######## design 1 ########
Fig. 1: design 1, cell classes on the final placement
Scale bar: 20 um. Fill, decap, tap and diode cells in grey.
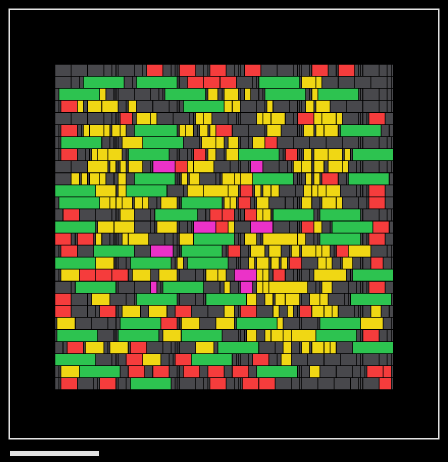

## config.mk

```make
export PLATFORM = sky130hd
export DESIGN_NAME = ddr_lane_judge
export DESIGN_NICKNAME = d
export VERILOG_FILES = /design/src/rtl/ddr_lane_judge_pkg.sv /design/src/rtl/ddr_lane_judge_streak.sv /design/src/rtl/ddr_lane_judge.sv
export SDC_FILE = /design/constraint.sdc
export NUM_CORES = 1
export LEC_CHECK = 0
export CORE_MARGIN = 10
export CORE_UTILIZATION = 45
export CTS_BUF_LIST = sky130_fd_sc_hd__clkbuf_8
export DETAILED_ROUTE_END_ITERATION = 16
export PLACE_DENSITY_LB_ADDON = 0.05
export SETUP_SLACK_MARGIN = 0.05
export SLEW_MARGIN = 20
export SYNTH_ARGS = -nofsm -noshare
export SYNTH_HDL_FRONTEND = slang
export SYNTH_SLANG_ARGS = --single-unit
```

## constraint.sdc

```tcl
create_clock -name clk -period 2.8 [get_ports clk]
set_input_delay 0.56 -clock clk [delete_from_list [all_inputs] [get_ports clk]]
set_output_delay 0.56 -clock clk [all_outputs]
set_load 0.02 [all_outputs]
```

## src/rtl/ddr_lane_judge_pkg.sv

```systemverilog
// Shared definitions for the lane judge: lane indices, default geometry,
// scoring defaults and the play-state encoding the game FSM uses to derive run.
package ddr_lane_judge_pkg;

    localparam int LANE_LEFT  = 0;
    localparam int LANE_DOWN  = 1;
    localparam int LANE_UP    = 2;
    localparam int LANE_RIGHT = 3;

    localparam int DEF_NUM_LANES = 4;
    localparam int DEF_DEPTH     = 4;
    localparam int DEF_MULT_STEP = 10;
    localparam int DEF_MAX_MULT  = 8;

    typedef enum logic [1:0] {
        PS_MENU  = 2'd0,
        PS_PLAY  = 2'd1,
        PS_PAUSE = 2'd2,
        PS_OVER  = 2'd3
    } play_state_e;

    function automatic logic play_state_runs(play_state_e s);
        return s == PS_PLAY;
    endfunction

endpackage

```

## src/rtl/ddr_lane_judge_streak.sv

```systemverilog
// Combo / multiplier / life bookkeeping driven by the judgement events.
// Written as a separate file so the top stays focused on field and judgement.
module ddr_streak_counter
    import ddr_lane_judge_pkg::*;
#(
    parameter int COMBO_W   = 14,
    parameter int MULT_STEP = DEF_MULT_STEP,
    parameter int MAX_MULT  = DEF_MAX_MULT,
    parameter int LIFE_INIT = 4,
    parameter int LIFE_W    = 3
) (
    input  logic               clk,
    input  logic               reset_n,
    input  logic               i_correct,
    input  logic               i_incorrect,
    input  logic               i_miss,
    output logic [COMBO_W-1:0] o_combo,
    output logic [3:0]         o_mult,
    output logic [LIFE_W-1:0]  o_life,
    output logic               o_game_over
);
    localparam int STEP_W = (MULT_STEP > 1) ? $clog2(MULT_STEP) : 1;

    logic [COMBO_W-1:0] r_combo;
    logic [STEP_W-1:0]  r_step;
    logic [3:0]         r_mult;
    logic [LIFE_W-1:0]  r_life;
    logic               r_game_over;
    logic               w_bad;

    assign w_bad = i_incorrect | i_miss;

    always_ff @(posedge clk or negedge reset_n) begin
        if (!reset_n) begin
            r_combo     <= '0;
            r_step      <= '0;
            r_mult      <= 4'd1;
            r_life      <= LIFE_W'(LIFE_INIT);
            r_game_over <= 1'b0;
        end else if (!r_game_over) begin
            // A bad event costs one life even when wrong press and miss coincide
            if (w_bad) begin
                r_combo <= '0;
                r_step  <= '0;
                r_mult  <= 4'd1;
                if (r_life != '0) begin
                    r_life <= r_life - 1'b1;
                    if (r_life == LIFE_W'(1))
                        r_game_over <= 1'b1;
                end
            end else if (i_correct) begin
                if (r_combo != '1)
                    r_combo <= r_combo + 1'b1;
                if (r_step == STEP_W'(MULT_STEP - 1)) begin
                    r_step <= '0;
                    if (r_mult < 4'(MAX_MULT))
                        r_mult <= r_mult + 1'b1;
                end else begin
                    r_step <= r_step + 1'b1;
                end
            end
        end
    end

    assign o_combo     = r_combo;
    assign o_mult      = r_mult;
    assign o_life      = r_life;
    assign o_game_over = r_game_over;

endmodule

```

## src/rtl/ddr_lane_judge.sv

```systemverilog
// Scrolling note field, button edge detect and hit judgement for NUM_LANES
// lanes; scoring state lives in ddr_streak_counter.
module ddr_lane_judge
    import ddr_lane_judge_pkg::*;
#(
    parameter int NUM_LANES = DEF_NUM_LANES,
    parameter int DEPTH     = DEF_DEPTH,
    parameter int COMBO_W   = 14,
    parameter int MULT_STEP = DEF_MULT_STEP,
    parameter int MAX_MULT  = DEF_MAX_MULT,
    parameter int LIFE_INIT = 4,
    parameter int LIFE_W    = 3
) (
    input  logic                       clk,
    input  logic                       reset_n,
    input  logic                       beat,
    input  logic                       run,
    input  logic [NUM_LANES-1:0]       next_arrow,
    input  logic [NUM_LANES-1:0]       btn,
    output logic [DEPTH*NUM_LANES-1:0] rows,
    output logic                       correct_hit,
    output logic                       incorrect_hit,
    output logic                       miss,
    output logic [COMBO_W-1:0]         combo,
    output logic [3:0]                 multiplier,
    output logic [LIFE_W-1:0]          life,
    output logic                       game_over
);
    logic [DEPTH-1:0][NUM_LANES-1:0] r_rows;
    logic [NUM_LANES-1:0] r_btn_q, r_acc;
    logic                 r_judged, r_cor, r_inc, r_miss;
    logic [NUM_LANES-1:0] w_press, w_hit, w_acc_nx;
    logic                 w_judged_nx, w_cor, w_inc, w_miss, w_active, w_shift;

    assign w_active = run & ~game_over;
    assign w_press  = btn & ~r_btn_q;
    assign w_hit    = r_rows[DEPTH-1];
    assign w_shift  = w_active & beat;

    always_comb begin
        w_cor       = 1'b0;
        w_inc       = 1'b0;
        w_acc_nx    = r_acc;
        w_judged_nx = r_judged;
        if (w_active && w_press != '0) begin
            if (w_hit == '0 || r_judged) begin
                w_inc = 1'b1;
            end else if ((w_press & ~w_hit) != '0) begin
                w_inc    = 1'b1;
                w_acc_nx = '0;
            end else if ((r_acc | w_press) == w_hit) begin
                w_cor       = 1'b1;
                w_judged_nx = 1'b1;
                w_acc_nx    = '0;
            end else begin
                w_acc_nx = r_acc | w_press;
            end
        end
        // Miss sees the judged state after any same-cycle press
        w_miss = w_shift && (w_hit != '0) && !w_judged_nx;
        if (w_shift) begin
            w_judged_nx = 1'b0;
            w_acc_nx    = '0;
        end
    end

    always_ff @(posedge clk or negedge reset_n) begin
        if (!reset_n) begin
            r_rows   <= '0;
            r_btn_q  <= '0;
            r_acc    <= '0;
            r_judged <= 1'b0;
            r_cor    <= 1'b0;
            r_inc    <= 1'b0;
            r_miss   <= 1'b0;
        end else begin
            r_btn_q  <= btn;
            r_acc    <= w_acc_nx;
            r_judged <= w_judged_nx;
            r_cor    <= w_cor;
            r_inc    <= w_inc;
            r_miss   <= w_miss;
            if (w_shift)
                r_rows <= {r_rows[DEPTH-2:0], next_arrow};
        end
    end

    ddr_streak_counter #(
        .COMBO_W   (COMBO_W),
        .MULT_STEP (MULT_STEP),
        .MAX_MULT  (MAX_MULT),
        .LIFE_INIT (LIFE_INIT),
        .LIFE_W    (LIFE_W)
    ) u_streak (
        .clk         (clk),
        .reset_n     (reset_n),
        .i_correct   (w_cor),
        .i_incorrect (w_inc),
        .i_miss      (w_miss),
        .o_combo     (combo),
        .o_mult      (multiplier),
        .o_life      (life),
        .o_game_over (game_over)
    );

    assign rows          = r_rows;
    assign correct_hit   = r_cor;
    assign incorrect_hit = r_inc;
    assign miss          = r_miss;

endmodule

```

######## design 2 ########
`src/rtl/prbs16_checker_sat_counter.sv`:
```
// Saturating up-counter with a synchronous clear that takes priority over increment.
module sat_counter #(
    parameter int CNT_W = 16
) (
    input  logic             clk,
    input  logic             rst,
    input  logic             clr,
    input  logic             inc,
    output logic [CNT_W-1:0] q
);

    logic [CNT_W-1:0] cnt_q;
    logic [CNT_W-1:0] cnt_d;

    // Next count: clear first, otherwise increment until all-ones.
    always_comb begin
        cnt_d = cnt_q;
        if (clr) begin
            cnt_d = {CNT_W{1'b0}};
        end else if (inc && (cnt_q != {CNT_W{1'b1}})) begin
            cnt_d = cnt_q + CNT_W'(1);
        end else begin
            cnt_d = cnt_q;
        end
    end

    // Count register.
    always_ff @(posedge clk) begin
        if (!rst) begin
            cnt_q <= {CNT_W{1'b0}};
        end else begin
            cnt_q <= cnt_d;
        end
    end

    assign q = cnt_q;

endmodule

```
`config.mk`:
```
export PLATFORM = sky130hd
export DESIGN_NAME = sat_counter
export DESIGN_NICKNAME = d
export VERILOG_FILES = /design/src/rtl/prbs16_checker_sat_counter.sv
export SDC_FILE = /design/constraint.sdc
export NUM_CORES = 1
export LEC_CHECK = 0
export ABC_AREA = 1
export CORE_MARGIN = 8
export CORE_UTILIZATION = 44
export DETAILED_ROUTE_END_ITERATION = 16
export PLACE_DENSITY = 0.71
export SYNTH_ARGS = -nofsm -noshare
export SYNTH_HDL_FRONTEND = slang
export SYNTH_SLANG_ARGS = --single-unit
```
`constraint.sdc`:
```
create_clock -name clk -period 1.74 [get_ports clk]
set_clock_uncertainty 0.05 [all_clocks]
set_input_delay 0.348 -clock clk [delete_from_list [all_inputs] [get_ports clk]]
set_output_delay 0.348 -clock clk [all_outputs]
set_load 0.01 [all_outputs]
```
######## design 3 ########
$ cat src/rtl/pu_sequencer_pkg.sv
// Shared types and constants for the processing-unit sequencer.
// State encoding, default latency and FP32 reference values.
package pu_sequencer_pkg;

  typedef enum logic [1:0] {
    IDLE,
    ISSUE,
    DRAIN,
    DONE
  } seqState_t;

  localparam int DEF_PU_LATENCY = 3;

  localparam logic [31:0] FP_ZERO = 32'h0000_0000;
  localparam logic [31:0] FP_ONE  = 32'h3F80_0000;
  localparam logic [31:0] FP_TWO  = 32'h4000_0000;

endpackage

$ cat src/rtl/pu_sequencer_tag_pipe.sv
// Valid+index delay line that mirrors the processing-unit latency.
// Shifts every cycle; async reset discards all in-flight tags.
module pu_sequencer_tag_pipe #(
  parameter int DEPTH = 3,
  parameter int W     = 8
) (
  input  logic         clk,
  input  logic         rst_n,
  input  logic         inValid,
  input  logic [W-1:0] inIdx,
  output logic         outValid,
  output logic [W-1:0] outIdx
);

  logic         vld [DEPTH];
  logic [W-1:0] idx [DEPTH];

  always_ff @(posedge clk or negedge rst_n) begin
    if (!rst_n) begin
      for (int i = 0; i < DEPTH; i++) begin
        vld[i] <= 1'b0;
        idx[i] <= '0;
      end
    end else begin
      vld[0] <= inValid;
      idx[0] <= inIdx;
      for (int i = 1; i < DEPTH; i++) begin
        vld[i] <= vld[i-1];
        idx[i] <= idx[i-1];
      end
    end
  end

  assign outValid = vld[DEPTH-1];
  assign outIdx   = idx[DEPTH-1];

endmodule

$ cat src/rtl/pu_sequencer.sv
// Operand-side sequencer: issues one neuron per cycle to the PU
// and writes the returned results to result memory in order.
module pu_sequencer
  import pu_sequencer_pkg::*;
#(
  parameter int ADDR_W     = 8,
  parameter int PU_LATENCY = DEF_PU_LATENCY
) (
  input  logic              clk,
  input  logic              rst,
  input  logic              start,
  input  logic [ADDR_W-1:0] num_neurons,
  output logic [ADDR_W-1:0] w_addr,
  output logic              pu_en,
  input  logic [31:0]       pu_result,
  output logic              res_we,
  output logic [ADDR_W-1:0] res_addr,
  output logic [31:0]       res_data,
  output logic              busy,
  output logic              done
);

  seqState_t state, nextState;

  logic [ADDR_W-1:0] nCap;
  logic [ADDR_W-1:0] issueCnt;
  logic [ADDR_W-1:0] lastIdx;
  logic              lastIssue;
  logic              lastWrite;
  logic              accept;

  assign lastIdx   = nCap - ADDR_W'(1);
  assign lastIssue = (issueCnt == lastIdx);
  assign lastWrite = res_we && (res_addr == lastIdx);
  assign accept    = (state == IDLE) && start
                     && (num_neurons != '0);

  assign w_addr   = issueCnt;
  assign res_data = pu_result;

  // Counter stops at N-1 so it holds in DRAIN and never wraps.
  always_ff @(posedge clk or negedge rst) begin
    if (!rst) begin
      state    <= IDLE;
      nCap     <= '0;
      issueCnt <= '0;
    end else begin
      state <= nextState;
      if (accept) begin
        nCap     <= num_neurons;
        issueCnt <= '0;
      end else if (state == ISSUE && !lastIssue) begin
        issueCnt <= issueCnt + ADDR_W'(1);
      end
    end
  end

  always_comb begin
    nextState = state;
    pu_en     = 1'b0;
    busy      = 1'b0;
    done      = 1'b0;
    unique case (state)
      IDLE: begin
        if (start) begin
          nextState = (num_neurons != '0) ? ISSUE : DONE;
        end
      end
      ISSUE: begin
        pu_en = 1'b1;
        busy  = 1'b1;
        if (lastIssue) nextState = DRAIN;
      end
      DRAIN: begin
        busy = 1'b1;
        if (lastWrite) nextState = DONE;
      end
      DONE: begin
        done      = 1'b1;
        nextState = IDLE;
      end
      default: nextState = IDLE;
    endcase
  end

  pu_sequencer_tag_pipe #(
    .DEPTH(PU_LATENCY),
    .W    (ADDR_W)
  ) uTagPipe (
    .clk     (clk),
    .rst_n   (rst),
    .inValid (pu_en),
    .inIdx   (w_addr),
    .outValid(res_we),
    .outIdx  (res_addr)
  );

endmodule

$ cat config.mk
export PLATFORM = sky130hd
export DESIGN_NAME = pu_sequencer
export DESIGN_NICKNAME = d
export VERILOG_FILES = /design/src/rtl/pu_sequencer_pkg.sv /design/src/rtl/pu_sequencer_tag_pipe.sv /design/src/rtl/pu_sequencer.sv
export SDC_FILE = /design/constraint.sdc
export NUM_CORES = 1
export LEC_CHECK = 0
export ABC_AREA = 0
export CAP_MARGIN = 10
export CORE_MARGIN = 4
export CORE_UTILIZATION = 46
export CTS_CLUSTER_DIAMETER = 40
export DETAILED_ROUTE_END_ITERATION = 7
export GPL_ROUTABILITY_DRIVEN = 0
export MAX_ROUTING_LAYER = met4
export PLACE_DENSITY = 0.9
export SKIP_CTS_REPAIR_TIMING = 1
export SKIP_LAST_GASP = 1
export SYNTH_ARGS = -nofsm -noshare
export SYNTH_HDL_FRONTEND = slang
export SYNTH_SLANG_ARGS = --single-unit
export TNS_END_PERCENT = 1
$ cat constraint.sdc
create_clock -name clk -period 5.11 [get_ports clk]
set_input_delay 1.022 -clock clk [delete_from_list [all_inputs] [get_ports clk]]
set_output_delay 1.022 -clock clk [all_outputs]
set_load 0.01 [all_outputs]
Fig. 2: design 2, cell classes on the final placement
Scale bar: 20 um. Fill, decap, tap and diode cells in grey.
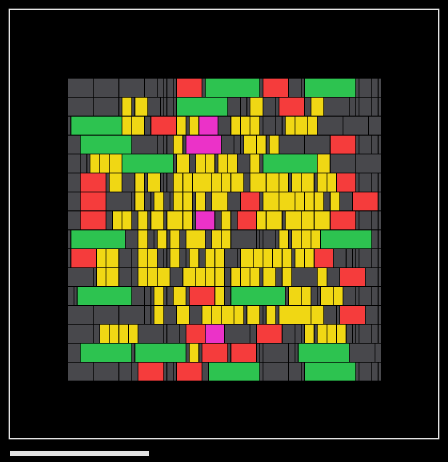
- green: registers (cells 16; share of their area 28%)
- magenta: clock drivers and dummy loads (cells 4; share of their area 3.1%)
- red: remaining buffers and delay cells (cells 24; share of their area 20%)
- yellow: remaining logic cells (cells 134; share of their area 49%)
core area: 0.00196 mm^2
flop share of the area: 27.2%

==> metrics.csv, design 2 <==
metric,value,unit
Post-synth regs,16,
initial antenna violation count,0,
reg-to-reg endpoint,q[13],
"Reg clk slew, reported paths",0.09,ns
Final Max-Slew Violation Tally,0,
WL/cell,11.9,um
Final ANT Viol Nets,0,
DP HPWL,1810,um
first-pass GRT wire length,3880,um
crit-path max FO,5,
Post-CTS Hold Fix Bufs,0,
Non-clk invs,12,
largest net degree at the start of global routing,16,
synthesis area per yosys,911,um^2
placed insts,201,
top power group,sequential cells,
"area share, top type",35.2,%
worst hold endpoint,q[12],
"Seq share, synth",35.2,%
post-synthesis cell type with the largest combined area,dfxtp_1,
Cells after Synth,153,
outcome,"finished, final reports clean",
Clk pwr share,38.0,%
Mapped Area,911,um^2
category of the most critical setup path,reg2out,
Placer Congestion,0.922,
## design 2: layer usage
layer	vias to the layer above	part of all wire, %	GRT usage [%]
met5	-	0	0
met4	0	1.0	6.17
met3	3	6.3	2.09
met2	42	47	22.0
met1	458	46	16.4
li1	538	-	-
## design 2: metrics by stage
stage          setup WS (ns)  hold slack (ns)  total power [W]  cell area (um^2)
6_report              0.0644            0.475         0.000661              1200
5_1_grt              0.00529            0.492         0.000688              1200
4_1_cts               0.0310            0.471         0.000671              1200
3_5_place_dp          0.0245            0.474         0.000418              1160
3_3_place_gp          0.0527            0.472         0.000418              1160
2_1_floorplan          0.341            0.490         0.000399               911
## design 2: worst max path at each step
stage	start	endpoint	cells after the start	slack [ns]
6_report	q[13]	q[13]	1	0.06
5_1_grt	q[1]	q[1]	1	0.005
4_1_cts	q[6]	q[6]	1	0.03
3_5_place_dp	inc	q[8]	10	0.02
3_3_place_gp	inc	q[8]	10	0.05
2_1_floorplan	q[1]	q[13]	7	0.34
## design 2: repair_timing
item	in CTS	in global routing
pin swaps	0	0
resized	2	3
setup endpoints to repair	2	3
Fig. 3: design 1, gate families picked out
Scale bar: 20 um.
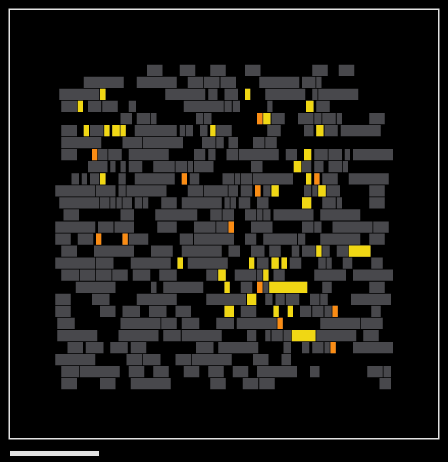
- orange: inv cells (cells 12; most used inv_1)
- yellow: nor cells (cells 33; most used nor2_1)
Top cell excl fill/tap: dfrtp_1
Non-Filler Instances: 389
multi-input gate share of total cell area: 35.1%

Notes on Fig. 1 above:
- magenta: clock drivers and dummy loads (cells 8; share of their area 2.6%)
- green: registers (cells 54; share of their area 40%)
- yellow: remaining logic cells (cells 184; share of their area 37%)
- red: remaining buffers and delay cells (cells 71; share of their area 20%)
core area: 0.00561 mm^2
post-route cell area: 0.00345 mm^2
row count: 27
fin util: 61.4%

==> metrics.csv, design 1 <==
metric,value,unit
Multiplexer share,8.35,%
I/O pins,53,
Hold WS,0.365,ns
flop share of the area,39.3,%
H-tree depth,2,
Comb. pwr,0.00122,W
busiest grt layer,met2,
vias per inst,5.30,
Worst Skew,0.0111,ns
routing usage on met2,21.9,%
crit-path max FO,4,
first-pass GRT wire length,10400,um
YS warnings,0,
Overflow after GRT,0,
Layout area overhead,30.6,%
Pre-Repair DR Iteration Count,4,
outcome,"finished, final reports clean",
Largest register FFs,14,
Adder Area Share,3.32,%
CP Data Arrival Time,2.78,ns
combinational gate area,0.00121,mm^2
"Seq share, synth",51.3,%
flip-flops,54,
Setup-failing EPs final,0,
multi-input combinational cell count,172,
sw frac,37.4,%
syn avg cell area,10.8,um^2
[design 1: cell usage after synthesis (3+ instances only)]
library cell   n
dfrtp_1       52
nand2_1       26
nor2_1        17
mux2_2        16
nand3_1       15
inv_1         11
nor3_1        10
a21oi_1        8
ha_1           7
o311ai_0       6
nand2b_1       5
nand4b_1       5
or3_1          5
clkbuf_1       4
mux2i_1        4
o21ai_0        4
a21o_1         3
and3_1         3
nand4_1        3
xor2_1         3
[design 1: per-stage QoR]
step	utilization, %	instance area (um^2)	std cells
2_1_floorplan	-	2640	245
3_3_place_gp	59.8	3350	381
3_5_place_dp	59.8	3350	381
4_1_cts	61.3	3440	389
5_1_grt	61.4	3450	389
6_report	61.4	3450	389
[design 1: final timing paths]
path | slack, ns | end
max in group asynchronous | 1.99 | u_streak.o_mult[2]
hold reg to reg | 0.51 | r_judged
min in group clk | 0.51 | r_judged
setup reg to reg | 0.52 | u_streak.o_combo[5]
setup / recovery | 0.26 | u_streak.o_combo[5]
hold / removal | 0.37 | r_btn_q[0]
[design 1: critical path: stages]
cell and delay [ns]:
clkdlybuf4s50_1 0.42, nor2b_4 0.13, or3_1 0.35, a211oi_4 0.31, nand4_4 0.16, a21o_1 0.25
or4_1 0.52, nand2_1 0.09
Fig. 4: design 3, metal 4
Scale bar: 20 um.
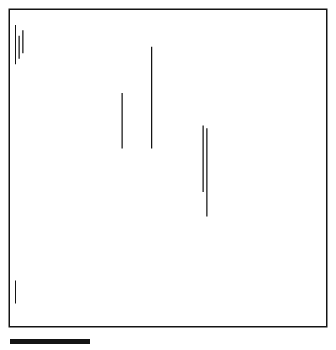
- main direction: vertical
- share of all routed wire: 2.5%
- longest straight run: 25.2 um
Routed WL: 4070 um
via count: 1,396

Fig. 5: design 3, metal layers overlaid
Scale bar: 20 um.
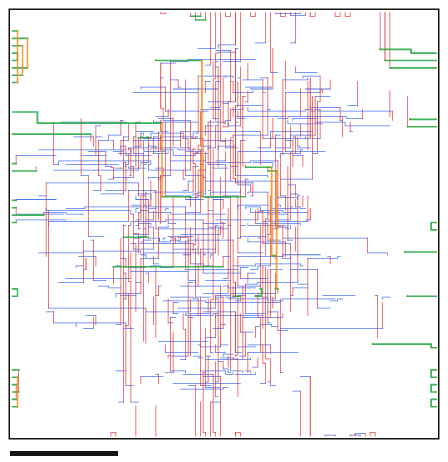
- green: M3 (wire length 220 um)
- orange: M4 (wire length 103 um)
- red: M2 (wire length 2,030 um)
- blue: M1 (wire length 1,720 um)
total track usage: 14.5%
WL/cell: 15.0 um

==> metrics.csv, design 3 <==
metric,value,unit
combinational share of power,2.6,%
Final Cycle Share,54.7,%
comb area leader,buffers and inverters,
post-synthesis cell type with the largest combined area,dfrtp_1,
Clk pwr share,37.0,%
outcome,"finished, final reports clean",
CP top delay family,simple AND/OR/NAND/NOR gates,
Leakage Power,0.970,nW
fin util,50.9,%
maximum clock path buffer count,2,
Worst Hold Class,reg2reg,
Critical Path Slowest Stage Cell,or4_1,
pin slew with the least headroom to its limit,0.975,ns
YS warnings,0,
vias per inst,5.13,
synthesis area per yosys,0.00232,mm^2
Top cell excl fill/tap,dfrtp_1,
Setup-failing EPs final,0,
first-pass GRT wire length,6850,um
DP HPWL,2980,um
top-count cell post-synth,dfrtp_1,
Log Warnings,30,
Slew HR,35.0,%
worst path cell trace,"clkdlybuf4s50_1, nor4_1, nand2_1, and3_1, or4_1, nand2_1",
"Reg clk slew, reported paths",0.09,ns
met3 usage,4.42,%
Max-Cap Viols,0,
syn avg cell area,10.9,um^2
Flop pwr share,60.4,%
Initial DRC Count,75,
==> design 3: cell type report <==
cell class                 count  area [um^2]
clock buffer                   6         72.6
clock inverter                 2         15.0
fill                         422         2360
inverter                       7         26.3
multi-input combinational    115          835
sequential                    45         1130
tap                           67         83.8
timing repair buffer          30          295
==> design 3: worst register-to-register path, delay by kind of cell, from the launching register on <==
| family | cells | cell delay (ns) |
|---|---|---|
| compound gates | 3 | 0.67 |
| xor+xnor | 2 | 0.39 |
| simple gates | 2 | 0.60 |
| buf+inv | 1 | 0.09 |
| flops | 1 | 0.47 |
| fa+ha+maj | 1 | 0.23 |
==> design 3: worst paths after layout <==
check,endpoint,slack (ns),depth (start not counted)
setup / recovery,w_addr[3],2.32,6
max in group asynchronous,nCap[5],3.63,1
min in group asynchronous,uTagPipe.outIdx[3],0.87,1
setup reg to reg,state[0],2.52,9
hold reg to reg,uTagPipe.outIdx[7],0.35,0
hold / removal,uTagPipe.outIdx[7],0.35,0
==> design 3: metrics by stage <==
step,area (um^2),power [W]
2_1_floorplan,2320,0.000389
3_3_place_gp,2370,0.000378
3_5_place_dp,2370,0.000379
4_1_cts,2450,0.000593
5_1_grt,2450,0.000612
6_report,2450,0.000589

######## design 4 ########
Fig. 6: design 4, metal 4
Scale bar: 20 um.
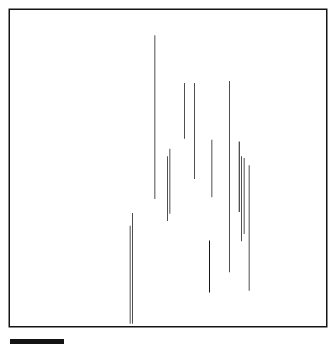

### config.mk
export PLATFORM = sky130hd
export DESIGN_NAME = lsu
export DESIGN_NICKNAME = d
export VERILOG_FILES = /design/src/rtl/lsu_pkg.sv /design/src/rtl/lsu_align.sv /design/src/rtl/lsu.sv
export SDC_FILE = /design/constraint.sdc
export NUM_CORES = 1
export LEC_CHECK = 0
export CAP_MARGIN = 20
export CORE_MARGIN = 2
export CORE_UTILIZATION = 40
export CTS_BUF_LIST = sky130_fd_sc_hd__clkbuf_4 sky130_fd_sc_hd__clkbuf_8
export DETAILED_ROUTE_END_ITERATION = 7
export GPL_TIMING_DRIVEN = 1
export PLACE_DENSITY_LB_ADDON = 0.08
export SETUP_SLACK_MARGIN = 0.05
export SLEW_MARGIN = 25
export SYNTH_ARGS = -nofsm -noshare
export SYNTH_HDL_FRONTEND = slang
export SYNTH_HIERARCHICAL = 1
export SYNTH_SLANG_ARGS = --single-unit
### constraint.sdc
create_clock -name clk -period 3.25 [get_ports clk]
set_clock_uncertainty 0.2 [all_clocks]
set_input_delay 0.4875 -clock clk [delete_from_list [all_inputs] [get_ports clk]]
set_output_delay 0.4875 -clock clk [all_outputs]
set_load 0.005 [all_outputs]
### src/rtl/lsu_pkg.sv
// Shared RV32 definitions for the load/store unit: funct3 width codes and FSM state encoding.
package lsu_pkg;

  localparam int unsigned WORD_W = 32;

  localparam logic [2:0] F3_B  = 3'b000;
  localparam logic [2:0] F3_H  = 3'b001;
  localparam logic [2:0] F3_W  = 3'b010;
  localparam logic [2:0] F3_BU = 3'b100;
  localparam logic [2:0] F3_HU = 3'b101;

  typedef enum logic [2:0] {
    IDLE = 3'd0,
    RD   = 3'd1,
    CAP  = 3'd2,
    WR   = 3'd3,
    RESP = 3'd4
  } lsu_state_e;

endpackage

### src/rtl/lsu_align.sv
// Lane extraction with sign/zero extension for loads, and byte/halfword merge for
// read-modify-write stores.
module lsu_align
  import lsu_pkg::*;
(
  input  logic [2:0]        funct3,
  input  logic [1:0]        byte_off,
  input  logic [WORD_W-1:0] word,
  input  logic [15:0]       wdata,
  output logic [WORD_W-1:0] load_data,
  output logic [WORD_W-1:0] merged
);

  logic [4:0]  byte_sh;
  logic [4:0]  half_sh;
  logic [7:0]  byte_lane;
  logic [15:0] half_lane;

  always_comb begin
    byte_sh   = {byte_off, 3'b000};
    half_sh   = {byte_off[1], 4'b0000};
    half_lane = byte_off[1] ? word[31:16] : word[15:0];
    case (byte_off)
      2'd0:    byte_lane = word[7:0];
      2'd1:    byte_lane = word[15:8];
      2'd2:    byte_lane = word[23:16];
      default: byte_lane = word[31:24];
    endcase

    case (funct3)
      F3_B:    load_data = {{24{byte_lane[7]}}, byte_lane};
      F3_H:    load_data = {{16{half_lane[15]}}, half_lane};
      F3_BU:   load_data = {24'd0, byte_lane};
      F3_HU:   load_data = {16'd0, half_lane};
      default: load_data = word;
    endcase

    // Only the addressed lane is replaced; the rest of the captured word is kept.
    case (funct3)
      F3_B:    merged = (word & ~(32'h0000_00FF << byte_sh)) | (32'(wdata[7:0]) << byte_sh);
      F3_H:    merged = (word & ~(32'h0000_FFFF << half_sh)) | (32'(wdata) << half_sh);
      default: merged = word;
    endcase
  end

endmodule

### src/rtl/lsu.sv
// Single-outstanding load/store unit: validates RV32I accesses, performs read-modify-write
// for sub-word stores and returns extended load data with a one-cycle response pulse.
module lsu
  import lsu_pkg::*;
#(
  parameter int unsigned MEMORY_SIZE = 2048,
  parameter int unsigned ADDR_WIDTH  = $clog2(MEMORY_SIZE)
) (
  input  logic                  clk,
  input  logic                  rst,
  input  logic                  req_valid,
  output logic                  req_ready,
  input  logic                  req_we,
  input  logic [2:0]            req_funct3,
  input  logic [31:0]           req_addr,
  input  logic [31:0]           req_wdata,
  output logic                  resp_valid,
  output logic [31:0]           resp_rdata,
  output logic                  resp_err,
  output logic [ADDR_WIDTH-1:0] mem_addr,
  output logic                  mem_re,
  output logic                  mem_we,
  output logic [31:0]           mem_wdata,
  input  logic [31:0]           mem_rdata
);

  localparam int unsigned BYTE_AW = ADDR_WIDTH + 2;

  lsu_state_e         state;
  logic               we_q;
  logic [2:0]         funct3_q;
  logic [BYTE_AW-1:0] addr_q;
  logic [31:0]        wdata_q;
  logic [31:0]        rdata_q;
  logic               err_q;

  logic        range_err;
  logic        align_err;
  logic        f3_err;
  logic        req_err;
  logic [31:0] load_data;
  logic [31:0] merged;

  // Fault classification of the incoming request.
  always_comb begin
    range_err = (req_addr >> BYTE_AW) != 32'd0;
    align_err = 1'b0;
    f3_err    = 1'b0;
    case (req_funct3)
      F3_B:    f3_err = 1'b0;
      F3_BU:   f3_err = req_we;
      F3_H:    align_err = req_addr[0];
      F3_HU:   begin
        f3_err    = req_we;
        align_err = req_addr[0];
      end
      F3_W:    align_err = |req_addr[1:0];
      default: f3_err = 1'b1;
    endcase
    req_err = range_err | align_err | f3_err;
  end

  lsu_align u_align (
    .funct3    (funct3_q),
    .byte_off  (addr_q[1:0]),
    .word      (mem_rdata),
    .wdata     (wdata_q[15:0]),
    .load_data (load_data),
    .merged    (merged)
  );

  always_ff @(posedge clk) begin
    if (rst) begin
      state    <= IDLE;
      we_q     <= 1'b0;
      funct3_q <= 3'd0;
      addr_q   <= '0;
      wdata_q  <= 32'd0;
      rdata_q  <= 32'd0;
      err_q    <= 1'b0;
    end else begin
      case (state)
        IDLE: begin
          if (req_valid) begin
            we_q     <= req_we;
            funct3_q <= req_funct3;
            addr_q   <= req_addr[BYTE_AW-1:0];
            wdata_q  <= req_wdata;
            rdata_q  <= 32'd0;
            err_q    <= req_err;
            if (req_err)                  state <= RESP;
            else if (!req_we)             state <= RD;
            else if (req_funct3 == F3_W)  state <= WR;
            else                          state <= RD;
          end
        end
        RD:   state <= CAP;
        CAP: begin
          if (we_q) begin
            wdata_q <= merged;
            state   <= WR;
          end else begin
            rdata_q <= load_data;
            state   <= RESP;
          end
        end
        WR:   state <= RESP;
        RESP: begin
          rdata_q <= 32'd0;
          state   <= IDLE;
        end
        default: state <= IDLE;
      endcase
    end
  end

  // Strobes are gated by rst so a reset in any state suppresses writes and responses.
  assign req_ready  = (state == IDLE) && !rst;
  assign mem_re     = (state == RD)   && !rst;
  assign mem_we     = (state == WR)   && !rst;
  assign resp_valid = (state == RESP) && !rst;
  assign resp_err   = resp_valid && err_q;
  assign resp_rdata = rdata_q;
  assign mem_addr   = addr_q[BYTE_AW-1:2];
  assign mem_wdata  = wdata_q;

endmodule
######## design 5 ########
**config.mk**
```make
export PLATFORM = sky130hd
export DESIGN_NAME = uart_transmitter
export DESIGN_NICKNAME = d
export VERILOG_FILES = /design/src/rtl/uart_transmitter.sv
export SDC_FILE = /design/constraint.sdc
export NUM_CORES = 1
export LEC_CHECK = 0
export CAP_MARGIN = 40
export CELL_PAD_IN_SITES_DETAIL_PLACEMENT = 0
export CELL_PAD_IN_SITES_GLOBAL_PLACEMENT = 1
export CORE_MARGIN = 8
export CORE_UTILIZATION = 40
export CTS_CLUSTER_DIAMETER = 50
export DETAILED_ROUTE_END_ITERATION = 12
export GPL_ROUTABILITY_DRIVEN = 0
export PLACE_DENSITY_LB_ADDON = 0.1
export SETUP_SLACK_MARGIN = 0.1
export SYNTH_ARGS = -nofsm -noshare
export SYNTH_HDL_FRONTEND = slang
export SYNTH_SLANG_ARGS = --single-unit
```
**constraint.sdc**
```tcl
create_clock -name clk -period 2.74 [get_ports clk]
set_input_delay 0.548 -clock clk [delete_from_list [all_inputs] [get_ports clk]]
set_output_delay 0.548 -clock clk [all_outputs]
set_load 0.02 [all_outputs]
```
**src/rtl/uart_transmitter.sv**
```systemverilog
// uart_transmitter: serialises bytes onto an idle-high line with a one-deep holding register for gapless frames
module uart_transmitter #(
    parameter int CLKS_PER_BIT = 434,
    parameter int DATA_BITS    = 8,
    parameter int PARITY       = 0,
    parameter int STOP_BITS    = 1
) (
    input  logic                 clk,
    input  logic                 rst,
    input  logic [DATA_BITS-1:0] data,
    input  logic                 valid,
    output logic                 ready,
    output logic                 txd,
    output logic                 busy
);
    localparam int CW = $clog2(CLKS_PER_BIT);
    localparam logic [CW-1:0] CMAX = CW'(CLKS_PER_BIT - 1);

    typedef enum logic [2:0] {IDLE, START, DATA, PARITY_ST, STOP} state_t;

    state_t               state, state_n;
    logic [CW-1:0]        cnt, cnt_n;
    logic [2:0]           idx, idx_n;
    logic [DATA_BITS-1:0] sh, sh_n, hold;
    logic                 par, par_n, txd_n, hold_full, rst_q, load, tick, take, hold_par;

    assign tick     = cnt == CMAX;
    assign take     = valid && ready;
    assign hold_par = (PARITY == 1) ? ~^hold : ^hold;
    assign ready    = ~hold_full && ~rst_q;
    assign busy     = (state != IDLE) || hold_full;

    // next-state, bit timing and the registered value of the serial line
    always_comb begin
        state_n = state;
        cnt_n   = tick ? '0 : cnt + 1'b1;
        idx_n   = idx;
        sh_n    = sh;
        par_n   = par;
        txd_n   = txd;
        load    = 1'b0;
        case (state)
            IDLE: begin
                cnt_n = '0;
                txd_n = 1'b1;
                load  = hold_full;
            end
            START: if (tick) begin
                state_n = DATA;
                idx_n   = '0;
                txd_n   = sh[0];
            end
            DATA: if (tick) begin
                if (idx == 3'(DATA_BITS - 1)) begin
                    state_n = (PARITY != 0) ? PARITY_ST : STOP;
                    idx_n   = '0;
                    txd_n   = (PARITY != 0) ? par : 1'b1;
                end else begin
                    idx_n = idx + 3'd1;
                    sh_n  = sh >> 1;
                    txd_n = sh[1];
                end
            end
            PARITY_ST: if (tick) begin
                state_n = STOP;
                idx_n   = '0;
                txd_n   = 1'b1;
            end
            STOP: if (tick) begin
                if (idx == 3'(STOP_BITS - 1)) begin
                    state_n = IDLE;
                    txd_n   = 1'b1;
                    load    = hold_full;
                end else begin
                    idx_n = idx + 3'd1;
                end
            end
            default: state_n = IDLE;
        endcase
        if (load) begin
            state_n = START;
            sh_n    = hold;
            par_n   = hold_par;
            txd_n   = 1'b0;
            cnt_n   = '0;
        end
    end

    // frame state, shifter and holding register; reset drops any byte in flight
    always_ff @(posedge clk) begin
        if (rst) begin
            state     <= IDLE;
            cnt       <= '0;
            idx       <= '0;
            sh        <= '0;
            par       <= 1'b0;
            txd       <= 1'b1;
            hold      <= '0;
            hold_full <= 1'b0;
        end else begin
            state     <= state_n;
            cnt       <= cnt_n;
            idx       <= idx_n;
            sh        <= sh_n;
            par       <= par_n;
            txd       <= txd_n;
            hold_full <= take || (hold_full && ~load);
            if (take) hold <= data;
        end
    end

    // delayed reset keeps ready low for the cycle after reset is released
    always_ff @(posedge clk) begin
        rst_q <= rst;
    end
endmodule

```
######## design 6 ########
## src/rtl/vec_store_pkg.sv

```systemverilog
// Shared types and helpers for the vector store engine: FSM state encoding,
// the tile/beat divisibility check and the per-lane write-strobe rule.
package vec_store_pkg;

  typedef enum logic [2:0] {
    S_IDLE      = 3'd0,
    S_REQ_TILE  = 3'd1,
    S_WAIT_TILE = 3'd2,
    S_WRITE     = 3'd3,
    S_ADVANCE   = 3'd4,
    S_FINISH    = 3'd5
  } state_t;

  function automatic bit beats_divide_tile(input int tile_elems, input int beat_elems);
    return (beat_elems > 0) && ((tile_elems % beat_elems) == 0);
  endfunction

  // A lane is written only while it still falls inside the requested length.
  function automatic logic strb_lane(input logic [31:0] remaining, input int lane);
    return 32'(lane) < remaining;
  endfunction

endpackage

```

## src/rtl/vec_store_beat_mux.sv

```systemverilog
// Combinational beat selector: picks beat i_beat out of the tile register and
// masks lanes past the end of the transfer (strobe low, data forced to zero).
module vec_store_beat_mux
  import vec_store_pkg::*;
#(
  parameter int DATA_WIDTH = 8,
  parameter int TILE_ELEMS = 32,
  parameter int BEAT_ELEMS = 4,
  parameter int BEAT_IDX_W = 3,
  parameter int LEN_WIDTH  = 16
) (
  input  logic [DATA_WIDTH*TILE_ELEMS-1:0] i_tile,
  input  logic [BEAT_IDX_W-1:0]            i_beat,
  input  logic [LEN_WIDTH:0]               i_remaining,
  output logic [DATA_WIDTH*BEAT_ELEMS-1:0] o_wdata,
  output logic [BEAT_ELEMS-1:0]            o_wstrb
);

  always_comb begin
    o_wdata = '0;
    o_wstrb = '0;
    for (int i = 0; i < BEAT_ELEMS; i++) begin
      o_wstrb[i] = strb_lane(32'(i_remaining), i);
      if (strb_lane(32'(i_remaining), i)) begin
        o_wdata[i*DATA_WIDTH +: DATA_WIDTH] =
          i_tile[(int'(i_beat)*BEAT_ELEMS + i)*DATA_WIDTH +: DATA_WIDTH];
      end
    end
  end

endmodule

```

## src/rtl/vec_store_engine.sv

```systemverilog
// Vector store engine: streams length elements from a buffer tile to DRAM in
// strobed beats, one tile at a time. Define STORE_STALL_CNT_EN to build the stall counter.
module vec_store_engine
  import vec_store_pkg::*;
#(
  parameter int ADDR_WIDTH = 24,
  parameter int DATA_WIDTH = 8,
  parameter int TILE_WIDTH = 256,
  parameter int TILE_ELEMS = TILE_WIDTH / DATA_WIDTH,
  parameter int BEAT_ELEMS = 4,
  parameter int LEN_WIDTH  = 16
) (
  input  logic                             clk,
  input  logic                             rst,
  input  logic                             start,
  input  logic [ADDR_WIDTH-1:0]            dram_addr,
  input  logic [LEN_WIDTH-1:0]             length,
  input  logic [ADDR_WIDTH-1:0]            stride,
  input  logic [4:0]                       buf_id,
  output logic                             busy,
  output logic                             done,
  output logic                             buf_read_en,
  output logic [4:0]                       buf_read_id,
  input  logic [TILE_WIDTH-1:0]            buf_read_data,
  input  logic                             buf_read_done,
  output logic                             mem_req,
  output logic                             mem_we,
  output logic [ADDR_WIDTH-1:0]            mem_addr,
  output logic [DATA_WIDTH*BEAT_ELEMS-1:0] mem_wdata,
  output logic [BEAT_ELEMS-1:0]            mem_wstrb,
  input  logic                             mem_ready,
  output logic [15:0]                      stall_cnt,
  output logic [2:0]                       o_dbg_state
);

  localparam int BEATS      = TILE_ELEMS / BEAT_ELEMS;
  localparam int BEAT_IDX_W = (BEATS > 1) ? $clog2(BEATS) : 1;
  localparam int CNT_W      = LEN_WIDTH + 1;

  if (!beats_divide_tile(TILE_ELEMS, BEAT_ELEMS)) begin : g_bad_beat_cfg
    $error("vec_store_engine: TILE_ELEMS must be a multiple of BEAT_ELEMS");
  end

  state_t                          r_state;
  state_t                          w_next;
  logic [ADDR_WIDTH-1:0]           r_base;
  logic [ADDR_WIDTH-1:0]           r_stride;
  logic [CNT_W-1:0]                r_len;
  logic [CNT_W-1:0]                r_written;
  logic [4:0]                      r_buf_id;
  logic [TILE_WIDTH-1:0]           r_tile;
  logic [BEAT_IDX_W-1:0]           r_beat;

  logic                            w_accept;
  logic                            w_tile_take;
  logic                            w_hs;
  logic                            w_last_beat;
  logic [CNT_W-1:0]                w_remaining;
  logic [CNT_W-1:0]                w_step;
  logic [DATA_WIDTH*BEAT_ELEMS-1:0] w_wdata;
  logic [BEAT_ELEMS-1:0]           w_wstrb;

  // Memory handshake: a beat transfers on a rising clk edge where mem_req and
  // mem_ready are both high; until then the beat (addr/data/strb) is held and
  // mem_req stays asserted.
  assign w_accept    = start && (r_state == S_IDLE);
  assign w_tile_take = buf_read_done && ((r_state == S_REQ_TILE) || (r_state == S_WAIT_TILE));
  assign w_hs        = (r_state == S_WRITE) && mem_ready;
  assign w_remaining = r_len - r_written;
  assign w_step      = (w_remaining < CNT_W'(BEAT_ELEMS)) ? w_remaining : CNT_W'(BEAT_ELEMS);
  assign w_last_beat = (r_beat == BEAT_IDX_W'(BEATS - 1)) || (w_remaining <= CNT_W'(BEAT_ELEMS));

  vec_store_beat_mux #(
    .DATA_WIDTH (DATA_WIDTH),
    .TILE_ELEMS (TILE_ELEMS),
    .BEAT_ELEMS (BEAT_ELEMS),
    .BEAT_IDX_W (BEAT_IDX_W),
    .LEN_WIDTH  (LEN_WIDTH)
  ) u_beat_mux (
    .i_tile      (r_tile),
    .i_beat      (r_beat),
    .i_remaining (w_remaining),
    .o_wdata     (w_wdata),
    .o_wstrb     (w_wstrb)
  );

  always_ff @(posedge clk or posedge rst) begin
    if (rst) r_state <= S_IDLE;
    else     r_state <= w_next;
  end

  always_comb begin
    w_next = r_state;
    case (r_state)
      S_IDLE:      if (start) w_next = (length == '0) ? S_FINISH : S_REQ_TILE;
      S_REQ_TILE:  w_next = buf_read_done ? S_WRITE : S_WAIT_TILE;
      S_WAIT_TILE: if (buf_read_done) w_next = S_WRITE;
      S_WRITE:     if (mem_ready && w_last_beat) w_next = S_ADVANCE;
      S_ADVANCE:   w_next = (w_remaining != '0) ? S_REQ_TILE : S_FINISH;
      S_FINISH:    w_next = S_IDLE;
      default:     w_next = S_IDLE;
    endcase
  end

  always_comb begin
    busy        = 1'b0;
    done        = 1'b0;
    buf_read_en = 1'b0;
    mem_req     = 1'b0;
    mem_addr    = '0;
    mem_wdata   = '0;
    mem_wstrb   = '0;
    case (r_state)
      S_REQ_TILE: begin
        busy        = 1'b1;
        buf_read_en = 1'b1;
      end
      S_WAIT_TILE, S_ADVANCE: busy = 1'b1;
      S_WRITE: begin
        busy      = 1'b1;
        mem_req   = 1'b1;
        mem_addr  = r_base + ADDR_WIDTH'(r_beat) * ADDR_WIDTH'(BEAT_ELEMS);
        mem_wdata = w_wdata;
        mem_wstrb = w_wstrb;
      end
      S_FINISH: done = 1'b1;
      default: ;
    endcase
  end

  assign mem_we      = mem_req;
  assign buf_read_id = r_buf_id;
  assign o_dbg_state = r_state;

  always_ff @(posedge clk or posedge rst) begin
    if (rst) begin
      r_base    <= '0;
      r_stride  <= '0;
      r_len     <= '0;
      r_written <= '0;
      r_buf_id  <= '0;
      r_tile    <= '0;
      r_beat    <= '0;
    end else begin
      if (w_accept) begin
        r_base    <= dram_addr;
        r_stride  <= (stride == '0) ? ADDR_WIDTH'(TILE_ELEMS) : stride;
        r_len     <= {1'b0, length};
        r_written <= '0;
        r_buf_id  <= buf_id;
        r_beat    <= '0;
      end
      // The tile is copied once so later activity on the buffer bus cannot leak into beats.
      if (w_tile_take) begin
        r_tile <= buf_read_data;
        r_beat <= '0;
      end
      if (w_hs) begin
        r_written <= r_written + w_step;
        r_beat    <= r_beat + BEAT_IDX_W'(1);
      end
      if ((r_state == S_ADVANCE) && (w_remaining != '0)) begin
        r_base <= r_base + r_stride;
      end
    end
  end

`ifdef STORE_STALL_CNT_EN
  logic [15:0] r_stall_cnt;

  always_ff @(posedge clk or posedge rst) begin
    if (rst) begin
      r_stall_cnt <= '0;
    end else if (w_accept) begin
      r_stall_cnt <= '0;
    end else if (mem_req && !mem_ready && (r_stall_cnt != 16'hFFFF)) begin
      r_stall_cnt <= r_stall_cnt + 16'd1;
    end
  end

  assign stall_cnt = r_stall_cnt;
`else
  assign stall_cnt = '0;
`endif

endmodule
```

## config.mk

```make
export PLATFORM = sky130hd
export DESIGN_NAME = vec_store_engine
export DESIGN_NICKNAME = d
export VERILOG_FILES = /design/src/rtl/vec_store_pkg.sv /design/src/rtl/vec_store_beat_mux.sv /design/src/rtl/vec_store_engine.sv
export SDC_FILE = /design/constraint.sdc
export NUM_CORES = 1
export LEC_CHECK = 0
export ABC_AREA = 0
export CELL_PAD_IN_SITES_DETAIL_PLACEMENT = 0
export CELL_PAD_IN_SITES_GLOBAL_PLACEMENT = 1
export CORE_AREA = 3 3 279 281
export CTS_CLUSTER_SIZE = 20
export DETAILED_ROUTE_END_ITERATION = 16
export DIE_AREA = 0 0 282 284
export PLACE_DENSITY = 0.65
export SETUP_SLACK_MARGIN = 0.4
export SYNTH_ARGS = -nofsm -noshare
export SYNTH_HDL_FRONTEND = slang
export SYNTH_SLANG_ARGS = --single-unit
```

## constraint.sdc

```tcl
create_clock -name clk -period 10.2 [get_ports clk]
set_input_delay 1.53 -clock clk [delete_from_list [all_inputs] [get_ports clk]]
set_output_delay 1.53 -clock clk [all_outputs]
set_load 0.05 [all_outputs]
```

######## design 7 ########
==> src/rtl/axi_rd_arbiter_if.sv <==
// Bundle of the requester-side and manager-side AXI read channels seen by
// axi_rd_arbiter. Requester-side vectors are packed, with requester i at slice i.
interface axi_rd_arbiter_if #(
  parameter int N_REQ  = 4,
  parameter int ADDR_W = 32,
  parameter int DATA_W = 64,
  parameter int ID_W   = 4
) ();

  // requester-side AR channel
  logic [N_REQ-1:0]        s_arvalid;
  logic [N_REQ-1:0]        s_arready;
  logic [N_REQ*ADDR_W-1:0] s_araddr;
  logic [N_REQ*ID_W-1:0]   s_arid;
  logic [N_REQ*8-1:0]      s_arlen;

  // requester-side R channel (payload broadcast, valid/ready per requester)
  logic [N_REQ-1:0]        s_rvalid;
  logic [N_REQ-1:0]        s_rready;
  logic [DATA_W-1:0]       s_rdata;
  logic [ID_W-1:0]         s_rid;
  logic [1:0]              s_rresp;
  logic                    s_rlast;

  // manager-side AR channel
  logic                    m_arvalid;
  logic                    m_arready;
  logic [ADDR_W-1:0]       m_araddr;
  logic [ID_W-1:0]         m_arid;
  logic [7:0]              m_arlen;

  // manager-side R channel
  logic                    m_rvalid;
  logic                    m_rready;
  logic [DATA_W-1:0]       m_rdata;
  logic [ID_W-1:0]         m_rid;
  logic [1:0]              m_rresp;
  logic                    m_rlast;

  // arbiter view
  modport slave (
    input  s_arvalid, s_araddr, s_arid, s_arlen, s_rready,
    output s_arready, s_rvalid, s_rdata, s_rid, s_rresp, s_rlast,
    output m_arvalid, m_araddr, m_arid, m_arlen, m_rready,
    input  m_arready, m_rvalid, m_rdata, m_rid, m_rresp, m_rlast
  );

  // environment view (requesters and manager together)
  modport master (
    output s_arvalid, s_araddr, s_arid, s_arlen, s_rready,
    input  s_arready, s_rvalid, s_rdata, s_rid, s_rresp, s_rlast,
    input  m_arvalid, m_araddr, m_arid, m_arlen, m_rready,
    output m_arready, m_rvalid, m_rdata, m_rid, m_rresp, m_rlast
  );

endinterface

==> src/rtl/axi_rd_arbiter.sv <==
// Round-robin arbiter sharing one AXI read manager port between N_REQ
// requesters. One burst is outstanding at a time: the winner's AR request is
// forwarded combinationally, then its R beats are routed back to it until the
// manager signals rlast. Burst length violations raise a sticky len_err.
module axi_rd_arbiter #(
  parameter int N_REQ  = 4,
  parameter int ADDR_W = 32,
  parameter int DATA_W = 64,
  parameter int ID_W   = 4
) (
  input  logic                     clk,
  input  logic                     rst,
  axi_rd_arbiter_if.slave          bus,
  output logic [$clog2(N_REQ)-1:0] grant_idx,
  output logic                     busy,
  output logic                     len_err
);

  localparam int GW = $clog2(N_REQ);

  typedef enum logic [1:0] {
    ST_IDLE = 2'd0,
    ST_ADDR = 2'd1,
    ST_DATA = 2'd2
  } state_t;

  state_t        state_r;
  state_t        state_s;
  logic [GW-1:0] grant_r;
  logic [GW-1:0] last_grant_r;
  logic [GW-1:0] grant_next_s;
  logic [7:0]    arlen_r;
  logic [8:0]    beat_r;
  logic          len_err_r;
  logic          ar_fire_s;
  logic          r_fire_s;
  logic          len_bad_s;
  logic [7:0]    arlen_sel_s;

  // Rotating-priority search: first set request after 'last', wrapping round.
  function automatic logic [GW-1:0] pick_next(input logic [N_REQ-1:0] req,
                                               input logic [GW-1:0]    last);
    logic [GW-1:0] sel;
    logic          found;
    logic          hit;
    int            idx;
    sel   = last;
    found = 1'b0;
    for (int k = 1; k <= N_REQ; k++) begin
      idx   = (int'(last) + k) % N_REQ;
      hit   = !found && req[idx];
      sel   = hit ? GW'(idx) : sel;
      found = found | hit;
    end
    return sel;
  endfunction

  assign grant_next_s = pick_next(bus.s_arvalid, last_grant_r);
  assign arlen_sel_s  = bus.s_arlen[int'(grant_r)*8 +: 8];

  // Next-state logic and handshake routing to/from the granted requester only.
  always_comb begin
    state_s       = state_r;
    bus.s_arready = '0;
    bus.s_rvalid  = '0;
    bus.m_arvalid = 1'b0;
    bus.m_rready  = 1'b0;
    ar_fire_s     = 1'b0;
    r_fire_s      = 1'b0;
    case (state_r)
      ST_IDLE: begin
        if (|bus.s_arvalid) begin
          state_s = ST_ADDR;
        end else begin
          state_s = ST_IDLE;
        end
      end
      ST_ADDR: begin
        bus.m_arvalid          = bus.s_arvalid[grant_r];
        bus.s_arready[grant_r] = bus.m_arready;
        ar_fire_s              = bus.s_arvalid[grant_r] && bus.m_arready;
        if (ar_fire_s) begin
          state_s = ST_DATA;
        end else begin
          state_s = ST_ADDR;
        end
      end
      ST_DATA: begin
        bus.s_rvalid[grant_r] = bus.m_rvalid;
        bus.m_rready          = bus.s_rready[grant_r];
        r_fire_s              = bus.m_rvalid && bus.s_rready[grant_r];
        if (r_fire_s && bus.m_rlast) begin
          state_s = ST_IDLE;
        end else begin
          state_s = ST_DATA;
        end
      end
      default: begin
        state_s = ST_IDLE;
      end
    endcase
  end

  // AR payload mirrors the granted requester; only m_arvalid is state-gated.
  always_comb begin
    bus.m_araddr = bus.s_araddr[int'(grant_r)*ADDR_W +: ADDR_W];
    bus.m_arid   = bus.s_arid[int'(grant_r)*ID_W +: ID_W];
    bus.m_arlen  = arlen_sel_s;
  end

  // R payload is broadcast unregistered; only s_rvalid selects the receiver.
  always_comb begin
    bus.s_rdata = bus.m_rdata[DATA_W-1:0];
    bus.s_rid   = bus.m_rid;
    bus.s_rresp = bus.m_rresp;
    bus.s_rlast = bus.m_rlast;
  end

  // A beat is wrong if rlast arrives off the expected count, or the expected
  // last beat arrives without rlast. beat_r counts beats already accepted.
  always_comb begin
    if (r_fire_s) begin
      if (bus.m_rlast) begin
        len_bad_s = (beat_r != {1'b0, arlen_r});
      end else begin
        len_bad_s = (beat_r == {1'b0, arlen_r});
      end
    end else begin
      len_bad_s = 1'b0;
    end
  end

  // FSM state register; reset abandons any burst in flight.
  always_ff @(posedge clk) begin
    if (rst) begin
      state_r <= ST_IDLE;
    end else begin
      state_r <= state_s;
    end
  end

  // Grant is latched when leaving IDLE; priority rotates when a burst ends.
  always_ff @(posedge clk) begin
    if (rst) begin
      grant_r      <= '0;
      last_grant_r <= GW'(N_REQ - 1);
    end else begin
      if (state_r == ST_IDLE && |bus.s_arvalid) begin
        grant_r <= grant_next_s;
      end else begin
        grant_r <= grant_r;
      end
      if (r_fire_s && bus.m_rlast) begin
        last_grant_r <= grant_r;
      end else begin
        last_grant_r <= last_grant_r;
      end
    end
  end

  // Burst length capture on AR handshake and beat counting on R handshakes.
  always_ff @(posedge clk) begin
    if (rst) begin
      arlen_r <= 8'd0;
      beat_r  <= 9'd0;
    end else if (ar_fire_s) begin
      arlen_r <= arlen_sel_s;
      beat_r  <= 9'd0;
    end else if (r_fire_s) begin
      arlen_r <= arlen_r;
      beat_r  <= beat_r + 9'd1;
    end else begin
      arlen_r <= arlen_r;
      beat_r  <= beat_r;
    end
  end

  // Sticky length-violation flag, cleared only by reset.
  always_ff @(posedge clk) begin
    if (rst) begin
      len_err_r <= 1'b0;
    end else if (len_bad_s) begin
      len_err_r <= 1'b1;
    end else begin
      len_err_r <= len_err_r;
    end
  end

  assign grant_idx = grant_r;
  assign busy      = (state_r != ST_IDLE);
  assign len_err   = len_err_r;

endmodule
==> src/flat_wrapper.sv <==
// flat-port wrapper written by rule: the top's interface ports become plain ports
module axi_rd_arbiter_flat 
#(
  parameter int N_REQ  = 4,
  parameter int ADDR_W = 32,
  parameter int DATA_W = 64,
  parameter int ID_W   = 4
)
  (clk, rst, grant_idx, busy, len_err, bus_s_arvalid, bus_s_araddr, bus_s_arid, bus_s_arlen, bus_s_rready, bus_s_arready, bus_s_rvalid, bus_s_rdata, bus_s_rid, bus_s_rresp, bus_s_rlast, bus_m_arvalid, bus_m_araddr, bus_m_arid, bus_m_arlen, bus_m_rready, bus_m_arready, bus_m_rvalid, bus_m_rdata, bus_m_rid, bus_m_rresp, bus_m_rlast);
  axi_rd_arbiter_if #(.N_REQ(N_REQ), .ADDR_W(ADDR_W), .DATA_W(DATA_W), .ID_W(ID_W)) bus_i ();
  input  logic clk;
  input  logic rst;
  output logic [$clog2(N_REQ)-1:0] grant_idx;
  output logic busy;
  output logic len_err;
  input wire logic [$bits(bus_i.s_arvalid)-1:0] bus_s_arvalid;
  input wire logic [$bits(bus_i.s_araddr)-1:0] bus_s_araddr;
  input wire logic [$bits(bus_i.s_arid)-1:0] bus_s_arid;
  input wire logic [$bits(bus_i.s_arlen)-1:0] bus_s_arlen;
  input wire logic [$bits(bus_i.s_rready)-1:0] bus_s_rready;
  output wire logic [$bits(bus_i.s_arready)-1:0] bus_s_arready;
  output wire logic [$bits(bus_i.s_rvalid)-1:0] bus_s_rvalid;
  output wire logic [$bits(bus_i.s_rdata)-1:0] bus_s_rdata;
  output wire logic [$bits(bus_i.s_rid)-1:0] bus_s_rid;
  output wire logic [$bits(bus_i.s_rresp)-1:0] bus_s_rresp;
  output wire logic [$bits(bus_i.s_rlast)-1:0] bus_s_rlast;
  output wire logic [$bits(bus_i.m_arvalid)-1:0] bus_m_arvalid;
  output wire logic [$bits(bus_i.m_araddr)-1:0] bus_m_araddr;
  output wire logic [$bits(bus_i.m_arid)-1:0] bus_m_arid;
  output wire logic [$bits(bus_i.m_arlen)-1:0] bus_m_arlen;
  output wire logic [$bits(bus_i.m_rready)-1:0] bus_m_rready;
  input wire logic [$bits(bus_i.m_arready)-1:0] bus_m_arready;
  input wire logic [$bits(bus_i.m_rvalid)-1:0] bus_m_rvalid;
  input wire logic [$bits(bus_i.m_rdata)-1:0] bus_m_rdata;
  input wire logic [$bits(bus_i.m_rid)-1:0] bus_m_rid;
  input wire logic [$bits(bus_i.m_rresp)-1:0] bus_m_rresp;
  input wire logic [$bits(bus_i.m_rlast)-1:0] bus_m_rlast;
  assign bus_i.s_arvalid = bus_s_arvalid;
  assign bus_i.s_araddr = bus_s_araddr;
  assign bus_i.s_arid = bus_s_arid;
  assign bus_i.s_arlen = bus_s_arlen;
  assign bus_i.s_rready = bus_s_rready;
  assign bus_s_arready = bus_i.s_arready;
  assign bus_s_rvalid = bus_i.s_rvalid;
  assign bus_s_rdata = bus_i.s_rdata;
  assign bus_s_rid = bus_i.s_rid;
  assign bus_s_rresp = bus_i.s_rresp;
  assign bus_s_rlast = bus_i.s_rlast;
  assign bus_m_arvalid = bus_i.m_arvalid;
  assign bus_m_araddr = bus_i.m_araddr;
  assign bus_m_arid = bus_i.m_arid;
  assign bus_m_arlen = bus_i.m_arlen;
  assign bus_m_rready = bus_i.m_rready;
  assign bus_i.m_arready = bus_m_arready;
  assign bus_i.m_rvalid = bus_m_rvalid;
  assign bus_i.m_rdata = bus_m_rdata;
  assign bus_i.m_rid = bus_m_rid;
  assign bus_i.m_rresp = bus_m_rresp;
  assign bus_i.m_rlast = bus_m_rlast;
  axi_rd_arbiter #(.N_REQ(N_REQ), .ADDR_W(ADDR_W), .DATA_W(DATA_W), .ID_W(ID_W)) u_core (.clk(clk), .rst(rst), .bus(bus_i), .grant_idx(grant_idx), .busy(busy), .len_err(len_err));
endmodule
==> config.mk <==
export PLATFORM = sky130hd
export DESIGN_NAME = axi_rd_arbiter_flat
export DESIGN_NICKNAME = d
export VERILOG_FILES = /design/src/rtl/axi_rd_arbiter_if.sv /design/src/rtl/axi_rd_arbiter.sv /design/src/flat_wrapper.sv
export SDC_FILE = /design/constraint.sdc
export NUM_CORES = 1
export LEC_CHECK = 0
export CORE_AREA = 2 2 153 155
export DETAILED_ROUTE_END_ITERATION = 16
export DIE_AREA = 0 0 155 157
export PLACE_DENSITY = 0.58
export SLEW_MARGIN = 20
export SYNTH_ARGS = -nofsm -noshare
export SYNTH_HDL_FRONTEND = slang
export SYNTH_SLANG_ARGS = --single-unit
==> constraint.sdc <==
create_clock -name clk -period 4.5 [get_ports clk]
set_input_delay 1.125 -clock clk [delete_from_list [all_inputs] [get_ports clk]]
set_output_delay 1.125 -clock clk [all_outputs]
set_load 0.01 [all_outputs]
Fig. 7: design 4, cell classes on the final placement
Scale bar: 20 um. Fill, decap, tap and diode cells in grey.
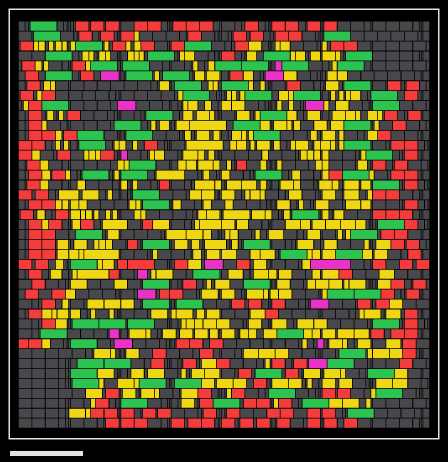
- red: remaining buffers and delay cells (cells 190; share of their area 28%)
- yellow: remaining logic cells (cells 411; share of their area 45%)
- magenta: clock drivers and dummy loads (cells 15; share of their area 2.7%)
- green: registers (cells 85; share of their area 25%)
flop share of the area: 24.1%
core area: 0.0126 mm^2
post-route cell area: 0.00706 mm^2
fin util: 56.2%
row count: 41

Fig. 8: design 4, cell outlines without signal wires
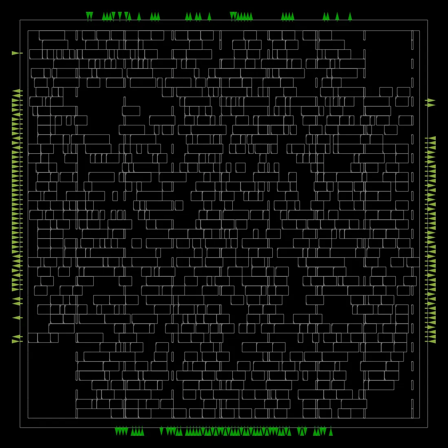
FILL cells: 1,151
Non-Filler Instances: 873
flip-flops: 85
n_taps: 172

About Fig. 6:
- wire length on this layer: 483 um
- nets with wire on the layer: 14
- longest straight run: 70.7 um
Routed WL: 16,800 um
via count: 4,925

==> metrics.csv, design 4 <==
metric,value,unit
Worst Hold Class,reg2reg,
# clock sinks,85,
total track usage,23.9,%
DR DRC count,0,
post-synthesis cell type with the largest combined area,dfxtp_1,
GRT met1 Usage,30.4,%
Worst Slack Setup Final,0.481,ns
setup TNS,0,ns
Worst-Skew Late Latency,0.36,ns
crit-path max cell delay,0.69,ns
Adder Area Share,0,%
PwrDens,354,mW/mm^2
Core Util at FP,40.9,%
RSZ-0062 raised after global routing,no,
outcome,"finished, final reports clean",
"area share, top type",33.1,%
crit-path max FO,12,
Pre-Repair DR Iteration Count,5,
Critical Path Start Type,flop,
vias in the first global route,4860,
Leakage Power,2.46,nW
Slew HR,41.8,%
Overflow after GRT,0,
design 4: layout make-up:
cell class	instances	area, um^2
Sequential cell	85	1700
Timing Repair Buffer	190	1890
Fill cell	1151	5500
Tap cell	172	215
Clock buffer	10	131
Clock inverter	5	52.6
Inverter	2	7.51
Multi-Input combinational cell	409	3060
design 4: worst reg2reg max path, delay by kind of cell, from the launching register on:
| family | cells | cell delay [ns] |
|---|---|---|
| AOI/OAI and AO/OA | 1 | 0.10 |
| and+or+nand+nor | 2 | 1.06 |
| DFF | 1 | 0.51 |
| muxes | 2 | 0.67 |
design 4: where the power goes:
group / internal [W] / total (W) / switching, W / leakage [nW]
Combinational: 0.000332 / 0.000628 / 0.000296 / 1.67
Clock: 0.000356 / 0.000734 / 0.000379 / 0.0953
Sequential: 0.00109 / 0.00114 / 0.0000530 / 0.696
Total: 0.00177 / 0.00250 / 0.000728 / 2.46
design 4: final timing paths:
path	to	startpoint	depth (start not counted)	slack, ns
worst max-delay path	resp_err	state[2]	3	0.48
worst min register to register	addr_q[3]	addr_q[3]	2	0.25
worst min-delay path	addr_q[3]	addr_q[3]	2	0.25
worst max register to register	mem_wdata[18]	funct3_q[1]	5	0.59
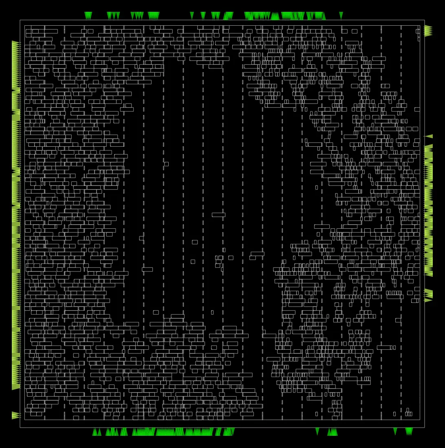
Fig. 9. Cell outlines without signal wires (design 6).
Non-Filler Instances: 3,048
flip-flops: 348

Fig. 10: design 6, metal 4
Scale bar: 100 um.
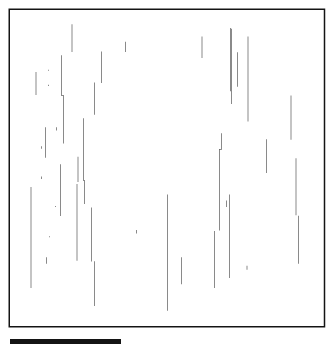
- main direction: vertical
- share of all routed wire: 2.3%
- wire length on this layer: 1,390 um
- longest straight run: 104 um
via count: 14,095
Routed WL: 59,700 um

==> metrics.csv, design 6 <==
metric,value,unit
Max-Cap Viols,0,
Comb. pwr,0.00448,W
multi-input gate share of total cell area,37.7,%
nets,2422,
# resized after CTS,0,
fin util,33.5,%
category of the most critical setup path,reg2out,
CP most frequent cell,or4_1,
RSZ-0062 raised after global routing,no,
combinational gate area,0.00956,mm^2
Die X,282,um
placed insts,2960,
Overflow after GRT,0,
outcome,"finished, final reports clean",
Internal Pwr Total,0.00518,W
met3 usage,5.52,%
comb area leader,multiplexers,
P_seq,0.00257,W
Die ar.,0.0801,mm^2
Core Util at FP,24.9,%
worst path required time,8.67,ns
Final Cycle Share,69.0,%
Cells after Synth,1637,
Post-synth EDFFs,0,
"Seq share, synth",46.3,%
ys flop type,dfrtp_1,
CP Data Arrival Time,5.51,ns
CTS tree,built,
sw frac,40.1,%
row count,101,
Critical Path Slowest Stage Cell,o21ai_2,
time the worst path needs with I/O delays and setup,7.04,ns
Worst Hold Class,reg2reg,
I/O pins,419,
"Reg clk slew, reported paths",0.06,ns
Final Hold Viols,0,
Placement Setup Slack,3.68,ns
async set or reset register ratio after synthesis,100,%
"area share, top type",46.3,%
-- design 6: placed cells by master (no fill, tap or decap), types with 9 or more instances in the layout --
master           count
nor2_1              91
o21bai_1             9
inv_1               46
xor2_1              23
mux2i_1             34
o21a_1              12
conb_1              29
nor2b_1             12
nor4_1              12
mux4_2              64
a31oi_1             20
and3_1              11
clkinv_2            10
xnor2_1             28
o21ai_0             50
a21oi_1             45
mux2_2             259
dfrtp_1            345
clkdlybuf4s50_1    402
nor3_1              13
nand2_1            220
a21o_1              16
ha_1                60
buf_4               14
nand3_1             33
clkbuf_16           44
or3_1               12
clkbuf_1            12
-- design 6: worst paths after layout --
kind | to | cells after the start
hold reg to reg | buf_read_id[2] | 2
setup / recovery | mem_wdata[23] | 13
min in group asynchronous | r_tile[63] | 2
setup reg to reg | r_written[16] | 21
hold / removal | buf_read_id[2] | 2
max in group asynchronous | r_tile[19] | 3
-- design 6: registers in the layout, indices dropped and copies added (netlist names) --
register     cells
buf_read_id      5
r_base          24
r_stride        24
r_written       17
r_len           16
o_dbg_state      3
r_tile         256
r_beat           3
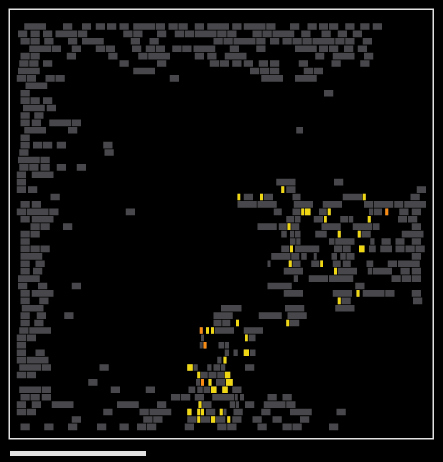
Fig. 11. Gate families picked out (design 7).
Scale bar: 50 um.
- yellow: nor cells (cells 41; most used nor2_1)
- orange: inv cells (cells 4; most used inv_1; where south)
Non-Filler Instances: 731
multi-input gate share of total cell area: 33.8%

==> metrics.csv, design 7 <==
metric,value,unit
outcome,"finished, final reports clean",
Netlist cell types,39,
crit path capture,bus_m_arvalid,
Antenna Cells,0,
maximum clock path buffer count,2,
cell count in the Yosys report,280,
worst path required time,3.38,ns
Log Warnings,26,
Post-synth regs,24,
Multiplexer share,39.2,%
Slew HR,53.7,%
worst vdd ir,0.135,mV
uppermost layer routed,met5,
via count,2823,
placed insts,727,
Pre-Repair DR Iteration Count,5,
Layout area overhead,80.5,%
Reg2Reg Depth,6,
Internal Pwr Total,0.000718,W
DR WL met2,6940,um
CTS tree,built,
crit-path max FO,8,
port bufs,247,
share of cells above drive strength 1,13.0,%
# clock sinks,24,
# Post-CTS Setup Buffers,0,
"Power, Total",0.000999,W
"area share, top type",35.7,%
sw frac,28.1,%
worst hold endpoint,u_core.beat_r[8],
GRT met1 Usage,12.3,%
H-tree depth,1,
Synth Area in Compound Gates,4.01,%
syn avg cell area,10.4,um^2
Worst-Skew Late Latency,0.25,ns
met3 usage,5.34,%
vias in the first global route,2920,
CP Data Arrival Time,2.82,ns
most numerous logic cells after layout,"clkdlybuf4s50_1 (247), mux4_2 (46), nor2_1 (31)",
root buffer cell,clkbuf_16,
CTS Buf Count,3,
hold depth,2,
"AND/OR/NAND/NOR Cells, Area Fraction",12.6,%
design 7: Yosys cell counts:
library cell	n
nand2_1	6
inv_1	4
nor3_1	2
and3_1	2
nand2b_1	2
a211o_1	2
nand4_1	4
or2_2	1
and2_1	2
mux2i_1	10
o221ai_1	1
a22oi_1	1
nand3_1	7
o21bai_1	1
o22ai_1	1
nor2_1	31
or4_1	1
buf_4	71
nor3b_1	1
nor4_1	2
nand3_2	1
buf_1	2
nand3b_1	3
xor2_1	8
o211ai_1	1
nor2b_1	5
o21ai_0	4
and3b_4	1
ha_1	1
o31ai_1	1
buf_6	3
a21oi_1	5
mux4_2	46
buf_2	9
clkbuf_1	4
o2bb2ai_1	1
dfxtp_1	24
xnor2_1	8
and3b_1	1
design 7: cell type report:
| class | instances | area [um^2] |
|---|---|---|
| fill | 2412 | 17300 |
| clock buffer | 4 | 78.8 |
| inverter | 4 | 15.0 |
| tap | 285 | 357 |
| sequential | 24 | 485 |
| timing repair buffer | 251 | 2530 |
| multi-input combinational | 163 | 1770 |
design 7: sequential cells by signal, indices dropped and copies added (netlist names):
signal	cells
u_core.last_grant_r	2
u_core.beat_r	9
u_core.arlen_r	8
u_core.len_err	1
u_core.state_r	2
u_core.grant_idx	2
Fig. 12: design 5, cell classes on the final placement
Scale bar: 20 um. Fill, decap, tap and diode cells in grey.
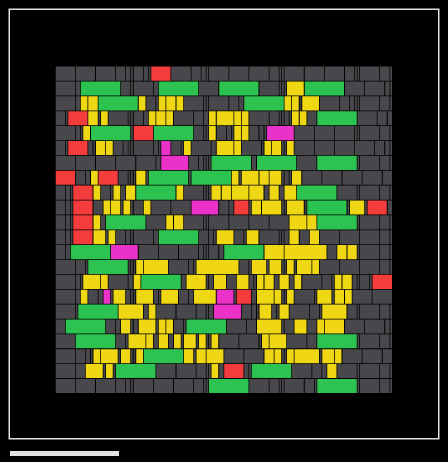
- yellow: remaining logic cells (cells 143; share of their area 48%)
- magenta: clock drivers and dummy loads (cells 8; share of their area 4.9%)
- green: registers (cells 34; share of their area 39%)
- red: remaining buffers and delay cells (cells 15; share of their area 8.3%)
core area: 0.00369 mm^2
row count: 22

==> metrics.csv, design 5 <==
metric,value,unit
Non-Filler Instances,248,
Critical Path Slowest Stage Cell,clkdlybuf4s50_1,
first-pass GRT wire length,5530,um
worst path required time,2.19,ns
I/O pins,14,
CP Data Arrival Time,1.65,ns
WL/cell,13.0,um
sw power,0.000243,W
P_seq,0.000526,W
Overflow after GRT,0,
sw frac,24.9,%
Worst-Skew Late Latency,0.29,ns
combinational share of power,9.3,%
Pre-Repair DR Iteration Count,4,
Leakage Power,0.619,nW
"Seq share, synth",43.9,%
flip-flops,34,
H-tree depth,2,
Synth Area in Compound Gates,15.7,%
Critical Path Start Type,flop,
RR Startpoint,state[0],
Max Fclk,455,MHz
Worst Hold Class,reg2reg,
top-count cell post-synth,nand2_1,
category of the most critical setup path,reg2out,
root buffer cell,clkbuf_8,
Non-Clock Buffer Area Fraction,8.04,%
"Power, Total",0.000976,W
flop share of the area,37.7,%
Internal Pwr Total,0.000733,W
worst hold endpoint,hold[6],
DR DRC count,0,
Final Cycle Share,80.3,%
Register Area,681,um^2
Reg2Reg Depth,6,
worst path cell trace,"nor3_1, nand2b_1, clkdlybuf4s50_1",
outcome,"finished, final reports clean",
maximum clock path buffer count,2,
synth cell count leaders,"nand2_1 (35), dfxtp_1 (34), nor2_1 (22), a21oi_1 (17), nand3_1 (9)",
Die X,78.3,um
DP HPWL,2340,um
# resized after CTS,0,
-- design 5: layout by cell type, fill, tap and decap left out, types with 2 or more instances in the layout --
cell type         n
or3_1             3
nor4_4            2
o21ai_0           3
buf_4             2
dfxtp_1          34
o21ai_1           2
xor2_1            3
a21oi_1          17
a32oi_1           2
xnor2_1           3
a31oi_1           2
nand3_1           9
and3_1            2
clkdlybuf4s50_1  13
nand2b_1          2
clkbuf_8          5
nand2_1          35
a311oi_1          5
inv_1             5
nor2_1           22
nor3_1            2
ha_1              5
-- design 5: registers in the layout, summed over array words and instances (netlist names) --
signal     flops
txd            1
hold_full      1
hold           8
idx            3
sh             8
cnt            9
rst_q          1
state          3
-- design 5: through the flow --
| stage | util [%] | setup WS (ns) | area [um^2] |
|---|---|---|---|
| after global routing | 48.9 | 0.430 | 1810 |
| after floorplan | - | 0.935 | 1550 |
| after detailed placement | 46.6 | 0.634 | 1720 |
| final | 48.9 | 0.541 | 1810 |
| after CTS | 48.9 | 0.525 | 1810 |
| after global placement | 46.4 | 0.676 | 1710 |
-- design 5: layer usage --
metal / part of all wire [%] / global-route usage (%)
met1: 51 / 14.3
met2: 41 / 16.3
met3: 5.9 / 3.76
met4: 1.4 / 3.89
met5: 0 / 0

## Gallery

Metal layers overlaid.
image #1
Scale bar: 50 um.
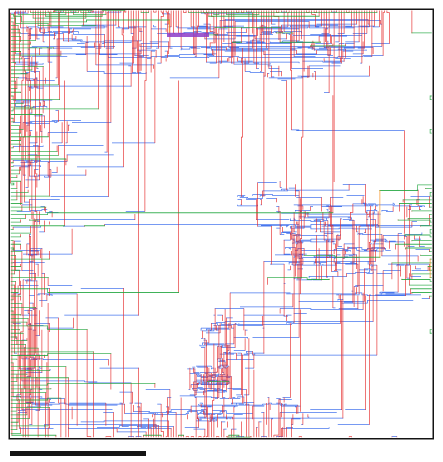
image #2
Scale bar: 100 um.
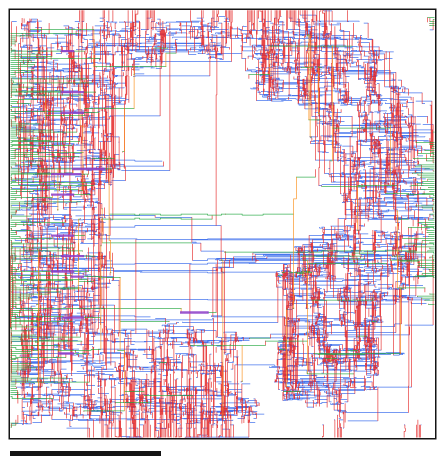
image #3
Scale bar: 20 um.
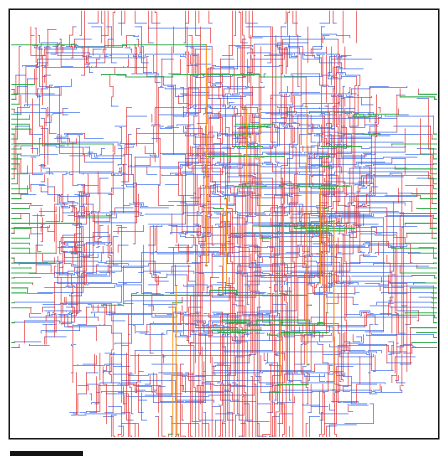
image #4
Scale bar: 20 um.
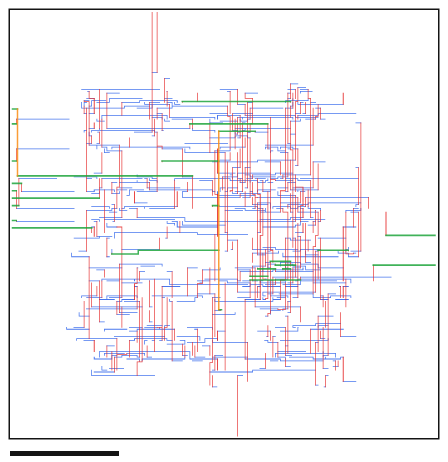
| picture | from |
|---|---|
| image #1 | design 7 |
| image #4 | design 5 |
| image #2 | design 6 |
| image #3 | design 4 |
- least wire: image #4



==> layout pictures side by side <==
Cell outlines without signal wires.
(a)
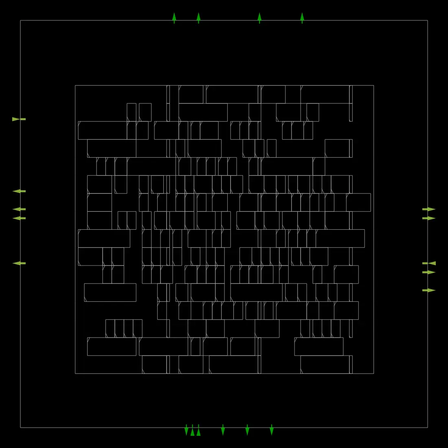
(b)
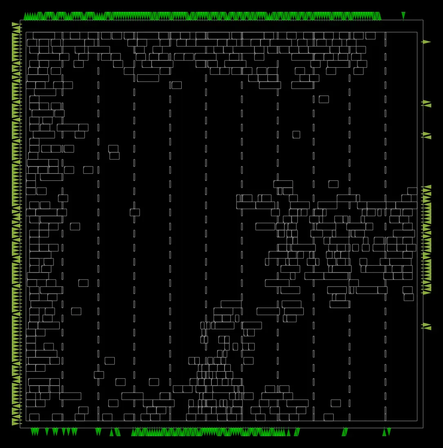
(c)
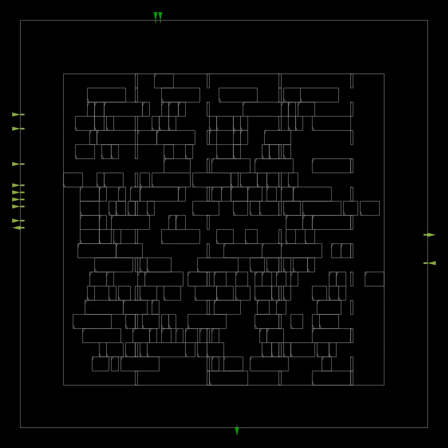
(d)
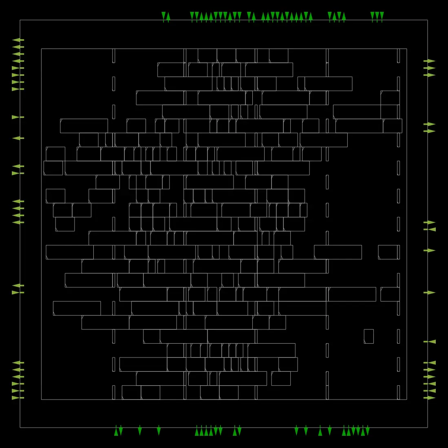
(e)
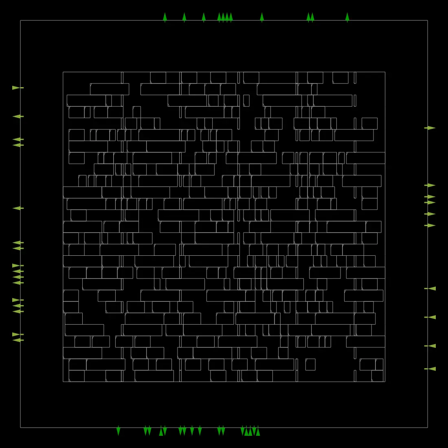
- fewest cells: (a)
- lowest utilization: (b)
Design 3 is (d).
Design 2 is (a).
Design 1 is (e).
Design 7 is (b).
Design 5 is (c).


==> screenshots <==
Cell classes on the final placement.
Plate I
Scale bar: 50 um. Fill, decap, tap and diode cells in grey.
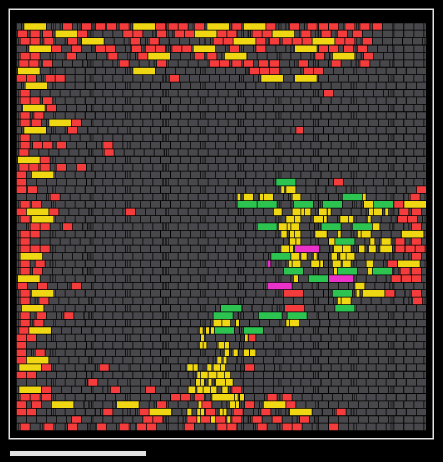
Plate II
Scale bar: 20 um. Fill, decap, tap and diode cells in grey.
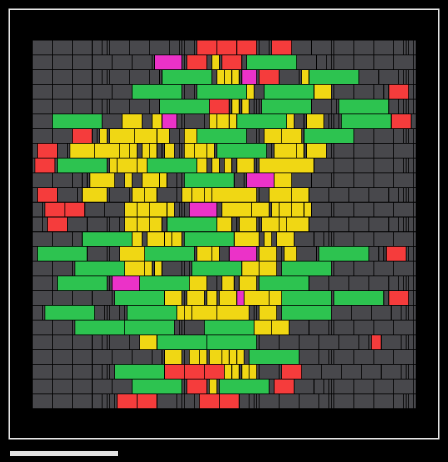
Plate III
Scale bar: 100 um. Fill, decap, tap and diode cells in grey.
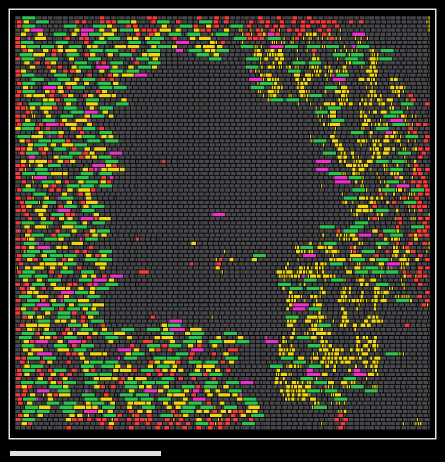
design 3: Plate II
design 7: Plate I
design 6: Plate III

Key to Plate II:
- magenta: clock drivers and dummy loads (cells 8; share of their area 3.7%)
- yellow: remaining logic cells (cells 122; share of their area 36%)
- green: registers (cells 45; share of their area 48%)
- red: remaining buffers and delay cells (cells 30; share of their area 12%)

Power figures rest on the tool's default switching activity, not on a simulated workload.
